=== width_adapt_stage_flat ===
Figure 1. Track usage over the die (width_adapt_stage_flat).
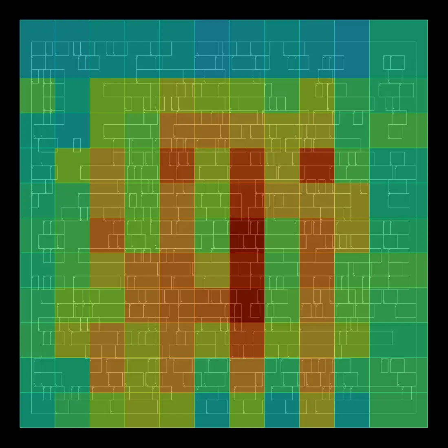

`config.mk`:
```
export PLATFORM = sky130hd
export DESIGN_NAME = width_adapt_stage_flat
export DESIGN_NICKNAME = d
export VERILOG_FILES = /design/src/rtl/width_adapt_if.sv /design/src/rtl/width_adapt_stage.sv /design/src/flat_wrapper.sv
export SDC_FILE = /design/constraint.sdc
export NUM_CORES = 1
export LEC_CHECK = 0
export ABC_AREA = 1
export CAP_MARGIN = 15
export CORE_MARGIN = 2
export CORE_UTILIZATION = 35
export DETAILED_ROUTE_END_ITERATION = 12
export GPL_TIMING_DRIVEN = 0
export MAX_ROUTING_LAYER = met4
export PLACE_DENSITY_LB_ADDON = 0.05
export SLEW_MARGIN = 20
export SYNTH_ARGS = -nofsm -noshare
export SYNTH_HDL_FRONTEND = slang
export SYNTH_SLANG_ARGS = --single-unit
```
`constraint.sdc`:
```
create_clock -name clk -period 1.1 [get_ports clk]
set_input_delay 0.275 -clock clk [delete_from_list [all_inputs] [get_ports clk]]
set_output_delay 0.275 -clock clk [all_outputs]
set_load 0.02 [all_outputs]
```
`src/rtl/width_adapt_if.sv`:
```
// Handshake bundle for the width adaptation stage.
// The slave modport is the stage's view; the master modport is the surrounding logic's view.
`timescale 1ns/1ps
interface width_adapt_if #(
    parameter int IN_W  = 16,
    parameter int OUT_W = 32,
    parameter int CNT_W = 16
);
    logic             in_valid;
    logic             in_ready;
    logic [IN_W-1:0]  in_data;
    logic             out_valid;
    logic             out_ready;
    logic [OUT_W-1:0] out_data;
    logic             out_trunc;
    logic [CNT_W-1:0] trunc_count;

    modport slave (
        input  in_valid, in_data, out_ready,
        output in_ready, out_valid, out_data, out_trunc, trunc_count
    );

    modport master (
        output in_valid, in_data, out_ready,
        input  in_ready, out_valid, out_data, out_trunc, trunc_count
    );
endinterface

```
`src/rtl/width_adapt_stage.sv`:
```
// Registered IN_W -> OUT_W width adapter behind a 2-entry skid buffer.
// Words are resized at capture; words that lose information are flagged and counted.
`timescale 1ns/1ps
module width_adapt_stage #(
    parameter int IN_W   = 16,
    parameter int OUT_W  = 32,
    parameter int SIGNED = 0,
    parameter int CNT_W  = 16
) (
    input  logic           clk,
    input  logic           rst_n,
    width_adapt_if.slave   bus
);
    typedef enum logic [1:0] {
        S_EMPTY = 2'd0,
        S_ONE   = 2'd1,
        S_FULL  = 2'd2
    } state_t;

    state_t                  r_state;
    state_t                  w_state_next;
    logic [1:0][OUT_W-1:0]   r_data;
    logic [1:0]              r_trunc;
    logic [CNT_W-1:0]        r_count;

    logic [OUT_W-1:0]        w_conv_data;
    logic                    w_conv_trunc;
    logic                    w_accept;
    logic                    w_deliver;
    logic                    w_load_head;
    logic                    w_load_tail;
    logic                    w_shift;

    // Resize the incoming word; the truncation flag only exists when bits are dropped.
    generate
        if (OUT_W > IN_W) begin : g_widen
            if (SIGNED != 0) begin : g_sext
                assign w_conv_data = {{(OUT_W-IN_W){bus.in_data[IN_W-1]}}, bus.in_data};
            end else begin : g_zext
                assign w_conv_data = {{(OUT_W-IN_W){1'b0}}, bus.in_data};
            end
            assign w_conv_trunc = 1'b0;
        end else if (OUT_W == IN_W) begin : g_same
            assign w_conv_data  = bus.in_data;
            assign w_conv_trunc = 1'b0;
        end else begin : g_narrow
            assign w_conv_data = bus.in_data[OUT_W-1:0];
            if (SIGNED != 0) begin : g_strunc
                assign w_conv_trunc = (bus.in_data[IN_W-1:OUT_W] !=
                                       {(IN_W-OUT_W){bus.in_data[OUT_W-1]}});
            end else begin : g_utrunc
                assign w_conv_trunc = |bus.in_data[IN_W-1:OUT_W];
            end
        end
    endgenerate

    assign w_accept  = bus.in_valid  & (r_state != S_FULL);
    assign w_deliver = bus.out_ready & (r_state != S_EMPTY);

    always_comb begin
        w_state_next = r_state;
        w_load_head  = 1'b0;
        w_load_tail  = 1'b0;
        w_shift      = 1'b0;
        case (r_state)
            S_EMPTY: begin
                if (w_accept) begin
                    w_state_next = S_ONE;
                    w_load_head  = 1'b1;
                end
            end
            S_ONE: begin
                // With accept and deliver together the new word replaces the departing head.
                if (w_accept && w_deliver) begin
                    w_load_head  = 1'b1;
                end else if (w_accept) begin
                    w_state_next = S_FULL;
                    w_load_tail  = 1'b1;
                end else if (w_deliver) begin
                    w_state_next = S_EMPTY;
                end
            end
            S_FULL: begin
                if (w_deliver) begin
                    w_state_next = S_ONE;
                    w_shift      = 1'b1;
                end
            end
            default: w_state_next = S_EMPTY;
        endcase
    end

    always_ff @(posedge clk or negedge rst_n) begin
        if (!rst_n) begin
            r_state <= S_EMPTY;
            r_data  <= '0;
            r_trunc <= '0;
            r_count <= '0;
        end else begin
            r_state <= w_state_next;
            if (w_load_head) begin
                r_data[0]  <= w_conv_data;
                r_trunc[0] <= w_conv_trunc;
            end else if (w_shift) begin
                r_data[0]  <= r_data[1];
                r_trunc[0] <= r_trunc[1];
            end
            if (w_load_tail) begin
                r_data[1]  <= w_conv_data;
                r_trunc[1] <= w_conv_trunc;
            end
            if (w_deliver && r_trunc[0] && (r_count != {CNT_W{1'b1}})) begin
                r_count <= r_count + 1'b1;
            end
        end
    end

    assign bus.in_ready    = (r_state != S_FULL);
    assign bus.out_valid   = (r_state != S_EMPTY);
    assign bus.out_data    = r_data[0];
    assign bus.out_trunc   = r_trunc[0];
    assign bus.trunc_count = r_count;
endmodule

```
`src/flat_wrapper.sv`:
```
// flat-port wrapper written by rule: the top's interface ports become plain ports
module width_adapt_stage_flat 
#(
    parameter int IN_W   = 16,
    parameter int OUT_W  = 32,
    parameter int SIGNED = 0,
    parameter int CNT_W  = 16
)
  (clk, rst_n, bus_in_valid, bus_in_data, bus_out_ready, bus_in_ready, bus_out_valid, bus_out_data, bus_out_trunc, bus_trunc_count);
  width_adapt_if #(.IN_W(IN_W), .OUT_W(OUT_W), .CNT_W(CNT_W)) bus_i ();
  input  logic clk;
  input  logic rst_n;
  input wire logic [$bits(bus_i.in_valid)-1:0] bus_in_valid;
  input wire logic [$bits(bus_i.in_data)-1:0] bus_in_data;
  input wire logic [$bits(bus_i.out_ready)-1:0] bus_out_ready;
  output wire logic [$bits(bus_i.in_ready)-1:0] bus_in_ready;
  output wire logic [$bits(bus_i.out_valid)-1:0] bus_out_valid;
  output wire logic [$bits(bus_i.out_data)-1:0] bus_out_data;
  output wire logic [$bits(bus_i.out_trunc)-1:0] bus_out_trunc;
  output wire logic [$bits(bus_i.trunc_count)-1:0] bus_trunc_count;
  assign bus_i.in_valid = bus_in_valid;
  assign bus_i.in_data = bus_in_data;
  assign bus_i.out_ready = bus_out_ready;
  assign bus_in_ready = bus_i.in_ready;
  assign bus_out_valid = bus_i.out_valid;
  assign bus_out_data = bus_i.out_data;
  assign bus_out_trunc = bus_i.out_trunc;
  assign bus_trunc_count = bus_i.trunc_count;
  width_adapt_stage #(.IN_W(IN_W), .OUT_W(OUT_W), .SIGNED(SIGNED), .CNT_W(CNT_W)) u_core (.clk(clk), .rst_n(rst_n), .bus(bus_i));
endmodule
```
=== scene_compositor ===
File: src/rtl/scene_compositor_pkg.sv
// scene_compositor_pkg: display geometry, object sizes, colours and FSM states shared by the compositor
//   Contents: coordinate width CW and object-bound width BW, display and object dimensions,
//   scene colours, state_t, and in_span() for half-open range tests without wrap-around.
package scene_compositor_pkg;
  localparam int CW = 12;
  localparam int BW = 13;
  localparam int H_DISP = 1024;
  localparam int V_DISP = 768;
  localparam int NUM_PIPES = 3;
  localparam logic [CW-1:0] BIRD_X = 12'd200;
  localparam logic [CW-1:0] BIRD_W = 12'd34;
  localparam logic [CW-1:0] BIRD_H = 12'd24;
  localparam logic [CW-1:0] PIPE_W = 12'd52;
  localparam logic [CW-1:0] GAP_H = 12'd160;
  localparam logic [CW-1:0] GROUND_Y = 12'd700;
  localparam logic [CW-1:0] X_LAST = CW'(H_DISP - 1);
  localparam logic [CW-1:0] Y_LAST = CW'(V_DISP - 1);
  localparam logic [CW-1:0] BIRD_Y_RST = CW'(V_DISP / 2);
  localparam logic [23:0] C_SKY = 24'h70C5CE;
  localparam logic [23:0] C_GND = 24'hDED895;
  localparam logic [23:0] C_PIPE = 24'h5EE270;
  localparam logic [23:0] C_BIRD = 24'hF8E038;
  typedef enum logic [1:0] {WAIT_VS, DRAW, REPORT} state_t;
  // Upper bound is formed in BW bits so objects near 4095 clip instead of wrapping to 0.
  function automatic logic in_span(input logic [CW-1:0] v, input logic [CW-1:0] lo, input logic [CW-1:0] len);
    return (v >= lo) && ({1'b0, v} < ({1'b0, lo} + {1'b0, len}));
  endfunction
endpackage

File: src/rtl/scene_compositor_pipe_hit.sv
// scene_compositor_pipe_hit: combinational test of one pixel against one pipe pair
//   Ports: x, y (pixel), pipe_x (left column), gap_y (gap top line), en (pipe drawn),
//   hit (pixel lies on the pipe body, outside its gap).
module scene_compositor_pipe_hit
  import scene_compositor_pkg::*;
(
  input  logic [CW-1:0] x,
  input  logic [CW-1:0] y,
  input  logic [CW-1:0] pipe_x,
  input  logic [CW-1:0] gap_y,
  input  logic          en,
  output logic          hit
);
  assign hit = en && in_span(x, pipe_x, PIPE_W) && !in_span(y, gap_y, GAP_H);
endmodule

File: src/rtl/scene_compositor.sv
// scene_compositor: per-pixel scene colour with frame-synchronous object buffering and collision report
//   Inputs:  clk, rst_n (async active-low), lcd_vs (active-low vsync), pix_valid, lcd_xpos, lcd_ypos,
//            obj_update (capture pulse), bird_y, pipe_x/pipe_gap_y (12 bits per pipe), pipe_en.
//   Outputs: lcd_data (colour of previous cycle's request), frame_done, hit, hit_valid.
module scene_compositor
  import scene_compositor_pkg::*;
(
  input  logic                    clk,
  input  logic                    rst_n,
  input  logic                    lcd_vs,
  input  logic                    pix_valid,
  input  logic [CW-1:0]           lcd_xpos,
  input  logic [CW-1:0]           lcd_ypos,
  input  logic                    obj_update,
  input  logic [CW-1:0]           bird_y,
  input  logic [CW*NUM_PIPES-1:0] pipe_x,
  input  logic [CW*NUM_PIPES-1:0] pipe_gap_y,
  input  logic [NUM_PIPES-1:0]    pipe_en,
  output logic [23:0]             lcd_data,
  output logic                    frame_done,
  output logic                    hit,
  output logic                    hit_valid
);
  state_t state, state_next;
  logic vs_q, vs_fall, dirty, hit_acc;
  logic [CW-1:0] pend_bird, act_bird;
  logic [CW*NUM_PIPES-1:0] pend_px, act_px, pend_gy, act_gy;
  logic [NUM_PIPES-1:0] pend_en, act_en, pipe_hits;
  logic bird, gnd, pipe_any, cur_hit, last;
  logic [23:0] colour;
  // vs_fall is itself a flop so it lands one cycle after lcd_vs is first seen low.
  always_ff @(posedge clk or negedge rst_n)
    if (!rst_n) begin
      vs_q <= 1'b1;
      vs_fall <= 1'b0;
    end else begin
      vs_q <= lcd_vs;
      vs_fall <= vs_q & ~lcd_vs;
    end
  // An update coinciding with vs_fall stays pending; the frame starting now uses the older set.
  always_ff @(posedge clk or negedge rst_n)
    if (!rst_n) begin
      pend_bird <= BIRD_Y_RST;
      act_bird <= BIRD_Y_RST;
      pend_px <= '0;
      act_px <= '0;
      pend_gy <= '0;
      act_gy <= '0;
      pend_en <= '0;
      act_en <= '0;
      dirty <= 1'b0;
    end else begin
      if (obj_update) begin
        pend_bird <= bird_y;
        pend_px <= pipe_x;
        pend_gy <= pipe_gap_y;
        pend_en <= pipe_en;
      end
      if (vs_fall && dirty) begin
        act_bird <= pend_bird;
        act_px <= pend_px;
        act_gy <= pend_gy;
        act_en <= pend_en;
      end
      dirty <= obj_update | (dirty & ~vs_fall);
    end
  for (genvar i = 0; i < NUM_PIPES; i++) begin : g_pipe
    scene_compositor_pipe_hit u_pipe_hit (
      .x(lcd_xpos),
      .y(lcd_ypos),
      .pipe_x(act_px[CW*i +: CW]),
      .gap_y(act_gy[CW*i +: CW]),
      .en(act_en[i]),
      .hit(pipe_hits[i])
    );
  end
  always_comb begin
    pipe_any = |pipe_hits;
    bird = in_span(lcd_xpos, BIRD_X, BIRD_W) && in_span(lcd_ypos, act_bird, BIRD_H);
    gnd = lcd_ypos >= GROUND_Y;
    colour = bird ? C_BIRD : pipe_any ? C_PIPE : gnd ? C_GND : C_SKY;
    cur_hit = pix_valid && bird && (pipe_any || gnd);
    last = pix_valid && lcd_xpos == X_LAST && lcd_ypos == Y_LAST;
  end
  always_ff @(posedge clk or negedge rst_n)
    if (!rst_n) lcd_data <= '0;
    else lcd_data <= pix_valid ? colour : 24'h0;
  always_ff @(posedge clk or negedge rst_n)
    if (!rst_n) state <= WAIT_VS;
    else state <= state_next;
  always_comb begin
    state_next = state;
    case (state)
      WAIT_VS: state_next = vs_fall ? DRAW : WAIT_VS;
      DRAW:    state_next = (!vs_fall && last) ? REPORT : DRAW;
      default: state_next = WAIT_VS;
    endcase
  end
  always_comb begin
    frame_done = state == REPORT;
    hit_valid = state == REPORT;
  end
  // hit is loaded on the last pixel so it is already valid while hit_valid is high.
  always_ff @(posedge clk or negedge rst_n)
    if (!rst_n) begin
      hit_acc <= 1'b0;
      hit <= 1'b0;
    end else begin
      if (state == DRAW && vs_fall) hit_acc <= 1'b0;
      else if (state == DRAW && cur_hit) hit_acc <= 1'b1;
      else if (state == REPORT) hit_acc <= 1'b0;
      if (state == DRAW && !vs_fall && last) hit <= hit_acc | cur_hit;
    end
endmodule

File: config.mk
export PLATFORM = sky130hd
export DESIGN_NAME = scene_compositor
export DESIGN_NICKNAME = d
export VERILOG_FILES = /design/src/rtl/scene_compositor_pkg.sv /design/src/rtl/scene_compositor_pipe_hit.sv /design/src/rtl/scene_compositor.sv
export SDC_FILE = /design/constraint.sdc
export NUM_CORES = 1
export LEC_CHECK = 0
export CAP_MARGIN = 20
export CORE_UTILIZATION = 45
export DETAILED_ROUTE_END_ITERATION = 16
export GPL_TIMING_DRIVEN = 1
export PLACE_DENSITY_LB_ADDON = 0.15
export SLEW_MARGIN = 10
export SYNTH_ARGS = -nofsm -noshare
export SYNTH_HDL_FRONTEND = slang
export SYNTH_HIERARCHICAL = 1
export SYNTH_SLANG_ARGS = --single-unit
File: constraint.sdc
create_clock -name clk -period 3.4 [get_ports clk]
set_input_delay 0.68 -clock clk [delete_from_list [all_inputs] [get_ports clk]]
set_output_delay 0.68 -clock clk [all_outputs]
set_load 0.005 [all_outputs]
Figure 2. Cells colored by instance (scene_compositor).
The bar under the picture is 50 um long. Other cells in gray.
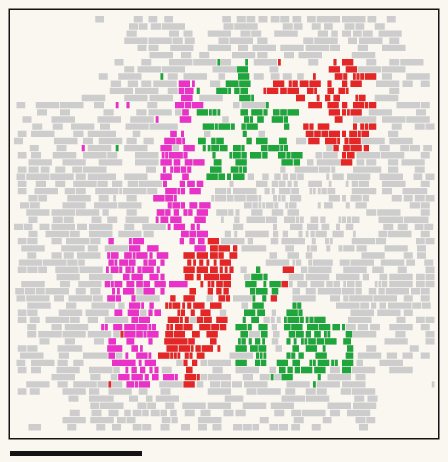
legend:
  g_pipe[0].u_pipe_hit:
    color: red
    cells: 166
  g_pipe[1].u_pipe_hit:
    color: green
    cells: 169
  g_pipe[2].u_pipe_hit:
    color: magenta
    cells: 167
not colored: 725
fin cells: 1557
final core utilization: 57.9%
DIE AREA: 26500 um2

==> flow_metrics.py, scene_compositor <==
# Generated from Yosys and OpenROAD reports
metrics = {
    "status": {
        "status": "completed",
    },
    "die": {
        "die_w_um": 163,
    },
    "synth": {
        "ys_sh_xor_pct": 3.47,
        "top_cell": "dfrtp_1",
        "fp_nets": 1284,
        "syn-mean-instance-area_um2": 11.4,
        "synthArstFlopShare_pct": 100,
    },
    "sta": {
        "setup_slack_ps": 154,
    },
    "routing": {
        "met3_length_um": 767,
    },
    "pwr": {
        "combPwrFrac_pct": 35.7,
        "seqPwrFrac_pct": 36.9,
        "power_leader": "sequential cells",
        "power_w": 0.00815,
        "ir_worst_vdd_uv": 337,
    },
    "hold_path": {
        "hp-class": "in -> async",
    },
    "grt": {
        "grt_util_met2_pct": 31.5,
    },
    "critical_path": {
        "ff2ff_setup_slack_ps": 150,
    },
}
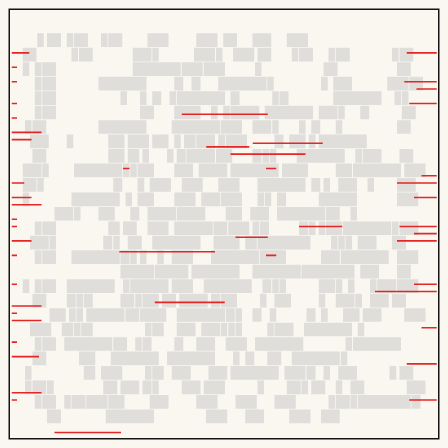
Figure 3: width_adapt_stage_flat, signal wires on met3.
Cells faint in the background.
longest straight run: 17.7 um
wire length on this layer: 244 um
GR Util met3: 3.48%
DR vias: 1819
DRT Wirelength: 5100 um

## Picture notes: Figure 1
GRT met2 Usage: 29.8%
drt wl/cell: 12.1 um
gr usage total: 17.5%

==> flow_metrics.py, width_adapt_stage_flat <==
# Generated from Yosys and OpenROAD reports
metrics = {
    "synth": {
        "ys_sh_xor_pct": 0,
        "synth.distinct_cells": 19,
        "adder_share_pct": 0,
        "yosysCellCount": 253,
        "synth_cells": 253,
        "synthesis.area_um2": 2050,
        "yosysTopAreaCellShare_pct": 41.6,
        "ys_seq_share_pct": 41.6,
    },
    "status": {
        "violations": "setup timing",
        "status": "complete, but fails checks",
    },
    "placed_design": {
        "place_inst": 395,
        "place_area_um2": 2660,
        "io_buffers": 37,
    },
    "routing": {
        "top_layer_used": "met4",
        "drt-initial-drc-count": 91,
    },
    "critical_path": {
        "arrival_ps": 1010,
        "critPathBufInv": 3,
        "critPathMaxFanout": 5,
        "crit_path_start_kind": "register",
        "path_depth": 4,
        "cp_top_family": "flip-flops",
    },
    "layout": {
        "final_cell_mix": "buf_4, nand2_1, buf_6",
        "comb_share_pct": 28.6,
        "seq_area_um2": 851,
        "n_all_buffers": 118,
        "fin_util_pct": 58.8,
    },
    "grt": {
        "first_global_vias": 1806,
        "grt.busiest_layer": "met2",
        "grtUsageMet1_pct": 21.1,
        "grt_pass1_wl_um": 8370,
        "antenna_found_initial": 0,
    },
    "pwr": {
        "power_density_nw_per_um2": 1660,
        "leakage_nw": 1.73,
        "p_sw_share_pct": 35.8,
        "ir_worst_vdd_uv": 662,
    },
    "run": {
        "warnings": 29,
        "max-cap-violations": 0,
    },
    "sta": {
        "drv_slew": 0,
        "fmax_ghz": 0.775,
        "setup_slack_ps": -190,
        "tns_ps": -4990,
        "setup_viol": 43,
        "period_used_pct": 117,
    },
    "hold_path": {
        "worstHoldPathCells": 3,
    },
    "clock_network": {
        "tritoncts": "yes",
        "numCtsBuffers": 5,
    },
}

=== stack_arbiter_flat ===
Figure 4. M2 wires (stack_arbiter_flat).
The bar under the picture is 20 um long.
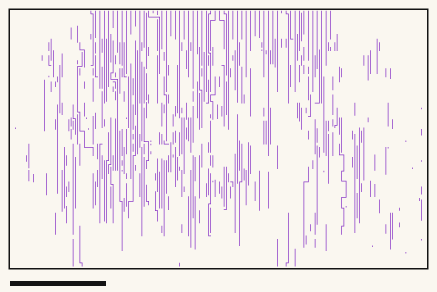

[config.mk]
export PLATFORM = sky130hd
export DESIGN_NAME = stack_arbiter_flat
export DESIGN_NICKNAME = d
export VERILOG_FILES = /design/src/rtl/stack_arbiter_pkg.sv /design/src/rtl/stack_arbiter_if.sv /design/src/rtl/stack_arbiter_rr_arbiter.sv /design/src/rtl/stack_arbiter.sv /design/src/flat_wrapper.sv
export SDC_FILE = /design/constraint.sdc
export NUM_CORES = 1
export LEC_CHECK = 0
export ABC_CLOCK_PERIOD_IN_PS = 3250
export CORE_ASPECT_RATIO = 0.6
export CORE_MARGIN = 2
export CORE_UTILIZATION = 34
export CTS_BUF_LIST = sky130_fd_sc_hd__clkbuf_2
export DETAILED_ROUTE_END_ITERATION = 8
export PLACE_DENSITY = 0.79
export SKIP_LAST_GASP = 1
export SLEW_MARGIN = 25
export SYNTH_ARGS = -nofsm -noshare
export SYNTH_HDL_FRONTEND = slang
export SYNTH_HIERARCHICAL = 1
export SYNTH_SLANG_ARGS = --single-unit
[constraint.sdc]
create_clock -name clk -period 3.25 [get_ports clk]
set_input_delay 0.325 -clock clk [delete_from_list [all_inputs] [get_ports clk]]
set_output_delay 0.325 -clock clk [all_outputs]
set_load 0.03 [all_outputs]
[src/rtl/stack_arbiter_pkg.sv]
// stack_arb_pkg
// Shared types and helpers for the stack_arbiter slice: the requester opcode
// encoding, the arbiter lock state, and small index helpers used by the
// interface, the round-robin sub-module and the top level.
// Ports: none (package).

package stack_arb_pkg;

   typedef enum logic [1:0] {
      OP_ILLEGAL = 2'b00,
      OP_PUSH    = 2'b01,
      OP_POP     = 2'b10,
      OP_SWAP    = 2'b11
   } op_e;

   typedef enum logic {
      OPEN   = 1'b0,
      LOCKED = 1'b1
   } arb_state_e;

   // Width of a requester index; a single requester still needs one bit.
   function automatic int id_width(input int n);
      return (n > 1) ? $clog2(n) : 1;
   endfunction

   // Successor of idx in a ring of n requesters.
   function automatic int next_idx(input int idx, input int n);
      return (idx + 1 >= n) ? 0 : idx + 1;
   endfunction

endpackage

[src/rtl/stack_arbiter_if.sv]
// stack_arbiter_if
// Requester-side bundle of the stack arbiter: per-requester valid/op/data/lock
// with one-hot ready, plus the shared one-cycle response.
// Parameters: NUM_REQ (requesters), DATA_WIDTH (stack entry width).
// Modports:
//   master - requester side: drives req_valid/req_op/req_data/req_lock,
//            observes req_ready and rsp_*.
//   slave  - arbiter side: the reverse.

interface stack_arbiter_if
   import stack_arb_pkg::*;
#(
   parameter int NUM_REQ    = 4,
   parameter int DATA_WIDTH = 8
);
   localparam int ID_W = id_width(NUM_REQ);

   logic [NUM_REQ-1:0]            req_valid;
   logic [2*NUM_REQ-1:0]          req_op;
   logic [DATA_WIDTH*NUM_REQ-1:0] req_data;
   logic [NUM_REQ-1:0]            req_lock;
   logic [NUM_REQ-1:0]            req_ready;
   logic                          rsp_valid;
   logic [ID_W-1:0]               rsp_id;
   logic [DATA_WIDTH-1:0]         rsp_data;
   logic                          rsp_err;

   modport master (
      output req_valid, req_op, req_data, req_lock,
      input  req_ready, rsp_valid, rsp_id, rsp_data, rsp_err
   );

   modport slave (
      input  req_valid, req_op, req_data, req_lock,
      output req_ready, rsp_valid, rsp_id, rsp_data, rsp_err
   );

endinterface

[src/rtl/stack_arbiter_rr_arbiter.sv]
// rr_arbiter
// Purely combinational round-robin picker. Searches the request vector
// starting at ptr, upward with wrap, and returns the first hit.
// Ports:
//   req       in  NUM_REQ  request vector
//   ptr       in  ID_W     highest-priority index
//   grant     out NUM_REQ  one-hot grant (0 when no request)
//   grant_idx out ID_W     index of the granted requester (0 when none)
//   any_grant out 1        some requester is granted

module rr_arbiter
   import stack_arb_pkg::*;
#(
   parameter int NUM_REQ = 4,
   localparam int ID_W   = id_width(NUM_REQ)
) (
   input  logic [NUM_REQ-1:0] req,
   input  logic [ID_W-1:0]    ptr,
   output logic [NUM_REQ-1:0] grant,
   output logic [ID_W-1:0]    grant_idx,
   output logic               any_grant
);

   // Two passes implement the wrap: first indices at or above ptr,
   // then the ones below it.
   always_comb begin
      grant     = '0;
      grant_idx = '0;
      any_grant = 1'b0;
      for (int i = 0; i < NUM_REQ; i++) begin
         if (!any_grant && req[i] && (i >= int'(ptr))) begin
            grant[i]  = 1'b1;
            grant_idx = ID_W'(i);
            any_grant = 1'b1;
         end
      end
      for (int i = 0; i < NUM_REQ; i++) begin
         if (!any_grant && req[i] && (i < int'(ptr))) begin
            grant[i]  = 1'b1;
            grant_idx = ID_W'(i);
            any_grant = 1'b1;
         end
      end
   end

endmodule

[src/rtl/stack_arbiter.sv]
// stack_arbiter
// Shares one LIFO stack between NUM_REQ requesters. Requests are picked
// round-robin; an accepted request with lock=1 pins the grant to that
// requester until it issues a request with lock=0. Stack controls are driven
// combinationally in the acceptance cycle; the response is registered and
// appears for one cycle after acceptance.
// Build option: define STACK_ARB_SWAP_EN to execute SWAP (op 11); without it
// op 11 is rejected like an illegal op and no SWAP datapath is built.
// Ports:
//   clk, rst_n   clock, asynchronous active-low reset
//   bus          stack_arbiter_if.slave requester bundle
//   stk_entry    data to the stack
//   stk_insert   stack insert strobe
//   stk_pop      stack pop strobe (with stk_insert: replace top)
//   stk_top      current stack top (combinational from the stack)
//   stk_full     stack full
//   stk_empty    stack empty
//   locked       arbiter is locked to one requester
//   lock_id      lock owner, 0 when unlocked

module stack_arbiter
   import stack_arb_pkg::*;
#(
   parameter int NUM_REQ    = 4,
   parameter int DATA_WIDTH = 8,
   localparam int ID_W      = id_width(NUM_REQ)
) (
   input  logic                  clk,
   input  logic                  rst_n,
   stack_arbiter_if.slave        bus,
   output logic [DATA_WIDTH-1:0] stk_entry,
   output logic                  stk_insert,
   output logic                  stk_pop,
   input  logic [DATA_WIDTH-1:0] stk_top,
   input  logic                  stk_full,
   input  logic                  stk_empty,
   output logic                  locked,
   output logic [ID_W-1:0]       lock_id
);

   arb_state_e            state, state_next;
   logic [ID_W-1:0]       rr_ptr, rr_ptr_next;
   logic [ID_W-1:0]       lock_owner, lock_owner_next;
   logic [NUM_REQ-1:0]    eligible, grant;
   logic [ID_W-1:0]       arb_ptr, grant_idx;
   logic                  accept;
   logic [1:0]            op_sel;
   logic [DATA_WIDTH-1:0] data_sel;
   logic                  lock_sel;
   logic                  do_insert, do_pop, op_err, take_top;

   // While locked only the owner may compete; pointing the search at the
   // owner makes the round-robin picker return it directly.
   always_comb begin
      eligible = bus.req_valid;
      arb_ptr  = rr_ptr;
      if (state == LOCKED) begin
         eligible = bus.req_valid & (NUM_REQ'(1) << lock_owner);
         arb_ptr  = lock_owner;
      end
   end

   rr_arbiter #(.NUM_REQ(NUM_REQ)) u_rr (
      .req       (eligible),
      .ptr       (arb_ptr),
      .grant     (grant),
      .grant_idx (grant_idx),
      .any_grant (accept)
   );

   assign bus.req_ready = grant;

   // One-hot select of the granted requester's fields; all zero without a grant.
   always_comb begin
      op_sel   = '0;
      data_sel = '0;
      lock_sel = 1'b0;
      for (int i = 0; i < NUM_REQ; i++) begin
         if (grant[i]) begin
            op_sel   = bus.req_op[2*i +: 2];
            data_sel = bus.req_data[DATA_WIDTH*i +: DATA_WIDTH];
            lock_sel = bus.req_lock[i];
         end
      end
   end

   // Any rejected operation leaves the stack controls idle.
   always_comb begin
      do_insert = 1'b0;
      do_pop    = 1'b0;
      op_err    = 1'b0;
      take_top  = 1'b0;
      case (op_e'(op_sel))
         OP_PUSH: begin
            if (stk_full) op_err = 1'b1;
            else          do_insert = 1'b1;
         end
         OP_POP: begin
            if (stk_empty) op_err = 1'b1;
            else begin
               do_pop   = 1'b1;
               take_top = 1'b1;
            end
         end
`ifdef STACK_ARB_SWAP_EN
         OP_SWAP: begin
            if (stk_empty) op_err = 1'b1;
            else begin
               do_insert = 1'b1;
               do_pop    = 1'b1;
               take_top  = 1'b1;
            end
         end
`endif
         default: op_err = 1'b1;
      endcase
   end

   assign stk_insert = accept & do_insert;
   assign stk_pop    = accept & do_pop;
   assign stk_entry  = data_sel;

   always_ff @(posedge clk or negedge rst_n) begin
      if (!rst_n) state <= OPEN;
      else        state <= state_next;
   end

   // Errored requests still move the lock state and pointer.
   always_comb begin
      state_next      = state;
      rr_ptr_next     = rr_ptr;
      lock_owner_next = lock_owner;
      case (state)
         OPEN: begin
            if (accept) begin
               rr_ptr_next = ID_W'(next_idx(int'(grant_idx), NUM_REQ));
               if (lock_sel) begin
                  state_next      = LOCKED;
                  lock_owner_next = grant_idx;
               end
            end
         end
         LOCKED: begin
            if (accept && !lock_sel) begin
               state_next      = OPEN;
               rr_ptr_next     = ID_W'(next_idx(int'(lock_owner), NUM_REQ));
               lock_owner_next = '0;
            end
         end
         default: state_next = OPEN;
      endcase
   end

   always_ff @(posedge clk or negedge rst_n) begin
      if (!rst_n) begin
         rr_ptr     <= '0;
         lock_owner <= '0;
      end else begin
         rr_ptr     <= rr_ptr_next;
         lock_owner <= lock_owner_next;
      end
   end

   // stk_top is sampled at the acceptance edge, i.e. the pre-operation top.
   always_ff @(posedge clk or negedge rst_n) begin
      if (!rst_n) begin
         bus.rsp_valid <= 1'b0;
         bus.rsp_id    <= '0;
         bus.rsp_data  <= '0;
         bus.rsp_err   <= 1'b0;
      end else begin
         bus.rsp_valid <= accept;
         bus.rsp_id    <= accept ? grant_idx : '0;
         bus.rsp_data  <= (accept && take_top) ? stk_top : '0;
         bus.rsp_err   <= accept & op_err;
      end
   end

   assign locked  = (state == LOCKED);
   assign lock_id = lock_owner;

endmodule

[src/flat_wrapper.sv]
// flat-port wrapper written by rule: the top's interface ports become plain ports
module stack_arbiter_flat import stack_arb_pkg::*;
#(
   parameter int NUM_REQ    = 4,
   parameter int DATA_WIDTH = 8,
   localparam int ID_W      = id_width(NUM_REQ)
)
  (clk, rst_n, stk_entry, stk_insert, stk_pop, stk_top, stk_full, stk_empty, locked, lock_id, bus_req_valid, bus_req_op, bus_req_data, bus_req_lock, bus_req_ready, bus_rsp_valid, bus_rsp_id, bus_rsp_data, bus_rsp_err);
  stack_arbiter_if #(.NUM_REQ(NUM_REQ), .DATA_WIDTH(DATA_WIDTH)) bus_i ();
  input  logic clk;
  input  logic rst_n;
  output logic [DATA_WIDTH-1:0] stk_entry;
  output logic stk_insert;
  output logic stk_pop;
  input  logic [DATA_WIDTH-1:0] stk_top;
  input  logic stk_full;
  input  logic stk_empty;
  output logic locked;
  output logic [ID_W-1:0] lock_id;
  input wire logic [$bits(bus_i.req_valid)-1:0] bus_req_valid;
  input wire logic [$bits(bus_i.req_op)-1:0] bus_req_op;
  input wire logic [$bits(bus_i.req_data)-1:0] bus_req_data;
  input wire logic [$bits(bus_i.req_lock)-1:0] bus_req_lock;
  output wire logic [$bits(bus_i.req_ready)-1:0] bus_req_ready;
  output wire logic [$bits(bus_i.rsp_valid)-1:0] bus_rsp_valid;
  output wire logic [$bits(bus_i.rsp_id)-1:0] bus_rsp_id;
  output wire logic [$bits(bus_i.rsp_data)-1:0] bus_rsp_data;
  output wire logic [$bits(bus_i.rsp_err)-1:0] bus_rsp_err;
  assign bus_i.req_valid = bus_req_valid;
  assign bus_i.req_op = bus_req_op;
  assign bus_i.req_data = bus_req_data;
  assign bus_i.req_lock = bus_req_lock;
  assign bus_req_ready = bus_i.req_ready;
  assign bus_rsp_valid = bus_i.rsp_valid;
  assign bus_rsp_id = bus_i.rsp_id;
  assign bus_rsp_data = bus_i.rsp_data;
  assign bus_rsp_err = bus_i.rsp_err;
  stack_arbiter #(.NUM_REQ(NUM_REQ), .DATA_WIDTH(DATA_WIDTH)) u_core (.clk(clk), .rst_n(rst_n), .bus(bus_i), .stk_entry(stk_entry), .stk_insert(stk_insert), .stk_pop(stk_pop), .stk_top(stk_top), .stk_full(stk_full), .stk_empty(stk_empty), .locked(locked), .lock_id(lock_id));
endmodule
=== mema_row_loader ===
File: src/rtl/mema_row_loader.sv
// Row loader feeding the memA skew buffer. It assembles row-major A elements into DIM-wide rows,
// strobes each row into memA, then holds the shift enable for the full skewed-drain window.
module mema_row_loader #(
  parameter int BITS_AB = 8,
  parameter int DIM     = 8
) (
  input  logic                       clk,
  input  logic                       rst,
  input  logic                       start,
  input  logic                       in_valid,
  output logic                       in_ready,
  input  logic signed [BITS_AB-1:0]  in_data,
  output logic signed [BITS_AB-1:0]  Ain [DIM-1:0],
  output logic [$clog2(DIM)-1:0]     Arow,
  output logic                       WrEn,
  output logic                       en,
  output logic                       busy,
  output logic                       done
);

  localparam int CW = $clog2(DIM);
  localparam int DW = $clog2(3*DIM-2);
  localparam logic [CW-1:0] LAST_IDX = CW'(DIM-1);
  localparam logic [DW-1:0] LAST_DRAIN = DW'(3*DIM-3);

  typedef enum logic [2:0] {
    S_IDLE  = 3'd0,
    S_LOAD  = 3'd1,
    S_WRITE = 3'd2,
    S_DRAIN = 3'd3,
    S_DONE  = 3'd4
  } state_t;

  state_t                     state_q, state_d;
  logic [CW-1:0]              col_q, col_d;
  logic [CW-1:0]              row_q, row_d;
  logic [DW-1:0]              dcnt_q, dcnt_d;
  logic signed [BITS_AB-1:0]  ain_q [DIM-1:0];
  logic signed [BITS_AB-1:0]  ain_d [DIM-1:0];
  logic                       in_ready_q, in_ready_d;
  logic                       wren_q, wren_d;
  logic                       en_q, en_d;
  logic                       busy_q, busy_d;
  logic                       done_q, done_d;
  logic                       handshake;

  assign handshake = in_valid && in_ready_q;

  // Next-state, counter and row-assembly logic; outputs are derived from the next state so they register cleanly.
  always_comb begin
    state_d = state_q;
    col_d   = col_q;
    row_d   = row_q;
    dcnt_d  = dcnt_q;
    ain_d   = ain_q;
    case (state_q)
      S_IDLE: begin
        if (start) begin
          state_d = S_LOAD;
          col_d   = '0;
          row_d   = '0;
        end else begin
          state_d = S_IDLE;
        end
      end
      S_LOAD: begin
        if (handshake) begin
          ain_d[col_q] = in_data;
          if (col_q == LAST_IDX) begin
            col_d   = '0;
            state_d = S_WRITE;
          end else begin
            col_d = col_q + 1'b1;
          end
        end else begin
          state_d = S_LOAD;
        end
      end
      S_WRITE: begin
        if (row_q == LAST_IDX) begin
          state_d = S_DRAIN;
          dcnt_d  = '0;
        end else begin
          row_d   = row_q + 1'b1;
          state_d = S_LOAD;
        end
      end
      S_DRAIN: begin
        dcnt_d = dcnt_q + 1'b1;
        if (dcnt_q == LAST_DRAIN) begin
          state_d = S_DONE;
        end else begin
          state_d = S_DRAIN;
        end
      end
      S_DONE:  state_d = S_IDLE;
      default: state_d = S_IDLE;
    endcase

    in_ready_d = (state_d == S_LOAD);
    wren_d     = (state_d == S_WRITE);
    en_d       = (state_d == S_DRAIN);
    done_d     = (state_d == S_DONE);
    busy_d     = (state_d != S_IDLE);
  end

  // State, counters, row buffer and output registers with synchronous reset.
  always_ff @(posedge clk) begin
    if (rst) begin
      state_q    <= S_IDLE;
      col_q      <= '0;
      row_q      <= '0;
      dcnt_q     <= '0;
      in_ready_q <= 1'b0;
      wren_q     <= 1'b0;
      en_q       <= 1'b0;
      busy_q     <= 1'b0;
      done_q     <= 1'b0;
      for (int i = 0; i < DIM; i++) begin
        ain_q[i] <= '0;
      end
    end else begin
      state_q    <= state_d;
      col_q      <= col_d;
      row_q      <= row_d;
      dcnt_q     <= dcnt_d;
      in_ready_q <= in_ready_d;
      wren_q     <= wren_d;
      en_q       <= en_d;
      busy_q     <= busy_d;
      done_q     <= done_d;
      ain_q      <= ain_d;
    end
  end

  assign Ain      = ain_q;
  assign Arow     = row_q;
  assign WrEn     = wren_q;
  assign en       = en_q;
  assign in_ready = in_ready_q;
  assign busy     = busy_q;
  assign done     = done_q;

endmodule

File: config.mk
export PLATFORM = sky130hd
export DESIGN_NAME = mema_row_loader
export DESIGN_NICKNAME = d
export VERILOG_FILES = /design/src/rtl/mema_row_loader.sv
export SDC_FILE = /design/constraint.sdc
export NUM_CORES = 1
export LEC_CHECK = 0
export CORE_MARGIN = 10
export CORE_UTILIZATION = 48
export CTS_CLUSTER_SIZE = 10
export DETAILED_ROUTE_END_ITERATION = 8
export PLACE_DENSITY = 0.79
export SLEW_MARGIN = 10
export SYNTH_ARGS = -nofsm -noshare
export SYNTH_HDL_FRONTEND = slang
export SYNTH_SLANG_ARGS = --single-unit
File: constraint.sdc
create_clock -name clk -period 2.08 [get_ports clk]
set_input_delay 0.208 -clock clk [delete_from_list [all_inputs] [get_ports clk]]
set_output_delay 0.208 -clock clk [all_outputs]
set_load 0.02 [all_outputs]
Figure 5. M4 wires (mema_row_loader).
The bar under the picture is 20 um long. Supply wires on this layer in gray.
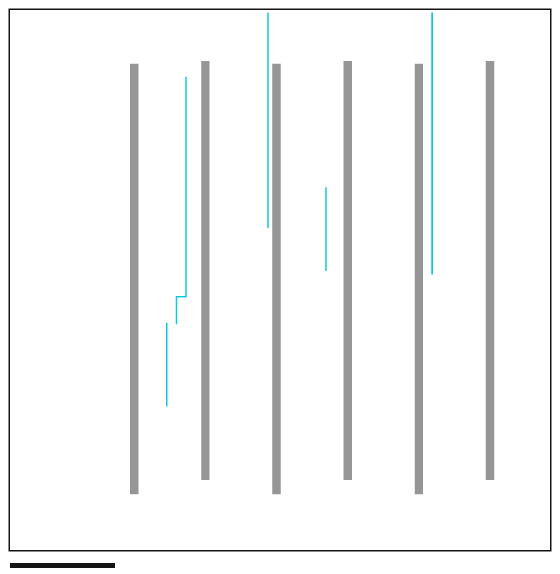
nets with wire on the layer: 3
longest straight run: 49.6 um
share of all routed wire: 2.1%
wire length on this layer: 171 um

==> flow_metrics.py, mema_row_loader <==
# Generated from Yosys and OpenROAD reports
metrics = {
    "layout": {
        "n_fill_cell": 569,
        "largest_cell_class": "flip-flops and latches",
        "inv_count": 2,
        "largest_register_ff_count": 64,
    },
    "routing": {
        "first_pass_iters": 4,
        "met1_length_um": 3440,
        "routedWlPerCell_um": 16.6,
        "wl_um": 8040,
    },
    "sta": {
        "fmax_ghz": 0.612,
        "period_used_pct": 78.5,
        "tns_ps": 0,
        "tightest_slew_ps": 486,
    },
    "synth": {
        "synth-simple-area-share_pct": 18.7,
        "yosysCellCount": 322,
        "synth.area.mux_share_pct": 20.9,
        "yosysTopAreaCellShare_pct": 50.3,
        "yosys_warnings": 0,
        "synthArstFlopShare_pct": 0,
        "top_cells_by_area": "dfxtp_1, mux2i_1, nor2_1",
        "logic_family": "multiplexers",
    },
    "status": {
        "status": "completed",
    },
    "critical_path": {
        "critPathMaxFanout": 9,
        "ff2ff_setup_slack_ps": 450,
        "endpoint_kind": "register",
    },
    "pwr": {
        "comb_cell_power_w": 0.000156,
        "power_density_nw_per_um2": 671,
        "clockPowerShare_pct": 40.2,
    },
    "grt": {
        "grt_max_degree": 58,
        "use_met3_pct": 5.83,
    },
    "die": {
        "pin_count": 84,
        "core_area_um2": 6760,
    },
    "clock_network": {
        "ctsResizeCount": 0,
    },
    "placed_design": {
        "place_ws_ps": 222,
    },
}
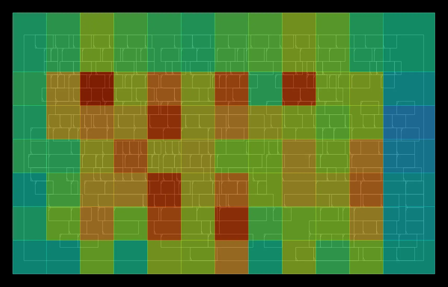
Figure 6: stack_arbiter_flat, track usage over the die.
GR Util met3: 4.06%
met1 Usage GRT: 31.0%

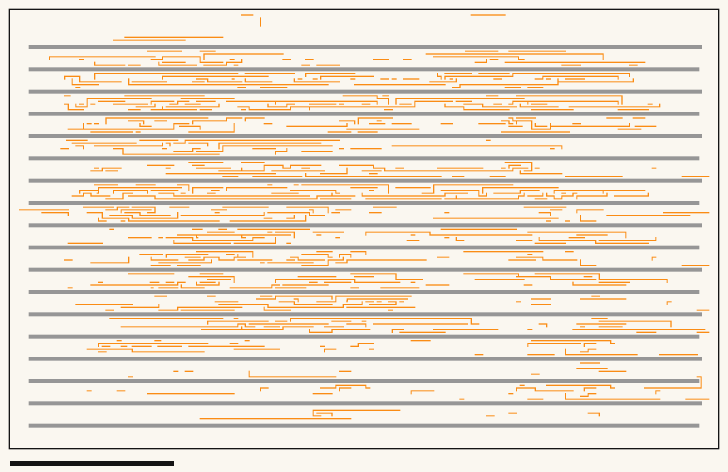
Figure 7: stack_arbiter_flat, metal 1.
The bar under the picture is 20 um long. Supply wires on this layer in gray.
wire length on this layer: 2360 um
nets with wire on the layer: 279
longest straight run: 24.4 um
share of all routed wire: 46%
main direction: horizontal
DRT Wirelength: 5080 um
DR vias: 1607

## Picture notes: Figure 4
main direction: vertical
longest straight run: 30.0 um
wire length on this layer: 2360 um
share of all routed wire: 46%

==> flow_metrics.py, stack_arbiter_flat <==
# Generated from Yosys and OpenROAD reports
metrics = {
    "status": {
        "status": "completed",
    },
    "routing": {
        "ant_nets": 0,
        "wl_met2_um": 2360,
        "top_layer_used": "met4",
    },
    "critical_path": {
        "cp_top_family": "buffers and inverters",
        "timing.rr.start": "u_core/lock_id[0]",
        "critPathMaxFanout": 5,
    },
    "synth": {
        "synth.area.mux_share_pct": 6.04,
        "ys.flops": 17,
        "top_cell": "dfrtp_1",
        "ys_sh_xor_pct": 0.631,
    },
    "grt": {
        "grt_max_degree": 18,
    },
    "die": {
        "fp_util_pct": 36.6,
        "core_area_um2": 3790,
    },
    "layout": {
        "final_cell_mix": "clkdlybuf4s50_1, buf_4, nor2_1",
        "post-route-cell-area_um2": 2630,
        "clk_share_pct": 0.762,
        "n_all_buffers": 113,
    },
    "sta": {
        "post-route-min-period_ps": 3160,
        "hold_ws_ps": 440,
        "drv_slew": 0,
    },
    "hold_path": {
        "hp-class": "in -> async",
    },
}

==> layout pictures side by side <==
Signal wires on met3.
Cells faint in the background.
(a)
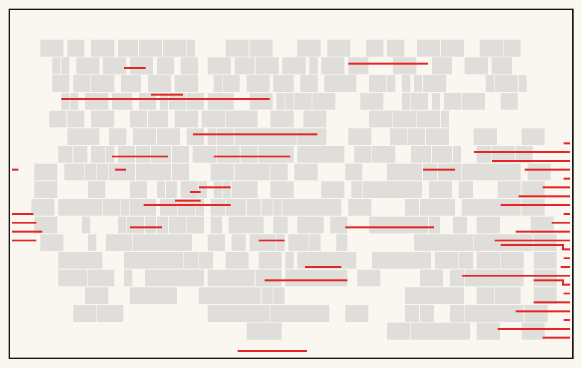
(b)
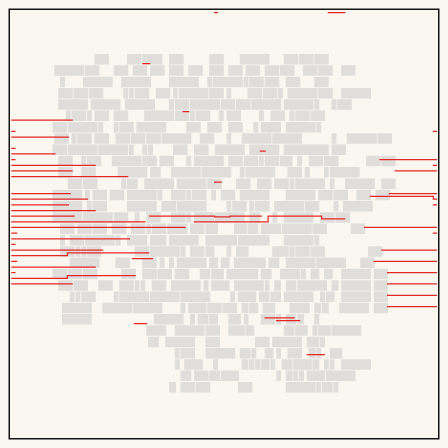
(b) comes from mema_row_loader.
(a) comes from stack_arbiter_flat.


=== gamepad_reader ===
<file path="config.mk">
export PLATFORM = sky130hd
export DESIGN_NAME = gamepad_reader
export DESIGN_NICKNAME = d
export VERILOG_FILES = /design/src/rtl/gamepad_reader.sv
export SDC_FILE = /design/constraint.sdc
export NUM_CORES = 1
export LEC_CHECK = 0
export CAP_MARGIN = 20
export CORE_ASPECT_RATIO = 1.5
export CORE_MARGIN = 4
export CORE_UTILIZATION = 58
export DETAILED_ROUTE_END_ITERATION = 10
export DONT_BUFFER_PORTS = 1
export PLACE_DENSITY = 0.74
export RECOVER_POWER = 25
export SYNTH_ARGS = -nofsm -noshare
export SYNTH_HDL_FRONTEND = slang
export SYNTH_SLANG_ARGS = --single-unit
</file>
<file path="constraint.sdc">
create_clock -name clk -period 2.7 [get_ports clk]
set_clock_uncertainty 0.1 [all_clocks]
set_input_delay 0.54 -clock clk [delete_from_list [all_inputs] [get_ports clk]]
set_output_delay 0.54 -clock clk [all_outputs]
set_load 0.1 [all_outputs]
</file>
<file path="src/rtl/gamepad_reader.sv">
// NES-style gamepad poller: latches, clocks out and deserialises eight active-low buttons.
// Outputs are registered, active-high, and refreshed only when a full scan completes (valid pulse).
module gamepad_reader #(
  parameter int HALF_PERIOD = 150,
  parameter int POLL_CYCLES = 416667
) (
  input  logic clk,
  input  logic reset,
  input  logic pad_data,
  output logic pad_latch,
  output logic pad_clk,
  output logic A,
  output logic B,
  output logic select,
  output logic start,
  output logic up,
  output logic down,
  output logic left,
  output logic right,
  output logic valid
);

  localparam int PW = (POLL_CYCLES > 1) ? $clog2(POLL_CYCLES) : 1;
  localparam int TW = $clog2(2 * HALF_PERIOD);

  typedef enum logic [2:0] {
    S_IDLE,
    S_LATCH,
    S_LOW,
    S_HIGH,
    S_DONE
  } state_t;

  state_t          state;
  logic [1:0]      sync_q;
  logic            data_s;
  logic [PW-1:0]   poll_cnt;
  logic            tick;
  logic [TW-1:0]   timer;
  logic [2:0]      bit_idx;
  logic [7:0]      shreg;
  logic [7:0]      shreg_nxt;
  logic [7:0]      btn;

  // Synchroniser idles high so a floating/pulled-up line reads as "not pressed".
  always_ff @(posedge clk or posedge reset) begin
    if (reset) sync_q <= 2'b11;
    else       sync_q <= {sync_q[0], pad_data};
  end
  assign data_s = sync_q[1];

  always_ff @(posedge clk or posedge reset) begin
    if (reset)                poll_cnt <= PW'(POLL_CYCLES - 1);
    else if (poll_cnt == '0)  poll_cnt <= PW'(POLL_CYCLES - 1);
    else                      poll_cnt <= poll_cnt - 1'b1;
  end
  assign tick = (poll_cnt == '0);

  // Shift register with the current bit merged in, so bit 7 reaches the outputs on the same edge.
  always_comb begin
    shreg_nxt          = shreg;
    shreg_nxt[bit_idx] = data_s;
  end

  always_ff @(posedge clk or posedge reset) begin
    if (reset) begin
      state     <= S_IDLE;
      timer     <= '0;
      bit_idx   <= '0;
      shreg     <= 8'hFF;
      pad_latch <= 1'b0;
      pad_clk   <= 1'b0;
      btn       <= '0;
      valid     <= 1'b0;
    end else begin
      valid <= 1'b0;
      case (state)
        S_IDLE: begin
          if (tick) begin
            state     <= S_LATCH;
            timer     <= TW'(2 * HALF_PERIOD - 1);
            pad_latch <= 1'b1;
          end
        end
        S_LATCH: begin
          if (timer == '0) begin
            state     <= S_LOW;
            timer     <= TW'(HALF_PERIOD - 1);
            pad_latch <= 1'b0;
          end else begin
            timer <= timer - 1'b1;
          end
        end
        S_LOW: begin
          if (timer == '0) begin
            shreg <= shreg_nxt;
            if (bit_idx == 3'd7) begin
              state <= S_DONE;
              timer <= '0;
              btn   <= ~shreg_nxt;
              valid <= 1'b1;
            end else begin
              state   <= S_HIGH;
              timer   <= TW'(HALF_PERIOD - 1);
              bit_idx <= bit_idx + 3'd1;
              pad_clk <= 1'b1;
            end
          end else begin
            timer <= timer - 1'b1;
          end
        end
        S_HIGH: begin
          if (timer == '0) begin
            state   <= S_LOW;
            timer   <= TW'(HALF_PERIOD - 1);
            pad_clk <= 1'b0;
          end else begin
            timer <= timer - 1'b1;
          end
        end
        S_DONE: begin
          state   <= S_IDLE;
          timer   <= '0;
          bit_idx <= '0;
        end
        default: begin
          state     <= S_IDLE;
          timer     <= '0;
          bit_idx   <= '0;
          pad_latch <= 1'b0;
          pad_clk   <= 1'b0;
        end
      endcase
    end
  end

  assign A      = btn[0];
  assign B      = btn[1];
  assign select = btn[2];
  assign start  = btn[3];
  assign up     = btn[4];
  assign down   = btn[5];
  assign left   = btn[6];
  assign right  = btn[7];

endmodule

</file>
=== register_access_initiator ===
`config.mk`:
```
export PLATFORM = sky130hd
export DESIGN_NAME = register_access_initiator
export DESIGN_NICKNAME = d
export VERILOG_FILES = /design/src/rtl/register_access_initiator_pkg.sv /design/src/rtl/register_access_initiator.sv
export SDC_FILE = /design/constraint.sdc
export NUM_CORES = 1
export LEC_CHECK = 0
export ABC_AREA = 1
export CORE_ASPECT_RATIO = 1.75
export CORE_MARGIN = 5
export CORE_UTILIZATION = 40
export CTS_CLUSTER_DIAMETER = 30
export DETAILED_ROUTE_END_ITERATION = 8
export GPL_ROUTABILITY_DRIVEN = 0
export HOLD_SLACK_MARGIN = 0.12
export PLACE_DENSITY_LB_ADDON = 0.2
export RECOVER_POWER = 50
export SLEW_MARGIN = 0
export SYNTH_ARGS = -nofsm -noshare
export SYNTH_HDL_FRONTEND = slang
export SYNTH_SLANG_ARGS = --single-unit
```
`constraint.sdc`:
```
create_clock -name i_clk -period 3.3 [get_ports i_clk]
set_input_delay 0.99 -clock i_clk [delete_from_list [all_inputs] [get_ports i_clk]]
set_output_delay 0.99 -clock i_clk [all_outputs]
set_load 0.05 [all_outputs]
```
`src/rtl/register_access_initiator_pkg.sv`:
```
// Shared constants and FSM encoding for the local register bus initiator.
package register_access_initiator_pkg;
  localparam int REG_ADDR_W    = 19;
  localparam int REG_DATA_W    = 32;
  localparam int WAIT_CNT_W    = 10;
  localparam int TIMEOUT_CNT_W = 16;

  typedef enum logic [1:0] {
    IDLE     = 2'd0,
    ISSUE    = 2'd1,
    WAIT_RSP = 2'd2,
    RESP     = 2'd3
  } state_e;
endpackage

```
`src/rtl/register_access_initiator.sv`:
```
// Register bus master: one host command at a time, single-cycle bus strobe,
// read-return capture with timeout, result handed back upstream.
module register_access_initiator
  import register_access_initiator_pkg::*;
#(
  parameter int TIMEOUT_CYCLES = 16
) (
  input  logic                     i_clk,
  input  logic                     i_rst_n,
  input  logic                     i_cmd_valid,
  output logic                     o_cmd_ready,
  input  logic                     i_cmd_rd,
  input  logic [REG_ADDR_W-1:0]    iv_cmd_addr,
  input  logic                     i_cmd_addr_fixed,
  input  logic [REG_DATA_W-1:0]    iv_cmd_wdata,
  output logic                     o_wr,
  output logic                     o_rd,
  output logic [REG_ADDR_W-1:0]    ov_addr,
  output logic                     o_addr_fixed,
  output logic [REG_DATA_W-1:0]    ov_wdata,
  input  logic                     i_rsp_wr,
  input  logic [REG_ADDR_W-1:0]    iv_rsp_addr,
  input  logic                     i_rsp_addr_fixed,
  input  logic [REG_DATA_W-1:0]    iv_rsp_rdata,
  output logic                     o_rsp_valid,
  input  logic                     i_rsp_ready,
  output logic [REG_ADDR_W-1:0]    ov_rsp_addr,
  output logic [REG_DATA_W-1:0]    ov_rsp_rdata,
  output logic                     o_rsp_timeout,
  output logic [TIMEOUT_CNT_W-1:0] ov_timeout_cnt
);

  localparam logic [WAIT_CNT_W-1:0]    WAIT_LAST  = WAIT_CNT_W'(TIMEOUT_CYCLES - 1);
  localparam logic [TIMEOUT_CNT_W-1:0] TO_CNT_MAX = {TIMEOUT_CNT_W{1'b1}};
  localparam logic [REG_ADDR_W-1:0]    ADDR_ZERO  = {REG_ADDR_W{1'b0}};
  localparam logic [REG_DATA_W-1:0]    DATA_ZERO  = {REG_DATA_W{1'b0}};

  state_e                   state_r;
  state_e                   state_nxt_s;
  logic                     accept_s;
  logic                     rsp_match_s;
  logic                     expire_s;
  logic                     op_rd_r;
  logic [REG_ADDR_W-1:0]    addr_r;
  logic                     addr_fixed_r;
  logic [WAIT_CNT_W-1:0]    wait_cnt_r;
  logic                     wr_r;
  logic                     rd_r;
  logic [REG_ADDR_W-1:0]    bus_addr_r;
  logic                     bus_addr_fixed_r;
  logic [REG_DATA_W-1:0]    bus_wdata_r;
  logic                     rsp_valid_r;
  logic [REG_ADDR_W-1:0]    rsp_addr_r;
  logic [REG_DATA_W-1:0]    rsp_rdata_r;
  logic                     rsp_timeout_r;
  logic [TIMEOUT_CNT_W-1:0] timeout_cnt_r;

  assign o_cmd_ready = (state_r == IDLE);
  assign accept_s    = (state_r == IDLE) & i_cmd_valid;
  assign rsp_match_s = i_rsp_wr & (iv_rsp_addr == addr_r) & (i_rsp_addr_fixed == addr_fixed_r);
  assign expire_s    = (wait_cnt_r == WAIT_LAST);

  // Next-state decode.
  always_comb begin
    state_nxt_s = state_r;
    case (state_r)
      IDLE: begin
        if (i_cmd_valid) state_nxt_s = ISSUE;
        else             state_nxt_s = IDLE;
      end
      ISSUE: begin
        if (op_rd_r) state_nxt_s = WAIT_RSP;
        else         state_nxt_s = IDLE;
      end
      WAIT_RSP: begin
        if (rsp_match_s || expire_s) state_nxt_s = RESP;
        else                         state_nxt_s = WAIT_RSP;
      end
      RESP: begin
        if (i_rsp_ready) state_nxt_s = IDLE;
        else             state_nxt_s = RESP;
      end
      default: state_nxt_s = IDLE;
    endcase
  end

  // State register.
  always_ff @(posedge i_clk or negedge i_rst_n) begin
    if (!i_rst_n) state_r <= IDLE;
    else          state_r <= state_nxt_s;
  end

  // Command latch and bus drive; loading on acceptance keeps the bus live only in ISSUE.
  always_ff @(posedge i_clk or negedge i_rst_n) begin
    if (!i_rst_n) begin
      op_rd_r          <= 1'b0;
      addr_r           <= ADDR_ZERO;
      addr_fixed_r     <= 1'b0;
      wr_r             <= 1'b0;
      rd_r             <= 1'b0;
      bus_addr_r       <= ADDR_ZERO;
      bus_addr_fixed_r <= 1'b0;
      bus_wdata_r      <= DATA_ZERO;
      wait_cnt_r       <= {WAIT_CNT_W{1'b0}};
    end else begin
      wr_r             <= accept_s & ~i_cmd_rd;
      rd_r             <= accept_s & i_cmd_rd;
      bus_addr_r       <= accept_s ? iv_cmd_addr : ADDR_ZERO;
      bus_addr_fixed_r <= accept_s & i_cmd_addr_fixed;
      bus_wdata_r      <= (accept_s & ~i_cmd_rd) ? iv_cmd_wdata : DATA_ZERO;
      if (accept_s) begin
        op_rd_r      <= i_cmd_rd;
        addr_r       <= iv_cmd_addr;
        addr_fixed_r <= i_cmd_addr_fixed;
      end
      if (state_r == ISSUE)         wait_cnt_r <= {WAIT_CNT_W{1'b0}};
      else if (state_r == WAIT_RSP) wait_cnt_r <= wait_cnt_r + 10'd1;
    end
  end

  // Upstream result; a match in the expiry cycle takes priority over the timeout.
  always_ff @(posedge i_clk or negedge i_rst_n) begin
    if (!i_rst_n) begin
      rsp_valid_r   <= 1'b0;
      rsp_addr_r    <= ADDR_ZERO;
      rsp_rdata_r   <= DATA_ZERO;
      rsp_timeout_r <= 1'b0;
      timeout_cnt_r <= {TIMEOUT_CNT_W{1'b0}};
    end else if ((state_r == WAIT_RSP) && rsp_match_s) begin
      rsp_valid_r   <= 1'b1;
      rsp_addr_r    <= addr_r;
      rsp_rdata_r   <= iv_rsp_rdata;
      rsp_timeout_r <= 1'b0;
    end else if ((state_r == WAIT_RSP) && expire_s) begin
      rsp_valid_r   <= 1'b1;
      rsp_addr_r    <= addr_r;
      rsp_rdata_r   <= DATA_ZERO;
      rsp_timeout_r <= 1'b1;
      if (timeout_cnt_r != TO_CNT_MAX) timeout_cnt_r <= timeout_cnt_r + 16'd1;
    end else if ((state_r == RESP) && i_rsp_ready) begin
      rsp_valid_r   <= 1'b0;
    end
  end

  assign o_wr           = wr_r;
  assign o_rd           = rd_r;
  assign ov_addr        = bus_addr_r;
  assign o_addr_fixed   = bus_addr_fixed_r;
  assign ov_wdata       = bus_wdata_r;
  assign o_rsp_valid    = rsp_valid_r;
  assign ov_rsp_addr    = rsp_addr_r;
  assign ov_rsp_rdata   = rsp_rdata_r;
  assign o_rsp_timeout  = rsp_timeout_r;
  assign ov_timeout_cnt = timeout_cnt_r;

endmodule

```
=== div_sched ===
**config.mk**
```make
export PLATFORM = sky130hd
export DESIGN_NAME = div_sched
export DESIGN_NICKNAME = d
export VERILOG_FILES = /design/src/rtl/div_pkg.sv /design/src/rtl/div_core.sv /design/src/rtl/div_sched.sv
export SDC_FILE = /design/constraint.sdc
export NUM_CORES = 1
export LEC_CHECK = 0
export CAP_MARGIN = 0
export CORE_ASPECT_RATIO = 0.8
export CORE_MARGIN = 2
export CORE_UTILIZATION = 42
export CTS_BUF_LIST = sky130_fd_sc_hd__clkbuf_8
export CTS_CLUSTER_DIAMETER = 150
export DETAILED_ROUTE_END_ITERATION = 10
export PLACE_DENSITY = 0.78
export SYNTH_ARGS = -nofsm -noshare
export SYNTH_HDL_FRONTEND = slang
export SYNTH_SLANG_ARGS = --single-unit
```
**constraint.sdc**
```tcl
create_clock -name i_clock -period 3.3 [get_ports i_clock]
set_input_delay 0.66 -clock i_clock [delete_from_list [all_inputs] [get_ports i_clock]]
set_output_delay 0.66 -clock i_clock [all_outputs]
set_load 0.005 [all_outputs]
```
**src/rtl/div_pkg.sv**
```systemverilog
// Shared widths, FSM encoding and constants for the two-requester divider scheduler.
package div_pkg;
    localparam int unsigned NW    = 10;
    localparam int unsigned DW    = 8;
    localparam int unsigned CNT_W = $clog2(NW + 1);

    localparam logic [NW-1:0] DZ_QUO = {NW{1'b1}};

    typedef enum logic [1:0] {IDLE, RUN, DONE} state_t;
endpackage

```
**src/rtl/div_core.sv**
```systemverilog
// Restoring divider datapath: load strobe, one shift-subtract per step, MSB first.
module div_core
    import div_pkg::*;
(
    input  logic          i_clock,
    input  logic          i_load,
    input  logic          i_step,
    input  logic [NW-1:0] i_num,
    input  logic [DW-1:0] i_den,
    output logic [NW-1:0] o_quo,
    output logic [NW-1:0] o_rem
);
    // The partial remainder stays below den, so DW+1 bits hold every shifted trial value.
    logic [DW:0]   r_prem;
    logic [NW-1:0] r_qsh;
    logic [DW-1:0] r_den;
    logic [DW:0]   w_trial;
    logic          w_fit;

    always_comb begin
        w_trial = {r_prem[DW-1:0], r_qsh[NW-1]};
        w_fit   = (w_trial >= {1'b0, r_den});
    end

    always_ff @(posedge i_clock) begin
        if (i_load) begin
            r_prem <= '0;
            r_qsh  <= i_num;
            r_den  <= i_den;
        end else if (i_step) begin
            r_prem <= w_fit ? (w_trial - {1'b0, r_den}) : w_trial;
            r_qsh  <= {r_qsh[NW-2:0], w_fit};
        end
    end

    // Before the first step r_qsh still holds the numerator.
    assign o_quo = r_qsh;
    assign o_rem = NW'(r_prem);
endmodule

```
**src/rtl/div_sched.sv**
```systemverilog
// Round-robin arbiter and IDLE/RUN/DONE sequencer sharing one div_core between two requesters.
module div_sched
    import div_pkg::*;
(
    input  logic          i_clock,
    input  logic          i_reset,
    input  logic          i_req0,
    input  logic          i_req1,
    input  logic [NW-1:0] i_num0,
    input  logic [NW-1:0] i_num1,
    input  logic [DW-1:0] i_den0,
    input  logic [DW-1:0] i_den1,
    output logic          o_ack0,
    output logic          o_ack1,
    output logic          o_busy,
    output logic          o_done,
    output logic          o_done_id,
    output logic [NW-1:0] o_quo,
    output logic [NW-1:0] o_rem,
    output logic          o_dz
);
    state_t           r_state;
    state_t           w_state_d;
    logic             r_last;
    logic             r_id;
    logic             r_den_zero;
    logic [CNT_W-1:0] r_cnt;
    logic             r_ack0;
    logic             r_ack1;
    logic             r_done_id;
    logic             r_dz;
    logic [NW-1:0]    r_quo;
    logic [NW-1:0]    r_rem;

    logic             w_grant0;
    logic             w_grant1;
    logic             w_load;
    logic             w_step;
    logic             w_finish;
    logic [NW-1:0]    w_num;
    logic [DW-1:0]    w_den;
    logic [NW-1:0]    w_core_quo;
    logic [NW-1:0]    w_core_rem;

    assign w_load = w_grant0 | w_grant1;
    assign w_num  = w_grant1 ? i_num1 : i_num0;
    assign w_den  = w_grant1 ? i_den1 : i_den0;

    always_comb begin
        w_state_d = r_state;
        w_grant0  = 1'b0;
        w_grant1  = 1'b0;
        w_step    = 1'b0;
        w_finish  = 1'b0;
        case (r_state)
            IDLE: begin
                // r_last = 1 means requester 1 was served last, so requester 0 wins a tie.
                if (i_req0 && (!i_req1 || r_last)) begin
                    w_grant0 = 1'b1;
                end else if (i_req1) begin
                    w_grant1 = 1'b1;
                end
                if (w_grant0 || w_grant1) begin
                    w_state_d = RUN;
                end
            end
            RUN: begin
                // A zero divisor finishes on the first RUN cycle without iterating.
                if (r_den_zero || (r_cnt == CNT_W'(NW))) begin
                    w_finish  = 1'b1;
                    w_state_d = DONE;
                end else begin
                    w_step = 1'b1;
                end
            end
            DONE:    w_state_d = IDLE;
            default: w_state_d = IDLE;
        endcase
    end

    always_ff @(posedge i_clock) begin
        if (i_reset) begin
            r_state    <= IDLE;
            r_last     <= 1'b1;
            r_id       <= 1'b0;
            r_den_zero <= 1'b0;
            r_cnt      <= '0;
            r_ack0     <= 1'b0;
            r_ack1     <= 1'b0;
            r_done_id  <= 1'b0;
            r_dz       <= 1'b0;
            r_quo      <= '0;
            r_rem      <= '0;
        end else begin
            r_state <= w_state_d;
            r_ack0  <= w_grant0;
            r_ack1  <= w_grant1;
            if (w_load) begin
                r_last     <= w_grant1;
                r_id       <= w_grant1;
                r_den_zero <= (w_den == '0);
                r_cnt      <= '0;
            end else if (w_step) begin
                r_cnt <= r_cnt + CNT_W'(1);
            end
            if (w_finish) begin
                r_done_id <= r_id;
                r_dz      <= r_den_zero;
                r_quo     <= r_den_zero ? DZ_QUO : w_core_quo;
                r_rem     <= r_den_zero ? w_core_quo : w_core_rem;
            end
        end
    end

    div_core u_core (
        .i_clock (i_clock),
        .i_load  (w_load),
        .i_step  (w_step),
        .i_num   (w_num),
        .i_den   (w_den),
        .o_quo   (w_core_quo),
        .o_rem   (w_core_rem)
    );

    assign o_ack0    = r_ack0;
    assign o_ack1    = r_ack1;
    assign o_busy    = (r_state != IDLE);
    assign o_done    = (r_state == DONE);
    assign o_done_id = r_done_id;
    assign o_quo     = r_quo;
    assign o_rem     = r_rem;
    assign o_dz      = r_dz;
endmodule
```
=== pipeline_hazard_ctrl ===
File: config.mk
export PLATFORM = sky130hd
export DESIGN_NAME = pipeline_hazard_ctrl
export DESIGN_NICKNAME = d
export VERILOG_FILES = /design/src/rtl/pipeline_hazard_ctrl.sv
export SDC_FILE = /design/constraint.sdc
export NUM_CORES = 1
export LEC_CHECK = 0
export ABC_CLOCK_PERIOD_IN_PS = 3300
export CAP_MARGIN = 20
export CORE_UTILIZATION = 30
export DETAILED_ROUTE_END_ITERATION = 6
export PLACE_DENSITY = 0.57
export RECOVER_POWER = 50
export SLEW_MARGIN = 0
export SYNTH_ARGS = -nofsm -noshare
export SYNTH_HDL_FRONTEND = slang
export SYNTH_SLANG_ARGS = --single-unit
export TNS_END_PERCENT = 5
File: constraint.sdc
create_clock -name clk -period 3.3 [get_ports clk]
set_clock_uncertainty 0.2 [all_clocks]
set_input_delay 0.66 -clock clk [delete_from_list [all_inputs] [get_ports clk]]
set_output_delay 0.66 -clock clk [all_outputs]
set_load 0.02 [all_outputs]
File: src/rtl/pipeline_hazard_ctrl.sv
// Pipeline register sequencer: per-stage write enables and bubble strobes for
// load-use hazards, taken branches, I/D memory waits and HLT drain.
module pipeline_hazard_ctrl #(
    parameter int RNUM_W       = 4,
    parameter int DRAIN_CYCLES = 3,
    parameter int CNT_W        = 16
) (
    input  logic              clk,
    input  logic              rst,
    input  logic [RNUM_W-1:0] id_read1_num,
    input  logic [RNUM_W-1:0] id_read2_num,
    input  logic              id_uses1,
    input  logic              id_uses2,
    input  logic              id_halt,
    input  logic              ex_memread,
    input  logic [RNUM_W-1:0] ex_dest_num,
    input  logic              mem_branch_tkn,
    input  logic              imem_ready,
    input  logic              dmem_req,
    input  logic              dmem_ready,
    output logic              pc_we,
    output logic              pc_sel_branch,
    output logic              if_id_we,
    output logic              id_ex_we,
    output logic              ex_mem_we,
    output logic              mem_wb_we,
    output logic              if_id_flush,
    output logic              id_ex_flush,
    output logic              ex_mem_flush,
    output logic              halted,
    output logic [CNT_W-1:0]  stall_cycles
);

    // state  | meaning
    // RUN    | normal issue; hazard priority resolved each cycle
    // DWAIT  | data memory busy, whole pipeline frozen
    // DRAIN  | HLT past ID, fetch blocked, downstream emptying
    // HALTED | pipeline empty, everything frozen until reset
    typedef enum logic [1:0] {RUN, DWAIT, DRAIN, HALTED} state_t;

    localparam int DW = (DRAIN_CYCLES < 1) ? 1 : $clog2(DRAIN_CYCLES + 1);

    state_t        state, state_nxt;
    logic [DW-1:0] drain_cnt, drain_cnt_nxt;
    logic          dmem_wait;
    logic          load_use;

    assign dmem_wait = dmem_req & ~dmem_ready;
    assign load_use  = ex_memread && (ex_dest_num != '0) &&
                       ((id_uses1 && (id_read1_num == ex_dest_num)) ||
                        (id_uses2 && (id_read2_num == ex_dest_num)));

    always_comb begin
        state_nxt     = state;
        drain_cnt_nxt = drain_cnt;
        pc_we         = 1'b0;
        pc_sel_branch = 1'b0;
        if_id_we      = 1'b0;
        id_ex_we      = 1'b0;
        ex_mem_we     = 1'b0;
        mem_wb_we     = 1'b0;
        if_id_flush   = 1'b0;
        id_ex_flush   = 1'b0;
        ex_mem_flush  = 1'b0;
        halted        = 1'b0;
        if (!rst) begin
            case (state)
                RUN: begin
                    if (dmem_wait) begin
                        state_nxt = DWAIT;
                    end else begin
                        pc_we     = 1'b1;
                        if_id_we  = 1'b1;
                        id_ex_we  = 1'b1;
                        ex_mem_we = 1'b1;
                        mem_wb_we = 1'b1;
                        if (mem_branch_tkn) begin
                            pc_sel_branch = 1'b1;
                            if_id_flush   = 1'b1;
                            id_ex_flush   = 1'b1;
                            ex_mem_flush  = 1'b1;
                        end else if (load_use) begin
                            pc_we       = 1'b0;
                            if_id_we    = 1'b0;
                            id_ex_flush = 1'b1;
                        end else if (!imem_ready) begin
                            pc_we       = 1'b0;
                            if_id_flush = 1'b1;
                        end else if (id_halt) begin
                            pc_we         = 1'b0;
                            if_id_we      = 1'b0;
                            drain_cnt_nxt = DW'(DRAIN_CYCLES);
                            state_nxt     = DRAIN;
                        end
                    end
                end
                DWAIT: begin
                    if (dmem_ready) begin
                        pc_we     = 1'b1;
                        if_id_we  = 1'b1;
                        id_ex_we  = 1'b1;
                        ex_mem_we = 1'b1;
                        mem_wb_we = 1'b1;
                        state_nxt = RUN;
                    end
                end
                DRAIN: begin
                    if (!dmem_wait) begin
                        if_id_we    = 1'b1;
                        id_ex_we    = 1'b1;
                        ex_mem_we   = 1'b1;
                        mem_wb_we   = 1'b1;
                        if_id_flush = 1'b1;
                        if (mem_branch_tkn) begin
                            // HLT was on the wrong path: redirect and resume
                            pc_we         = 1'b1;
                            pc_sel_branch = 1'b1;
                            id_ex_flush   = 1'b1;
                            ex_mem_flush  = 1'b1;
                            drain_cnt_nxt = '0;
                            state_nxt     = RUN;
                        end else if (drain_cnt <= DW'(1)) begin
                            drain_cnt_nxt = '0;
                            state_nxt     = HALTED;
                        end else begin
                            drain_cnt_nxt = drain_cnt - DW'(1);
                        end
                    end
                end
                HALTED: halted = 1'b1;
                default: state_nxt = RUN;
            endcase
        end
    end

    always_ff @(posedge clk or posedge rst) begin
        if (rst) begin
            state        <= RUN;
            drain_cnt    <= '0;
            stall_cycles <= '0;
        end else begin
            state     <= state_nxt;
            drain_cnt <= drain_cnt_nxt;
            if ((state != HALTED) && !pc_we && (stall_cycles != '1))
                stall_cycles <= stall_cycles + CNT_W'(1);
        end
    end

endmodule


==> layout pictures side by side <==
Track usage over the die.
shot_01.png
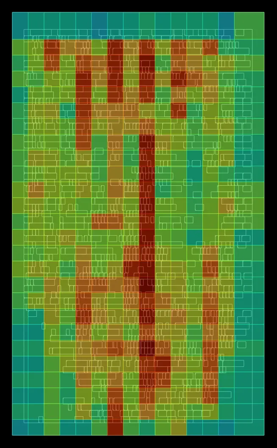
shot_02.png
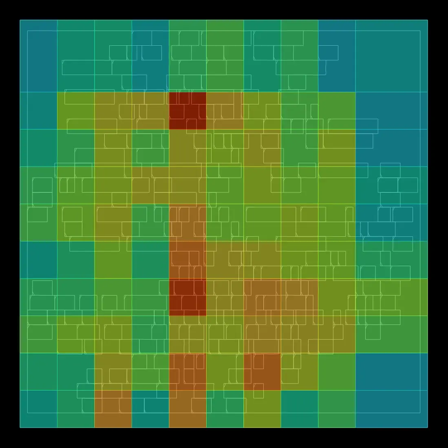
shot_03.png
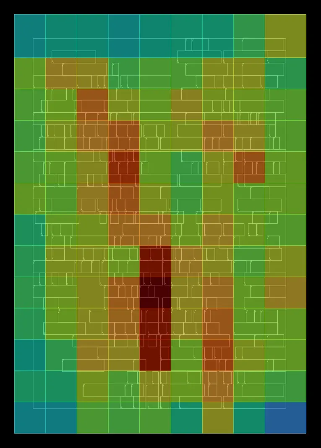
shot_04.png
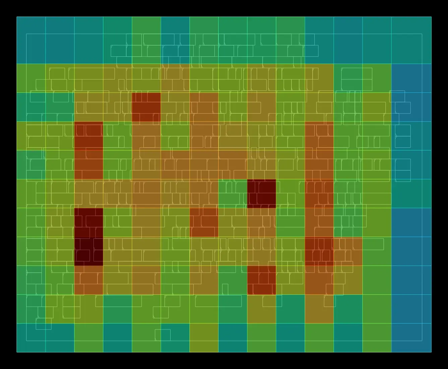
| picture | from |
|---|---|
| shot_01.png | register_access_initiator |
| shot_02.png | pipeline_hazard_ctrl |
| shot_04.png | div_sched |
| shot_03.png | gamepad_reader |

Figure 8. Signal wires on met3 (div_sched).
Cells faint in the background.
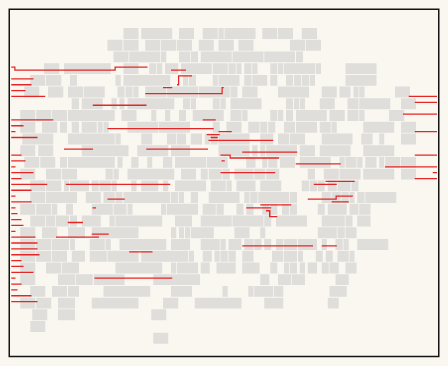
nets with wire on the layer: 69
wire length on this layer: 489 um
main direction: horizontal
longest straight run: 24.4 um
share of all routed wire: 6.7%
DR vias: 2601
DRT Wirelength: 7320 um
GR Util met3: 5.05%

==> flow_metrics.py, div_sched <==
# Generated from Yosys and OpenROAD reports
metrics = {
    "synth": {
        "syn-mean-instance-area_um2": 9.57,
        "ys_top_cells_by_count": "dfxtp_1, nor2_1, nor3_1",
        "logic_family": "simple AND/OR/NAND/NOR gates",
        "synth_cells": 319,
        "edf_count": 18,
        "synthArstFlopShare_pct": 0,
        "ff_type": "dfxtp_1",
        "synth.distinct_cells": 51,
        "ys_sh_xor_pct": 1.44,
        "largest_area_cell": "dfxtp_1",
        "top_cells_by_area": "dfxtp_1, edfxtp_1, mux2i_1",
        "synth.area.mux_share_pct": 10.7,
    },
    "layout": {
        "instances_no_fill": 472,
        "nonClkBufAreaFrac_pct": 17.4,
        "num-nets-final": 431,
        "syn_to_final_growth_pct": 28.2,
        "comb_share_pct": 38.9,
        "mi_logic_area_um2": 1520,
        "n_all_buffers": 69,
        "clockBufferCount": 11,
        "flops": 60,
        "post-route-cell-area_um2": 3910,
        "n_antenna_cell": 0,
    },
    "clock_network": {
        "ctsResizeCount": 0,
        "numCtsBuffers": 9,
        "post_cts_buffers": 0,
        "clock_path_buffers": 2,
        "tritoncts": "yes",
    },
    "die": {
        "pin_count": 66,
        "fp_util_pct": 43.9,
        "core_area_um2": 6960,
    },
    "placed_design": {
        "place_area_um2": 3740,
        "place_inst": 456,
        "routabilityCongestion": 0.820,
        "place_ws_ps": 763,
    },
    "sta": {
        "tightest_slew_ps": 942,
        "drv_slew": 0,
        "slew_headroom_pct": 36.8,
        "setup_slack_ps": 1120,
        "finalHoldViolCount": 0,
    },
    "routing": {
        "drt-initial-drc-count": 167,
        "first_pass_iters": 5,
        "drc": 0,
        "top_layer_used": "met4",
        "via_per_inst": 5.51,
    },
    "run": {
        "warnings": 27,
        "max-cap-violations": 0,
    },
    "status": {
        "status": "completed",
    },
    "critical_path": {
        "cp.required_ps": 3380,
        "cp_slowest_cell": "clkdlybuf4s50_1",
        "endpoint_kind": "register",
        "crit_path_start_kind": "input port",
        "crit_path_start": "i_req0",
        "r2r-end": "u_core.r_prem[8]",
    },
    "pwr": {
        "power_leader": "sequential cells",
        "seqPwrFrac_pct": 43.1,
    },
    "grt": {
        "grtUsageMet1_pct": 27.1,
    },
    "hold_path": {
        "worstHoldPathCells": 1,
    },
}
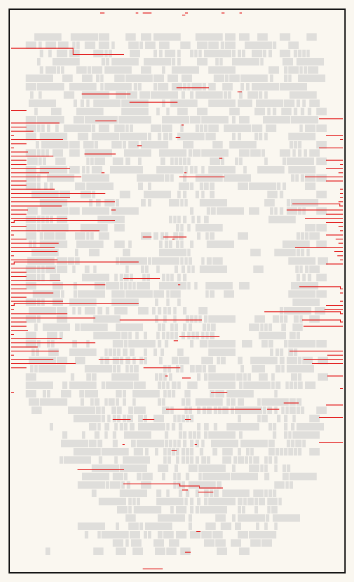
Figure 9: register_access_initiator, signal wires on met3.
Cells faint in the background.
longest straight run: 40.7 um
main direction: horizontal
DRT Wirelength: 19000 um
DR vias: 6044
GR Util met3: 7.15%

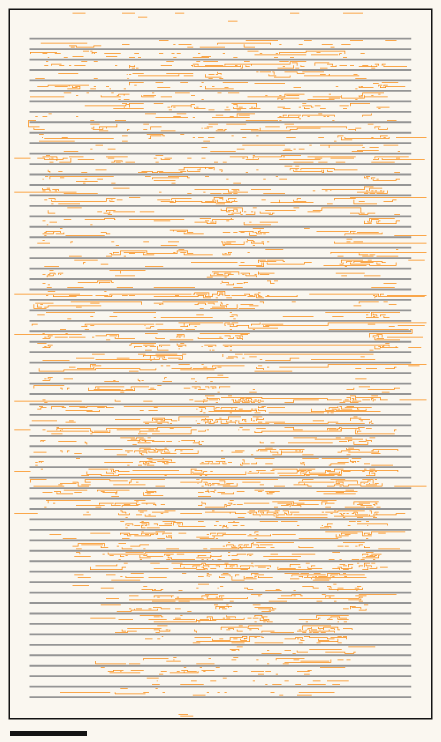
Figure 10: register_access_initiator, metal 1.
The bar under the picture is 20 um long. Supply wires on this layer in gray.
wire length on this layer: 6420 um
nets with wire on the layer: 1062
longest straight run: 43.2 um

==> flow_metrics.py, register_access_initiator <==
# Generated from Yosys and OpenROAD reports
metrics = {
    "synth": {
        "synth.distinct_cells": 27,
        "edf_count": 0,
        "synth_cells": 865,
        "syn-mean-instance-area_um2": 8.02,
    },
    "layout": {
        "num-nets-final": 1213,
        "n_fill_cell": 1606,
        "syn_to_final_growth_pct": 45.1,
        "drive_gt1_share_pct": 6.04,
    },
    "run": {
        "warnings": 29,
        "max-cap-violations": 1,
    },
    "critical_path": {
        "cp_top_family": "buffers and inverters",
        "cp-endpoint": "o_cmd_ready",
        "crit_path_start_kind": "register",
        "ff2ff_setup_slack_ps": 1100,
        "critPathMaxFanout": 3,
        "r2r-end": "ov_rsp_rdata[23]",
        "path_depth": 3,
        "cp.required_ps": 2310,
    },
    "pwr": {
        "comb_cell_power_w": 0.000913,
        "power.internal_w": 0.00370,
    },
    "sta": {
        "setup_viol": 0,
        "drv_slew": 67,
        "tightest_slew_ps": 1720,
    },
    "routing": {
        "ant_nets": 0,
        "first_pass_iters": 4,
    },
    "status": {
        "violations": "capacitance limit, slew limit",
        "status": "complete, but fails checks",
    },
    "hold_path": {
        "min_from": "ov_rsp_rdata[3]",
        "holdPathEnd": "ov_rsp_rdata[3]",
        "worstHoldPathCells": 2,
    },
    "clock_network": {
        "clock_path_buffers": 2,
        "clock-sinks": 156,
    },
    "die": {
        "die_h_um": 184,
    },
}
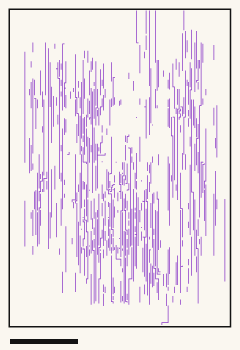
Figure 11: gamepad_reader, M2 wires.
The bar under the picture is 20 um long.
share of all routed wire: 54%
longest straight run: 58.5 um
DR vias: 2039
GRT met2 Usage: 35.9%
DRT Wirelength: 5440 um

==> flow_metrics.py, gamepad_reader <==
# Generated from Yosys and OpenROAD reports
metrics = {
    "sta": {
        "post-route-min-period_ps": 2360,
        "period_used_pct": 87.4,
        "fmax_ghz": 0.424,
        "tightest_slew_ps": 1090,
        "setup_viol": 0,
    },
    "grt": {
        "grt_max_degree": 26,
        "grt.busiest_layer": "met2",
    },
    "routing": {
        "met3_length_um": 194,
        "drc": 0,
        "routedWlPerCell_um": 15.8,
        "ant_nets": 0,
        "top_layer_used": "met4",
    },
    "placed_design": {
        "place_area_um2": 2880,
    },
    "layout": {
        "clockBufferCount": 5,
        "inv_count": 10,
        "num-nets-final": 288,
        "clk_share_pct": 3.82,
        "n_all_buffers": 14,
        "largest_cell_class": "flip-flops and latches",
        "top_regs": "poll_cnt (19), timer (9)",
        "post-route-cell-area_um2": 3010,
    },
    "status": {
        "status": "completed",
    },
    "clock_network": {
        "tritoncts": "yes",
        "cts-root-buf": "clkbuf_8",
        "clock-sinks": 55,
        "htreeDepth": 2,
        "cts.hold.buffers_added": 1,
    },
    "critical_path": {
        "cpMostUsedCell": "or4_1",
        "critPathBufInv": 0,
        "endpoint_kind": "register",
        "arrival_ps": 2460,
        "rr_worst_depth": 4,
        "cp.required_ps": 2800,
        "timing.rr.start": "poll_cnt[0]",
    },
    "synth": {
        "yosys_warnings": 0,
        "ff_type": "dfrtp_1",
        "top_cell": "dfrtp_1",
        "synth.area.mux_share_pct": 8.50,
    },
    "die": {
        "die_w_um": 64.3,
    },
    "pwr": {
        "seqPwrFrac_pct": 59.2,
        "p_sw_share_pct": 20.9,
    },
}
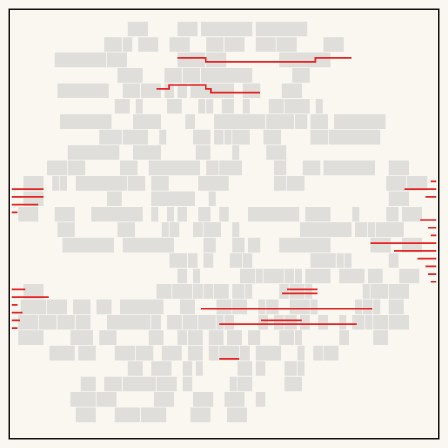
Figure 12: pipeline_hazard_ctrl, signal wires on met3.
Cells faint in the background.
longest straight run: 29.9 um
main direction: horizontal
share of all routed wire: 4.6%
wire length on this layer: 192 um
nets with wire on the layer: 30
DRT Wirelength: 4160 um
GR Util met3: 2.78%
DR vias: 1572

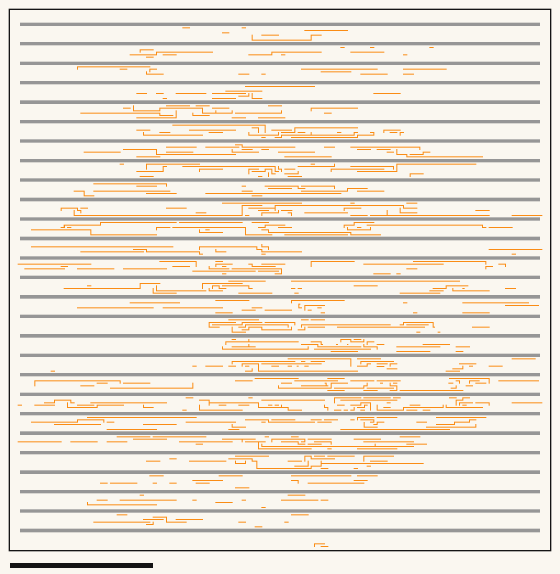
Figure 13: pipeline_hazard_ctrl, metal 1.
The bar under the picture is 20 um long. Supply wires on this layer in gray.
main direction: horizontal
wire length on this layer: 2030 um
longest straight run: 23.5 um
met1 Usage GRT: 21.8%

==> flow_metrics.py, pipeline_hazard_ctrl <==
# Generated from Yosys and OpenROAD reports
metrics = {
    "status": {
        "status": "completed",
    },
    "routing": {
        "via_per_inst": 4.97,
        "drt-initial-drc-count": 116,
    },
    "hold_path": {
        "min_from": "stall_cycles[15]",
        "holdPathEnd": "stall_cycles[15]",
        "worstHoldPathCells": 1,
    },
    "grt": {
        "first_global_vias": 1435,
        "grt_usage_pct": 15.0,
        "grt_pass1_wl_um": 6690,
        "grt_max_degree": 21,
    },
    "placed_design": {
        "place_inst": 307,
        "place_ws_ps": -495,
        "hpwl_um": 3280,
        "io_buffers": 47,
    },
    "synth": {
        "ys_seq_share_pct": 30.9,
        "synth.distinct_cells": 46,
        "ys.flops": 20,
        "synth-simple-area-share_pct": 32.7,
        "edf_count": 0,
        "yosysTopAreaCellShare_pct": 30.9,
        "ys_top_cells_by_count": "dfrtp_1, xor2_1, nand2_1",
        "synth_cells": 176,
    },
    "clock_network": {
        "clock-sinks": 20,
        "clock_path_buffers": 2,
        "numCtsBuffers": 3,
    },
    "pwr": {
        "clockPowerShare_pct": 12.4,
        "p_switching_w": 0.000664,
        "power_w": 0.00149,
        "clock_power_w": 0.000185,
    },
    "run": {
        "max-cap-violations": 0,
    },
    "layout": {
        "instances_no_fill": 316,
        "largest_cell_class": "logic gates",
        "syn_to_final_growth_pct": 46.9,
        "inv_count": 7,
        "clockBufferCount": 4,
        "post-route-cell-area_um2": 2380,
        "seq_share_pct": 21.1,
    },
    "critical_path": {
        "crit_path_start": "id_read1_num[1]",
        "cp_slowest_stage_delay_ps": 480,
        "arrival_ps": 2300,
    },
    "sta": {
        "tns_ps": 0,
        "setup_viol": 0,
        "slew_headroom_pct": 28.1,
    },
}

=== serial_paralelo_flat ===
Figure 14. Track usage over the die (serial_paralelo_flat).
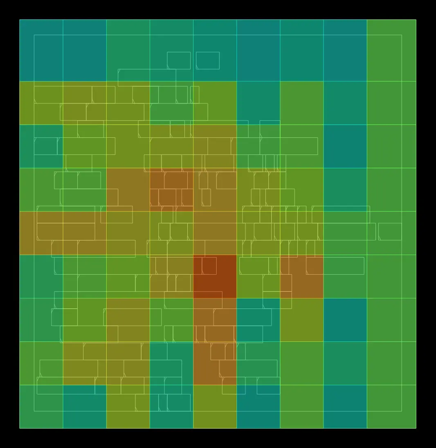

### src/rtl/serial_paralelo_if.sv
// serial_paralelo_if: serial line in, byte/valid/strobe/lock out.
// master = line driver / byte consumer, slave = receiver.
interface serial_paralelo_if;
  logic       data_in;
  logic [7:0] data_out;
  logic       valid_out;
  logic       byte_strobe;
  logic       active;
`ifdef ALIGN_ERR_CNT_EN
  logic [7:0] align_err;

  modport master (
    output data_in,
    input  data_out, valid_out, byte_strobe, active, align_err
  );
  modport slave (
    input  data_in,
    output data_out, valid_out, byte_strobe, active, align_err
  );
`else
  modport master (
    output data_in,
    input  data_out, valid_out, byte_strobe, active
  );
  modport slave (
    input  data_in,
    output data_out, valid_out, byte_strobe, active
  );
`endif
endinterface

### src/rtl/serial_paralelo.sv
// serial_paralelo: MSB-first deserialiser with comma hunt, align, lock.
// Ports: clk32_f, reset (async high), bus.slave (data_in, data_out,
// valid_out, byte_strobe, active[, align_err with ALIGN_ERR_CNT_EN]).
module serial_paralelo #(
  parameter logic [7:0]  COMMA      = 8'hBC,
  parameter int unsigned LOCK_COUNT = 4
) (
  input logic              clk32_f,
  input logic              reset,
  serial_paralelo_if.slave bus
);
  localparam logic [2:0] LC = 3'(LOCK_COUNT);

  typedef enum logic [1:0] {
    HUNT   = 2'd0,
    ALIGN  = 2'd1,
    LOCKED = 2'd2
  } state_t;

  state_t     state_q, state_d;
  // Only the 7 newest bits are kept; with data_in they form the window.
  logic [6:0] sr_q;
  logic [2:0] bit_cnt_q, bit_cnt_d;
  logic [2:0] comma_cnt_q, comma_cnt_d;
  logic [7:0] data_q, data_d;
  logic       valid_q, valid_d;
  logic       strobe_q, strobe_d;
  logic       active_q, active_d;
  logic [7:0] w;
  logic       bnd;
  logic       is_comma;

  assign w        = {sr_q, bus.data_in};
  assign bnd      = (bit_cnt_q == 3'd7);
  assign is_comma = (w == COMMA);

  always_comb begin
    state_d     = state_q;
    bit_cnt_d   = bit_cnt_q;
    comma_cnt_d = comma_cnt_q;
    data_d      = data_q;
    valid_d     = valid_q;
    strobe_d    = 1'b0;
    unique case (state_q)
      HUNT: begin
        if (is_comma) begin
          bit_cnt_d   = 3'd0;
          comma_cnt_d = 3'd1;
          state_d     = (LC == 3'd1) ? LOCKED : ALIGN;
        end
      end
      ALIGN: begin
        bit_cnt_d = bit_cnt_q + 3'd1;
        strobe_d  = bnd;
        if (bnd) begin
          if (is_comma) begin
            comma_cnt_d = comma_cnt_q + 3'd1;
            if (comma_cnt_d == LC)
              state_d = LOCKED;
          end else begin
            comma_cnt_d = 3'd0;
            state_d     = HUNT;
          end
        end
      end
      LOCKED: begin
        bit_cnt_d = bit_cnt_q + 3'd1;
        strobe_d  = bnd;
        if (bnd) begin
          data_d  = w;
          valid_d = !is_comma;
        end
      end
      default: state_d = HUNT;
    endcase
    active_d = (state_d == LOCKED);
  end

  always_ff @(posedge clk32_f or posedge reset) begin
    if (reset) begin
      state_q     <= HUNT;
      sr_q        <= '0;
      bit_cnt_q   <= '0;
      comma_cnt_q <= '0;
      data_q      <= '0;
      valid_q     <= 1'b0;
      strobe_q    <= 1'b0;
      active_q    <= 1'b0;
    end else begin
      state_q     <= state_d;
      sr_q        <= w[6:0];
      bit_cnt_q   <= bit_cnt_d;
      comma_cnt_q <= comma_cnt_d;
      data_q      <= data_d;
      valid_q     <= valid_d;
      strobe_q    <= strobe_d;
      active_q    <= active_d;
    end
  end

  assign bus.data_out    = data_q;
  assign bus.valid_out   = valid_q;
  assign bus.byte_strobe = strobe_q;
  assign bus.active      = active_q;

`ifdef ALIGN_ERR_CNT_EN
  logic [7:0] err_q;
  logic       align_fail;

  assign align_fail = (state_q == ALIGN) && (state_d == HUNT);

  always_ff @(posedge clk32_f or posedge reset) begin
    if (reset)
      err_q <= '0;
    else if (align_fail && err_q != 8'hFF)
      err_q <= err_q + 8'd1;
  end

  assign bus.align_err = err_q;
`endif
endmodule

### src/flat_wrapper.sv
// flat-port wrapper written by rule: the top's interface ports become plain ports
module serial_paralelo_flat 
#(
  parameter logic [7:0]  COMMA      = 8'hBC,
  parameter int unsigned LOCK_COUNT = 4
)
  (clk32_f, reset, bus_data_in, bus_data_out, bus_valid_out, bus_byte_strobe, bus_active);
  serial_paralelo_if bus_i ();
  input logic clk32_f;
  input logic reset;
  input wire logic [$bits(bus_i.data_in)-1:0] bus_data_in;
  output wire logic [$bits(bus_i.data_out)-1:0] bus_data_out;
  output wire logic [$bits(bus_i.valid_out)-1:0] bus_valid_out;
  output wire logic [$bits(bus_i.byte_strobe)-1:0] bus_byte_strobe;
  output wire logic [$bits(bus_i.active)-1:0] bus_active;
  assign bus_i.data_in = bus_data_in;
  assign bus_data_out = bus_i.data_out;
  assign bus_valid_out = bus_i.valid_out;
  assign bus_byte_strobe = bus_i.byte_strobe;
  assign bus_active = bus_i.active;
  serial_paralelo #(.COMMA(COMMA), .LOCK_COUNT(LOCK_COUNT)) u_core (.clk32_f(clk32_f), .reset(reset), .bus(bus_i));
endmodule
### config.mk
export PLATFORM = sky130hd
export DESIGN_NAME = serial_paralelo_flat
export DESIGN_NICKNAME = d
export VERILOG_FILES = /design/src/rtl/serial_paralelo_if.sv /design/src/rtl/serial_paralelo.sv /design/src/flat_wrapper.sv
export SDC_FILE = /design/constraint.sdc
export NUM_CORES = 1
export LEC_CHECK = 0
export CAP_MARGIN = 20
export CORE_AREA = 2 2 61 63
export DETAILED_ROUTE_END_ITERATION = 6
export DIE_AREA = 0 0 63 65
export SYNTH_ARGS = -nofsm -noshare
export SYNTH_HDL_FRONTEND = slang
export SYNTH_SLANG_ARGS = --single-unit
### constraint.sdc
create_clock -name clk32_f -period 2.45 [get_ports clk32_f]
set_input_delay 0.49 -clock clk32_f [delete_from_list [all_inputs] [get_ports clk32_f]]
set_output_delay 0.49 -clock clk32_f [all_outputs]
set_load 0.02 [all_outputs]
=== ram_2host_arb_flat ===
$ cat src/rtl/ram_2host_arb_pkg.sv
// Shared types for the two-host RAM arbiter: host identifiers, response tag and
// the address-window helper.
package ram_arb_pkg;

  localparam int unsigned StarveW = 4;

  typedef enum logic [1:0] {
    HostNone = 2'd0,
    HostI    = 2'd1,
    HostD    = 2'd2
  } host_e;

  typedef struct packed {
    host_e owner;
    logic  err;
  } resp_tag_t;

  // Offset compare avoids overflow when the window ends at the top of the map.
  function automatic logic addr_in_window(input logic [31:0] addr,
                                          input logic [31:0] base,
                                          input logic [31:0] bytes);
    return (addr >= base) && ((addr - base) < bytes);
  endfunction

endpackage

$ cat src/rtl/ram_2host_arb_if.sv
// Bus bundle between the two hosts, the arbiter and the single-port RAM.
interface ram_2host_arb_if;
  logic        i_req_i;
  logic        i_gnt_o;
  logic [31:0] i_addr_i;
  logic        i_rvalid_o;
  logic [31:0] i_rdata_o;
  logic        i_err_o;

  logic        d_req_i;
  logic        d_gnt_o;
  logic [31:0] d_addr_i;
  logic        d_we_i;
  logic [3:0]  d_be_i;
  logic [31:0] d_wdata_i;
  logic        d_rvalid_o;
  logic [31:0] d_rdata_o;
  logic        d_err_o;

  logic        ram_req_o;
  logic        ram_we_o;
  logic [3:0]  ram_be_o;
  logic [31:0] ram_addr_o;
  logic [31:0] ram_wdata_o;
  logic        ram_rvalid_i;
  logic [31:0] ram_rdata_i;

  modport slave (
    input  i_req_i, i_addr_i, d_req_i, d_addr_i, d_we_i, d_be_i, d_wdata_i,
           ram_rvalid_i, ram_rdata_i,
    output i_gnt_o, i_rvalid_o, i_rdata_o, i_err_o,
           d_gnt_o, d_rvalid_o, d_rdata_o, d_err_o,
           ram_req_o, ram_we_o, ram_be_o, ram_addr_o, ram_wdata_o
  );

  modport master (
    output i_req_i, i_addr_i, d_req_i, d_addr_i, d_we_i, d_be_i, d_wdata_i,
           ram_rvalid_i, ram_rdata_i,
    input  i_gnt_o, i_rvalid_o, i_rdata_o, i_err_o,
           d_gnt_o, d_rvalid_o, d_rdata_o, d_err_o,
           ram_req_o, ram_we_o, ram_be_o, ram_addr_o, ram_wdata_o
  );
endinterface

$ cat src/rtl/ram_2host_arb_chk.sv
// Protocol checks for the arbiter: one-hot grant, response causality and
// agreement between the RAM response and the tracked owner.
module ram_2host_arb_chk
  import ram_arb_pkg::*;
(
  input logic      clk_i,
  input logic      rst_ni,
  input logic      i_gnt,
  input logic      d_gnt,
  input logic      i_rvalid,
  input logic      d_rvalid,
  input logic      ram_rvalid,
  input resp_tag_t resp_tag
);

  logic rst_q_r;
  logic any_gnt_q_r;

  // Remember last cycle's reset and grant state
  always_ff @(posedge clk_i) begin
    rst_q_r     <= rst_ni;
    any_gnt_q_r <= i_gnt | d_gnt;
  end

  a_gnt_onehot : assert property (@(posedge clk_i) disable iff (!rst_ni)
    !(i_gnt && d_gnt));

  a_rvalid_after_gnt : assert property (@(posedge clk_i) disable iff (!rst_ni)
    (i_rvalid || d_rvalid) |-> any_gnt_q_r);

  // A RAM response straddling reset release is legitimately orphaned.
  a_ram_rvalid_match : assert property (@(posedge clk_i) disable iff (!rst_ni || !rst_q_r)
    ram_rvalid == ((resp_tag.owner != HostNone) && !resp_tag.err));

endmodule

$ cat src/rtl/ram_2host_arb_sel.sv
// Winner selection: D has priority, I is forced through after MaxStarve
// consecutive losing cycles.
module ram_arb_sel
  import ram_arb_pkg::*;
#(
  parameter int unsigned MaxStarve = 4
) (
  input  logic  clk_i,
  input  logic  rst_ni,
  input  logic  i_req,
  input  logic  d_req,
  output host_e winner,
  output logic  i_gnt,
  output logic  d_gnt
);

  logic [StarveW-1:0] starve_cnt_r;
  logic               force_i_s;

  // Pick the winner for this cycle; nobody wins while reset is held
  always_comb begin
    winner    = HostNone;
    force_i_s = (starve_cnt_r == StarveW'(MaxStarve));
    if (!rst_ni) begin
      winner = HostNone;
    end else if (i_req && (!d_req || force_i_s)) begin
      winner = HostI;
    end else if (d_req) begin
      winner = HostD;
    end else begin
      winner = HostNone;
    end
    i_gnt = (winner == HostI);
    d_gnt = (winner == HostD);
  end

  // Count consecutive cycles host I waits, saturating at the limit
  always_ff @(posedge clk_i) begin
    if (!rst_ni) begin
      starve_cnt_r <= {StarveW{1'b0}};
    end else if (i_req && !i_gnt) begin
      if (!force_i_s) begin
        starve_cnt_r <= starve_cnt_r + StarveW'(1);
      end else begin
        starve_cnt_r <= starve_cnt_r;
      end
    end else begin
      starve_cnt_r <= {StarveW{1'b0}};
    end
  end

endmodule

$ cat src/rtl/ram_2host_arb.sv
// Two-host arbiter in front of a single-port 1-cycle RAM: window decode, RAM
// port muxing and routing of the response back to the granted host.
module ram_2host_arb
  import ram_arb_pkg::*;
#(
  parameter int unsigned MemDepth  = 128,
  parameter logic [31:0] BaseAddr  = 32'h0000_0000,
  parameter int unsigned MaxStarve = 4
) (
  input  logic           clk_i,
  input  logic           rst_ni,
  ram_2host_arb_if.slave bus
);

  localparam logic [31:0] MemBytes = 32'(MemDepth * 4);

  host_e       winner_s;
  logic        i_gnt_s, d_gnt_s;
  logic [31:0] win_addr_s;
  logic        in_range_s;
  logic        ram_req_s, ram_we_s;
  logic [3:0]  ram_be_s;
  logic [31:0] ram_addr_s, ram_wdata_s;
  resp_tag_t   resp_r;
  logic        i_own_s, d_own_s;

  ram_arb_sel #(.MaxStarve(MaxStarve)) u_sel (
    .clk_i  (clk_i),
    .rst_ni (rst_ni),
    .i_req  (bus.i_req_i),
    .d_req  (bus.d_req_i),
    .winner (winner_s),
    .i_gnt  (i_gnt_s),
    .d_gnt  (d_gnt_s)
  );

  // Decode the winner's address and steer its fields onto the RAM port
  always_comb begin
    ram_req_s   = 1'b0;
    ram_we_s    = 1'b0;
    ram_be_s    = 4'h0;
    ram_addr_s  = 32'h0;
    ram_wdata_s = 32'h0;
    case (winner_s)
      HostI:   win_addr_s = bus.i_addr_i;
      HostD:   win_addr_s = bus.d_addr_i;
      default: win_addr_s = 32'h0;
    endcase
    in_range_s = addr_in_window(win_addr_s, BaseAddr, MemBytes);
    if ((winner_s != HostNone) && in_range_s) begin
      ram_req_s  = 1'b1;
      ram_addr_s = win_addr_s - BaseAddr;
      if (winner_s == HostD) begin
        ram_we_s    = bus.d_we_i;
        ram_be_s    = bus.d_be_i;
        ram_wdata_s = bus.d_wdata_i;
      end else begin
        ram_we_s    = 1'b0;
        ram_be_s    = 4'hF;
        ram_wdata_s = 32'h0;
      end
    end else begin
      ram_req_s = 1'b0;
    end
  end

  // Track who owns next cycle's response and whether it is an error
  always_ff @(posedge clk_i) begin
    if (!rst_ni) begin
      resp_r <= '{owner: HostNone, err: 1'b0};
    end else if (winner_s != HostNone) begin
      resp_r <= '{owner: winner_s, err: !in_range_s};
    end else begin
      resp_r <= '{owner: HostNone, err: 1'b0};
    end
  end

  // A response still pending when reset asserts is dropped immediately.
  assign i_own_s = rst_ni && (resp_r.owner == HostI);
  assign d_own_s = rst_ni && (resp_r.owner == HostD);

  assign bus.i_gnt_o     = i_gnt_s;
  assign bus.d_gnt_o     = d_gnt_s;
  assign bus.ram_req_o   = ram_req_s;
  assign bus.ram_we_o    = ram_we_s;
  assign bus.ram_be_o    = ram_be_s;
  assign bus.ram_addr_o  = ram_addr_s;
  assign bus.ram_wdata_o = ram_wdata_s;

  assign bus.i_rvalid_o = i_own_s;
  assign bus.i_err_o    = i_own_s && resp_r.err;
  assign bus.i_rdata_o  = (i_own_s && !resp_r.err) ? bus.ram_rdata_i : 32'h0;
  assign bus.d_rvalid_o = d_own_s;
  assign bus.d_err_o    = d_own_s && resp_r.err;
  assign bus.d_rdata_o  = (d_own_s && !resp_r.err) ? bus.ram_rdata_i : 32'h0;

  ram_2host_arb_chk u_chk (
    .clk_i      (clk_i),
    .rst_ni     (rst_ni),
    .i_gnt      (i_gnt_s),
    .d_gnt      (d_gnt_s),
    .i_rvalid   (bus.i_rvalid_o),
    .d_rvalid   (bus.d_rvalid_o),
    .ram_rvalid (bus.ram_rvalid_i),
    .resp_tag   (resp_r)
  );

endmodule

$ cat src/flat_wrapper.sv
// flat-port wrapper written by rule: the top's interface ports become plain ports
module ram_2host_arb_flat import ram_arb_pkg::*;
#(
  parameter int unsigned MemDepth  = 128,
  parameter logic [31:0] BaseAddr  = 32'h0000_0000,
  parameter int unsigned MaxStarve = 4
)
  (clk_i, rst_ni, bus_i_req_i, bus_i_addr_i, bus_d_req_i, bus_d_addr_i, bus_d_we_i, bus_d_be_i, bus_d_wdata_i, bus_ram_rvalid_i, bus_ram_rdata_i, bus_i_gnt_o, bus_i_rvalid_o, bus_i_rdata_o, bus_i_err_o, bus_d_gnt_o, bus_d_rvalid_o, bus_d_rdata_o, bus_d_err_o, bus_ram_req_o, bus_ram_we_o, bus_ram_be_o, bus_ram_addr_o, bus_ram_wdata_o);
  ram_2host_arb_if bus_i ();
  input  logic clk_i;
  input  logic rst_ni;
  input wire logic [$bits(bus_i.i_req_i)-1:0] bus_i_req_i;
  input wire logic [$bits(bus_i.i_addr_i)-1:0] bus_i_addr_i;
  input wire logic [$bits(bus_i.d_req_i)-1:0] bus_d_req_i;
  input wire logic [$bits(bus_i.d_addr_i)-1:0] bus_d_addr_i;
  input wire logic [$bits(bus_i.d_we_i)-1:0] bus_d_we_i;
  input wire logic [$bits(bus_i.d_be_i)-1:0] bus_d_be_i;
  input wire logic [$bits(bus_i.d_wdata_i)-1:0] bus_d_wdata_i;
  input wire logic [$bits(bus_i.ram_rvalid_i)-1:0] bus_ram_rvalid_i;
  input wire logic [$bits(bus_i.ram_rdata_i)-1:0] bus_ram_rdata_i;
  output wire logic [$bits(bus_i.i_gnt_o)-1:0] bus_i_gnt_o;
  output wire logic [$bits(bus_i.i_rvalid_o)-1:0] bus_i_rvalid_o;
  output wire logic [$bits(bus_i.i_rdata_o)-1:0] bus_i_rdata_o;
  output wire logic [$bits(bus_i.i_err_o)-1:0] bus_i_err_o;
  output wire logic [$bits(bus_i.d_gnt_o)-1:0] bus_d_gnt_o;
  output wire logic [$bits(bus_i.d_rvalid_o)-1:0] bus_d_rvalid_o;
  output wire logic [$bits(bus_i.d_rdata_o)-1:0] bus_d_rdata_o;
  output wire logic [$bits(bus_i.d_err_o)-1:0] bus_d_err_o;
  output wire logic [$bits(bus_i.ram_req_o)-1:0] bus_ram_req_o;
  output wire logic [$bits(bus_i.ram_we_o)-1:0] bus_ram_we_o;
  output wire logic [$bits(bus_i.ram_be_o)-1:0] bus_ram_be_o;
  output wire logic [$bits(bus_i.ram_addr_o)-1:0] bus_ram_addr_o;
  output wire logic [$bits(bus_i.ram_wdata_o)-1:0] bus_ram_wdata_o;
  assign bus_i.i_req_i = bus_i_req_i;
  assign bus_i.i_addr_i = bus_i_addr_i;
  assign bus_i.d_req_i = bus_d_req_i;
  assign bus_i.d_addr_i = bus_d_addr_i;
  assign bus_i.d_we_i = bus_d_we_i;
  assign bus_i.d_be_i = bus_d_be_i;
  assign bus_i.d_wdata_i = bus_d_wdata_i;
  assign bus_i.ram_rvalid_i = bus_ram_rvalid_i;
  assign bus_i.ram_rdata_i = bus_ram_rdata_i;
  assign bus_i_gnt_o = bus_i.i_gnt_o;
  assign bus_i_rvalid_o = bus_i.i_rvalid_o;
  assign bus_i_rdata_o = bus_i.i_rdata_o;
  assign bus_i_err_o = bus_i.i_err_o;
  assign bus_d_gnt_o = bus_i.d_gnt_o;
  assign bus_d_rvalid_o = bus_i.d_rvalid_o;
  assign bus_d_rdata_o = bus_i.d_rdata_o;
  assign bus_d_err_o = bus_i.d_err_o;
  assign bus_ram_req_o = bus_i.ram_req_o;
  assign bus_ram_we_o = bus_i.ram_we_o;
  assign bus_ram_be_o = bus_i.ram_be_o;
  assign bus_ram_addr_o = bus_i.ram_addr_o;
  assign bus_ram_wdata_o = bus_i.ram_wdata_o;
  ram_2host_arb #(.MemDepth(MemDepth), .BaseAddr(BaseAddr), .MaxStarve(MaxStarve)) u_core (.clk_i(clk_i), .rst_ni(rst_ni), .bus(bus_i));
endmodule
$ cat config.mk
export PLATFORM = sky130hd
export DESIGN_NAME = ram_2host_arb_flat
export DESIGN_NICKNAME = d
export VERILOG_FILES = /design/src/rtl/ram_2host_arb_pkg.sv /design/src/rtl/ram_2host_arb_if.sv /design/src/rtl/ram_2host_arb_chk.sv /design/src/rtl/ram_2host_arb_sel.sv /design/src/rtl/ram_2host_arb.sv /design/src/flat_wrapper.sv
export SDC_FILE = /design/constraint.sdc
export NUM_CORES = 1
export LEC_CHECK = 0
export CAP_MARGIN = 20
export CELL_PAD_IN_SITES_DETAIL_PLACEMENT = 0
export CELL_PAD_IN_SITES_GLOBAL_PLACEMENT = 1
export CORE_ASPECT_RATIO = 0.6
export CORE_UTILIZATION = 14
export DETAILED_ROUTE_END_ITERATION = 8
export GPL_TIMING_DRIVEN = 0
export PLACE_DENSITY_LB_ADDON = 0.1
export SETUP_SLACK_MARGIN = 0.05
export SYNTH_ARGS = -nofsm -noshare
export SYNTH_HDL_FRONTEND = slang
export SYNTH_HIERARCHICAL = 1
export SYNTH_SLANG_ARGS = --single-unit
$ cat constraint.sdc
create_clock -name clk_i -period 3.15 [get_ports clk_i]
set_clock_uncertainty 0.05 [all_clocks]
set_input_delay 0.63 -clock clk_i [delete_from_list [all_inputs] [get_ports clk_i]]
set_output_delay 0.63 -clock clk_i [all_outputs]
set_load 0.005 [all_outputs]
=== core_bus_arb ===
==> src/rtl/core_bus_arb.sv <==
// core_bus_arb: two-master to one-slave pipelined Wishbone arbiter with outstanding-request tracking
module core_bus_arb #(
  parameter int AW      = 32,
  parameter int DW      = 32,
  parameter int MAX_OUT = 4,
  parameter int RR      = 1
) (
  input  logic            clk,
  input  logic            rst,
  input  logic            m0_cyc,
  input  logic            m0_stb,
  input  logic            m0_we,
  input  logic [AW-1:0]   m0_adr,
  input  logic [DW/8-1:0] m0_sel,
  input  logic [DW-1:0]   m0_dat_mo,
  output logic            m0_stall,
  output logic            m0_ack,
  output logic            m0_err,
  output logic [DW-1:0]   m0_dat_so,
  input  logic            m1_cyc,
  input  logic            m1_stb,
  input  logic            m1_we,
  input  logic [AW-1:0]   m1_adr,
  input  logic [DW/8-1:0] m1_sel,
  input  logic [DW-1:0]   m1_dat_mo,
  output logic            m1_stall,
  output logic            m1_ack,
  output logic            m1_err,
  output logic [DW-1:0]   m1_dat_so,
  output logic            s_cyc,
  output logic            s_stb,
  output logic            s_we,
  output logic [AW-1:0]   s_adr,
  output logic [DW/8-1:0] s_sel,
  output logic [DW-1:0]   s_dat_mo,
  input  logic            s_stall,
  input  logic            s_ack,
  input  logic            s_err,
  input  logic [DW-1:0]   s_dat_so,
  output logic [1:0]      grant,
  output logic            proto_err
);
  localparam int CW = $clog2(MAX_OUT + 1);
  localparam logic [CW-1:0] MAXC = CW'(MAX_OUT);
  typedef enum logic [1:0] {IDLE, OWN0, OWN1} state_t;
  state_t state_q, state_d;
  logic [CW-1:0] count_q, count_d;
  logic last_q, last_d, perr_q, perr_d;
  logic own0, own1, o_cyc, o_stb, full, busy, acc, cmp, pick1, rel0, rel1;
  always_comb begin
    own0 = state_q == OWN0;
    own1 = state_q == OWN1;
    o_cyc = own1 ? m1_cyc : own0 & m0_cyc;
    o_stb = own1 ? m1_stb : own0 & m0_stb;
    full = count_q == MAXC;
    busy = count_q != '0;
    // bus cycle is held open after the owner drops cyc until every response is back
    s_cyc = o_cyc | ((own0 | own1) & busy);
    s_stb = o_cyc & o_stb & !full;
    s_we = own1 ? m1_we : own0 & m0_we;
    s_adr = own1 ? m1_adr : own0 ? m0_adr : '0;
    s_sel = own1 ? m1_sel : own0 ? m0_sel : '0;
    s_dat_mo = own1 ? m1_dat_mo : own0 ? m0_dat_mo : '0;
    m0_stall = !own0 | s_stall | full;
    m1_stall = !own1 | s_stall | full;
    m0_ack = own0 & s_ack;
    m1_ack = own1 & s_ack;
    m0_err = own0 & s_err;
    m1_err = own1 & s_err;
    m0_dat_so = s_dat_so;
    m1_dat_so = s_dat_so;
    grant = {own1, own0};
    proto_err = perr_q;
    acc = s_stb & !s_stall;
    cmp = s_ack | s_err;
    count_d = (acc & !cmp) ? count_q + 1'b1 : (cmp & !acc & busy) ? count_q - 1'b1 : count_q;
    perr_d = perr_q | (cmp & !busy);
    pick1 = m1_cyc & (!m0_cyc | RR == 0 | !last_q);
    rel0 = own0 & !m0_cyc & !busy;
    rel1 = own1 & !m1_cyc & !busy;
    state_d = state_q;
    last_d = last_q;
    if (state_q == IDLE) state_d = pick1 ? OWN1 : m0_cyc ? OWN0 : IDLE;
    else if (rel0) begin
      state_d = m1_cyc ? OWN1 : IDLE;
      last_d = 1'b0;
    end else if (rel1) begin
      state_d = m0_cyc ? OWN0 : IDLE;
      last_d = 1'b1;
    end
  end
  always_ff @(posedge clk or negedge rst) begin
    if (!rst) begin
      state_q <= IDLE;
      count_q <= '0;
      last_q <= 1'b0;
      perr_q <= 1'b0;
    end else begin
      state_q <= state_d;
      count_q <= count_d;
      last_q <= last_d;
      perr_q <= perr_d;
    end
  end
endmodule
==> config.mk <==
export PLATFORM = sky130hd
export DESIGN_NAME = core_bus_arb
export DESIGN_NICKNAME = d
export VERILOG_FILES = /design/src/rtl/core_bus_arb.sv
export SDC_FILE = /design/constraint.sdc
export NUM_CORES = 1
export LEC_CHECK = 0
export CORE_AREA = 4 4 125 127
export DETAILED_ROUTE_END_ITERATION = 7
export DIE_AREA = 0 0 129 131
export GPL_ROUTABILITY_DRIVEN = 0
export PLACE_DENSITY = 0.52
export RECOVER_POWER = 50
export SKIP_LAST_GASP = 1
export SLEW_MARGIN = 30
export SYNTH_ARGS = -nofsm -noshare
export SYNTH_HDL_FRONTEND = slang
export SYNTH_SLANG_ARGS = --single-unit
==> constraint.sdc <==
create_clock -name clk -period 5.65 [get_ports clk]
set_input_delay 0.8475 -clock clk [delete_from_list [all_inputs] [get_ports clk]]
set_output_delay 0.8475 -clock clk [all_outputs]
set_load 0.02 [all_outputs]
Figure 15. Clock network drawn from the DEF (serial_paralelo_flat).
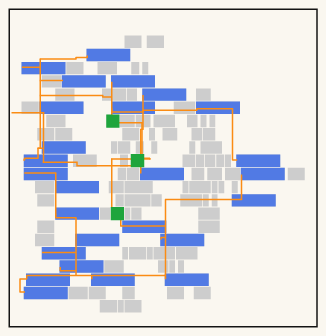
legend:
  flip-flops:
    color: blue
    count: 26
  clock wires:
    color: orange
    length: 319 um
  cells driving clock nets:
    color: green
    count: 3
routed clock nets: 4
Clock Power Share: 27.7%
Clk Latency, worst-skew pair: 330 ps
P_clk: 0.000220 W
Final Skew: 6.51 ps

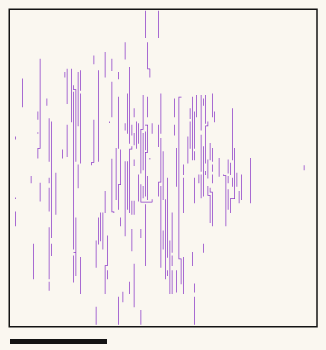
Figure 16: serial_paralelo_flat, M2 wires.
The bar under the picture is 20 um long.
nets with wire on the layer: 107
longest straight run: 33.3 um
share of all routed wire: 48%
wire length on this layer: 1000 um
main direction: vertical
DRT Wirelength: 2080 um
GRT met2 Usage: 19.4%
DR vias: 754

About Figure 14:
met1 Usage GRT: 14.6%
GR Util met3: 2.43%
drt wl/cell: 12.8 um
final core utilization: 40.7%

==> flow_metrics.py, serial_paralelo_flat <==
# Generated from Yosys and OpenROAD reports
metrics = {
    "status": {
        "status": "completed",
    },
    "layout": {
        "inv_count": 9,
        "seq_area_um2": 651,
        "instances_no_fill": 162,
        "logic_gates": 59,
        "n_antenna_cell": 0,
        "flops": 26,
        "n_all_buffers": 16,
    },
    "critical_path": {
        "crit_path_start": "bus_data_in",
        "path_depth": 6,
        "cp_slowest_cell": "or4b_4",
        "path_cells": "clkdlybuf4s50_1 > or4b_4 > o21ai_0 > buf_4 > a2bb2oi_1 > a2bb2oi_1",
    },
    "hold_path": {
        "worstHoldPathCells": 0,
        "min_from": "u_core.sr_q[4]",
    },
    "synth": {
        "logic_family": "AND-OR/OR-AND gates",
        "synth.area.mux_share_pct": 10.6,
        "ys_sh_xor_pct": 0.745,
        "ff_type": "dfrtp_1",
        "ys_seq_share_pct": 55.3,
        "edf_count": 0,
        "synthArstFlopShare_pct": 100,
        "syn-mean-instance-area_um2": 12.4,
    },
    "placed_design": {
        "place_area_um2": 1390,
        "place_ws_ps": 32.1,
    },
    "routing": {
        "ant_nets": 0,
        "via_per_inst": 4.65,
        "met3_length_um": 68,
        "drc": 0,
        "met1_length_um": 990,
    },
    "pwr": {
        "seqPwrFrac_pct": 59.9,
        "ir_worst_vdd_uv": 288,
        "p_sw_share_pct": 25.2,
    },
    "die": {
        "nWellTaps": 48,
    },
    "clock_network": {
        "ctsResizeCount": 0,
        "htreeDepth": 1,
        "cts-root-buf": "clkbuf_4",
    },
    "sta": {
        "setup_slack_ps": 377,
        "slew_headroom_pct": 70.2,
        "fmax_ghz": 0.482,
    },
    "grt": {
        "overflow": 0,
    },
}
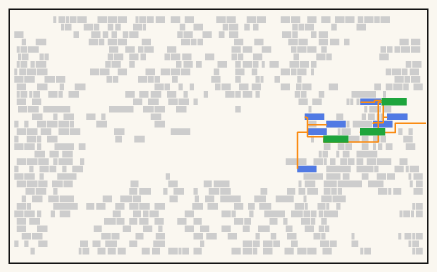
Figure 17: ram_2host_arb_flat, clock network drawn from the DEF.
legend:
  clock wires:
    color: orange
    length: 137 um
  flip-flops:
    color: blue
    count: 7
  cells driving clock nets:
    color: green
    count: 3
routed clock nets: 4
flops lie: east

==> flow_metrics.py, ram_2host_arb_flat <==
# Generated from Yosys and OpenROAD reports
metrics = {
    "status": {
        "status": "completed",
    },
    "critical_path": {
        "cp_top_family": "buffers and inverters",
        "cp.required_ps": 2470,
        "r2r-end": "u_core/resp_r[0]",
        "cp_slowest_cell": "clkdlybuf4s50_1",
    },
    "synth": {
        "adder_share_pct": 3.32,
        "yosysCellCount": 236,
        "synthArstFlopShare_pct": 0,
        "ys_top_cells_by_count": "and2_1, a21boi_2, buf_4",
        "synth.area.mux_share_pct": 0.531,
        "synth.distinct_cells": 36,
        "logic_family": "simple AND/OR/NAND/NOR gates",
    },
    "sta": {
        "slew_headroom_pct": 62.8,
        "post-route-min-period_ps": 3130,
        "fmax_ghz": 0.320,
    },
    "placed_design": {
        "place_area_um2": 4710,
    },
    "grt": {
        "grt_util_met2_pct": 25.9,
        "grt_pass1_wl_um": 15000,
    },
    "clock_network": {
        "tritoncts": "yes",
    },
    "layout": {
        "num-nets-final": 701,
        "drive_gt1_share_pct": 37.7,
        "n_fill_cell": 1330,
        "n_all_buffers": 333,
    },
    "hold_path": {
        "hp-class": "reg -> reg",
    },
    "die": {
        "die_area_um2": 14000,
        "nWellTaps": 170,
        "die_w_um": 152,
        "fp-row-count": 32,
    },
    "pwr": {
        "power_density_nw_per_um2": 126,
    },
    "routing": {
        "wl_um": 9630,
    },
}
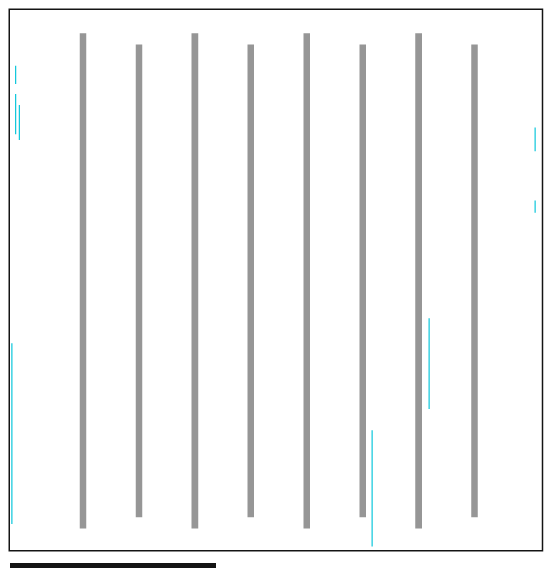
Figure 18: core_bus_arb, M4 wires.
The bar under the picture is 50 um long. Supply wires on this layer in gray.
share of all routed wire: 1.3%
longest straight run: 43.5 um
nets with wire on the layer: 8
main direction: vertical

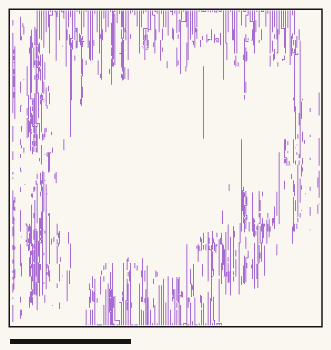
Figure 19: core_bus_arb, M2 wires.
The bar under the picture is 50 um long.
nets with wire on the layer: 542
wire length on this layer: 4630 um
main direction: vertical
share of all routed wire: 50%
longest straight run: 48.3 um

==> flow_metrics.py, core_bus_arb <==
# Generated from Yosys and OpenROAD reports
metrics = {
    "status": {
        "status": "completed",
    },
    "die": {
        "fp-row-count": 44,
        "pin_count": 323,
        "die_h_um": 131,
    },
    "sta": {
        "hold_ws_ps": 470,
        "setup_viol": 0,
        "rsz0062_at_grt": "false",
    },
    "routing": {
        "routedWlPerCell_um": 13.5,
        "met3_length_um": 1060,
        "wl_um": 9300,
        "ant_nets": 0,
    },
    "clock_network": {
        "post_cts_buffers": 0,
        "clk_latency_ps": 230,
        "ctsResizeCount": 0,
    },
    "pwr": {
        "leakage_nw": 1.45,
        "comb_cell_power_w": 0.00159,
        "power_w": 0.00182,
    },
    "synth": {
        "synth.distinct_cells": 34,
        "adder_share_pct": 2.76,
        "ys_seq_share_pct": 8.40,
        "top_cell": "nand2_1",
        "synthesis.area_um2": 2090,
    },
    "grt": {
        "grt.busiest_layer": "met2",
    },
    "layout": {
        "flops": 7,
        "n_fill_cell": 1586,
        "comb_share_pct": 31.3,
    },
    "hold_path": {
        "min_from": "proto_err",
    },
    "placed_design": {
        "place_inst": 687,
    },
    "critical_path": {
        "r2r-end": "count_q[2]",
        "rr_worst_depth": 9,
        "arrival_ps": 3370,
    },
}

==> notes/layouts.md <==
Pictures saved along the way, in no particular order.

Signal wires on met3.
Cells faint in the background.
picture 1
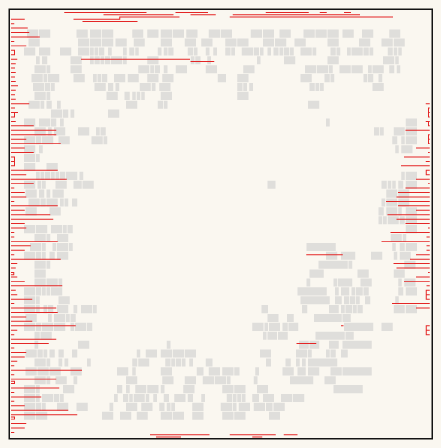
picture 2
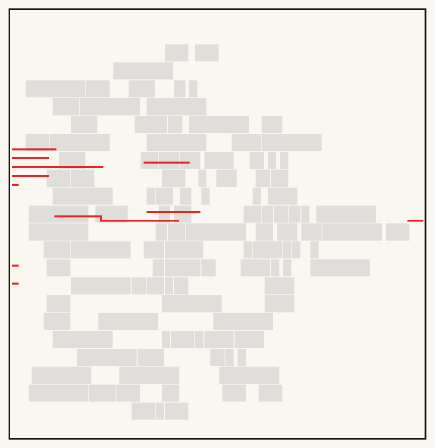
picture 3
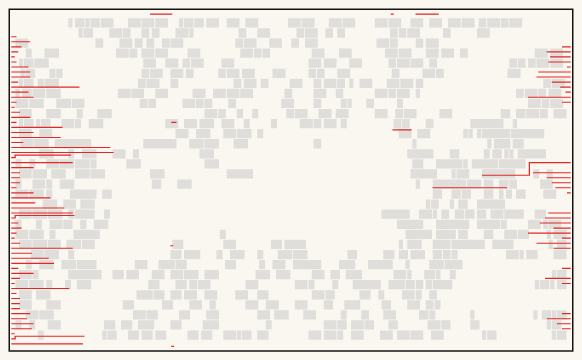
| picture | from |
|---|---|
| picture 3 | ram_2host_arb_flat |
| picture 1 | core_bus_arb |
| picture 2 | serial_paralelo_flat |

Key to picture 1:
nets with wire on the layer: 139
wire length on this layer: 1060 um
share of all routed wire: 11%
main direction: horizontal
longest straight run: 49.7 um



==> gallery <==
Track usage over the die.
image #1
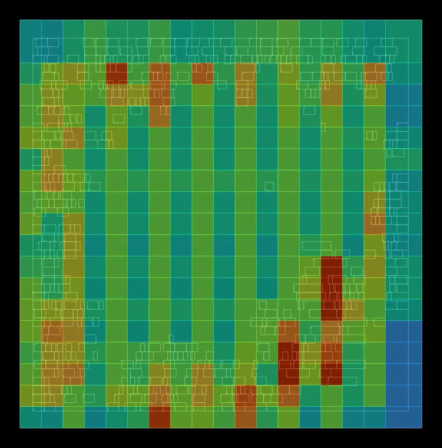
image #2
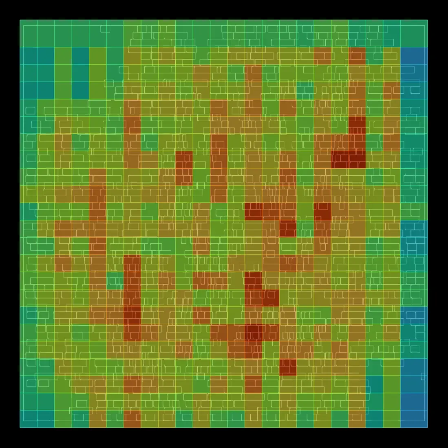
image #3
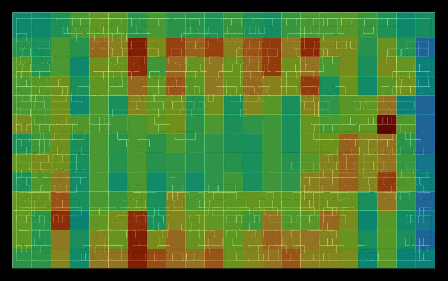
image #4
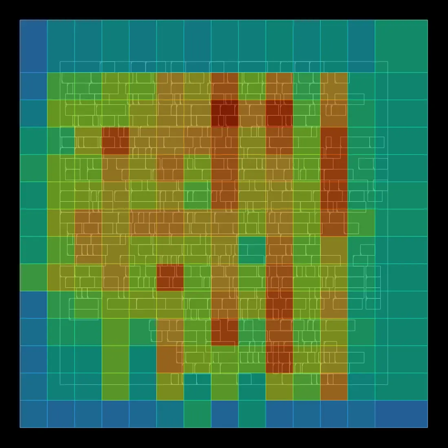
ram_2host_arb_flat: image #3
scene_compositor: image #2
core_bus_arb: image #1
mema_row_loader: image #4


==> gallery <==
Metal 1.
panel A
The bar under the picture is 20 um long. Supply wires on this layer in gray.
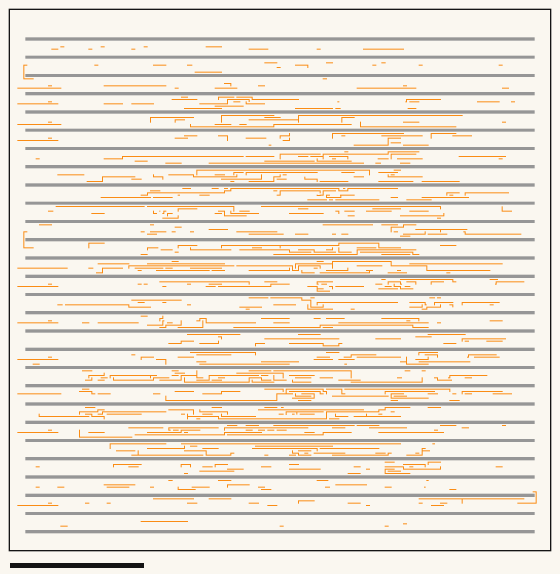
panel B
The bar under the picture is 50 um long. Supply wires on this layer in gray.
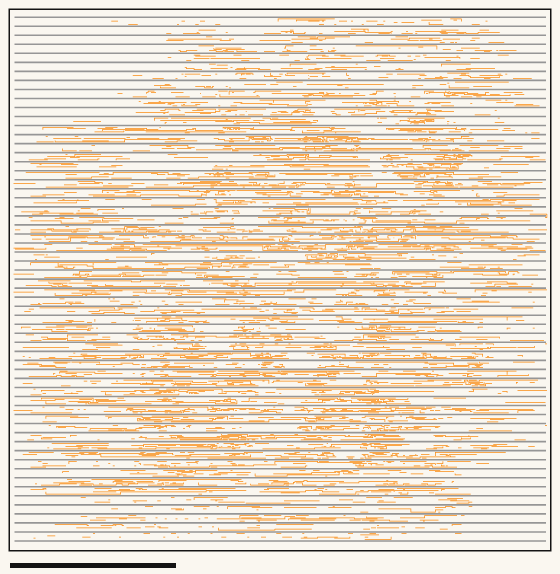
panel C
The bar under the picture is 50 um long. Supply wires on this layer in gray.
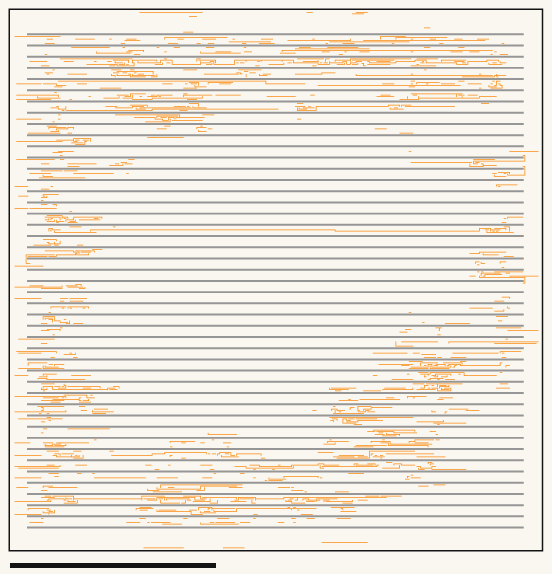
panel D
The bar under the picture is 20 um long. Supply wires on this layer in gray.
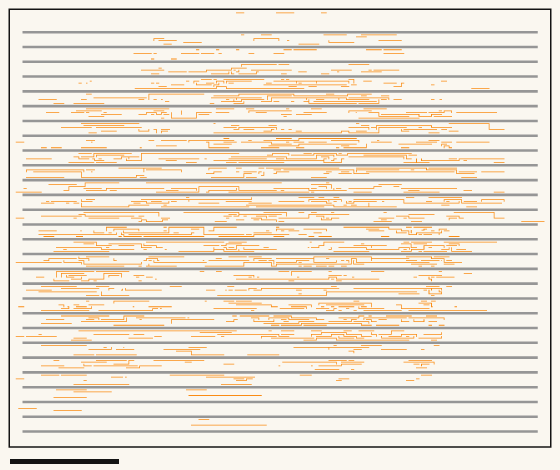
panel E
The bar under the picture is 20 um long. Supply wires on this layer in gray.
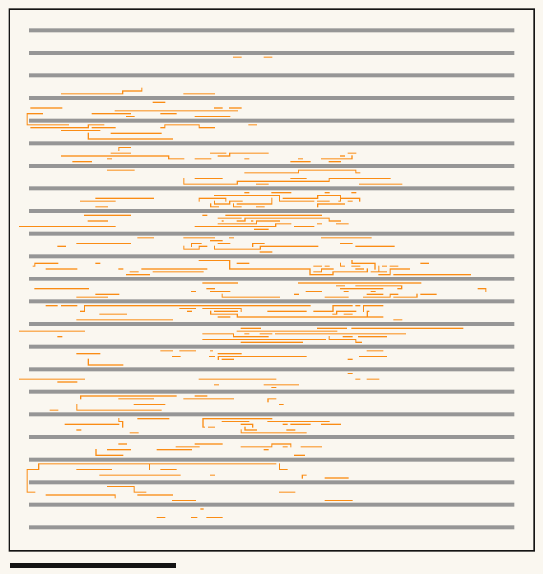
panel F
The bar under the picture is 20 um long. Supply wires on this layer in gray.
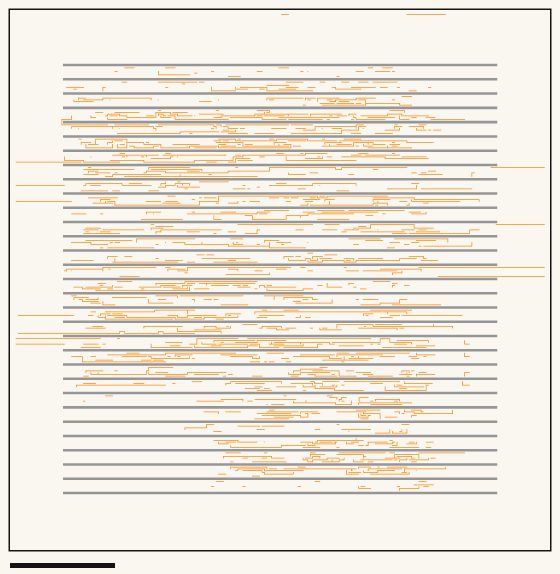
The one with the smallest die is panel E.
The one with the largest die is panel B.
Panel D comes from div_sched.
Panel E comes from serial_paralelo_flat.
Panel A comes from width_adapt_stage_flat.
Panel C comes from core_bus_arb.
Panel F comes from mema_row_loader.
Panel B comes from scene_compositor.

Power and IR drop assume default switching activity.
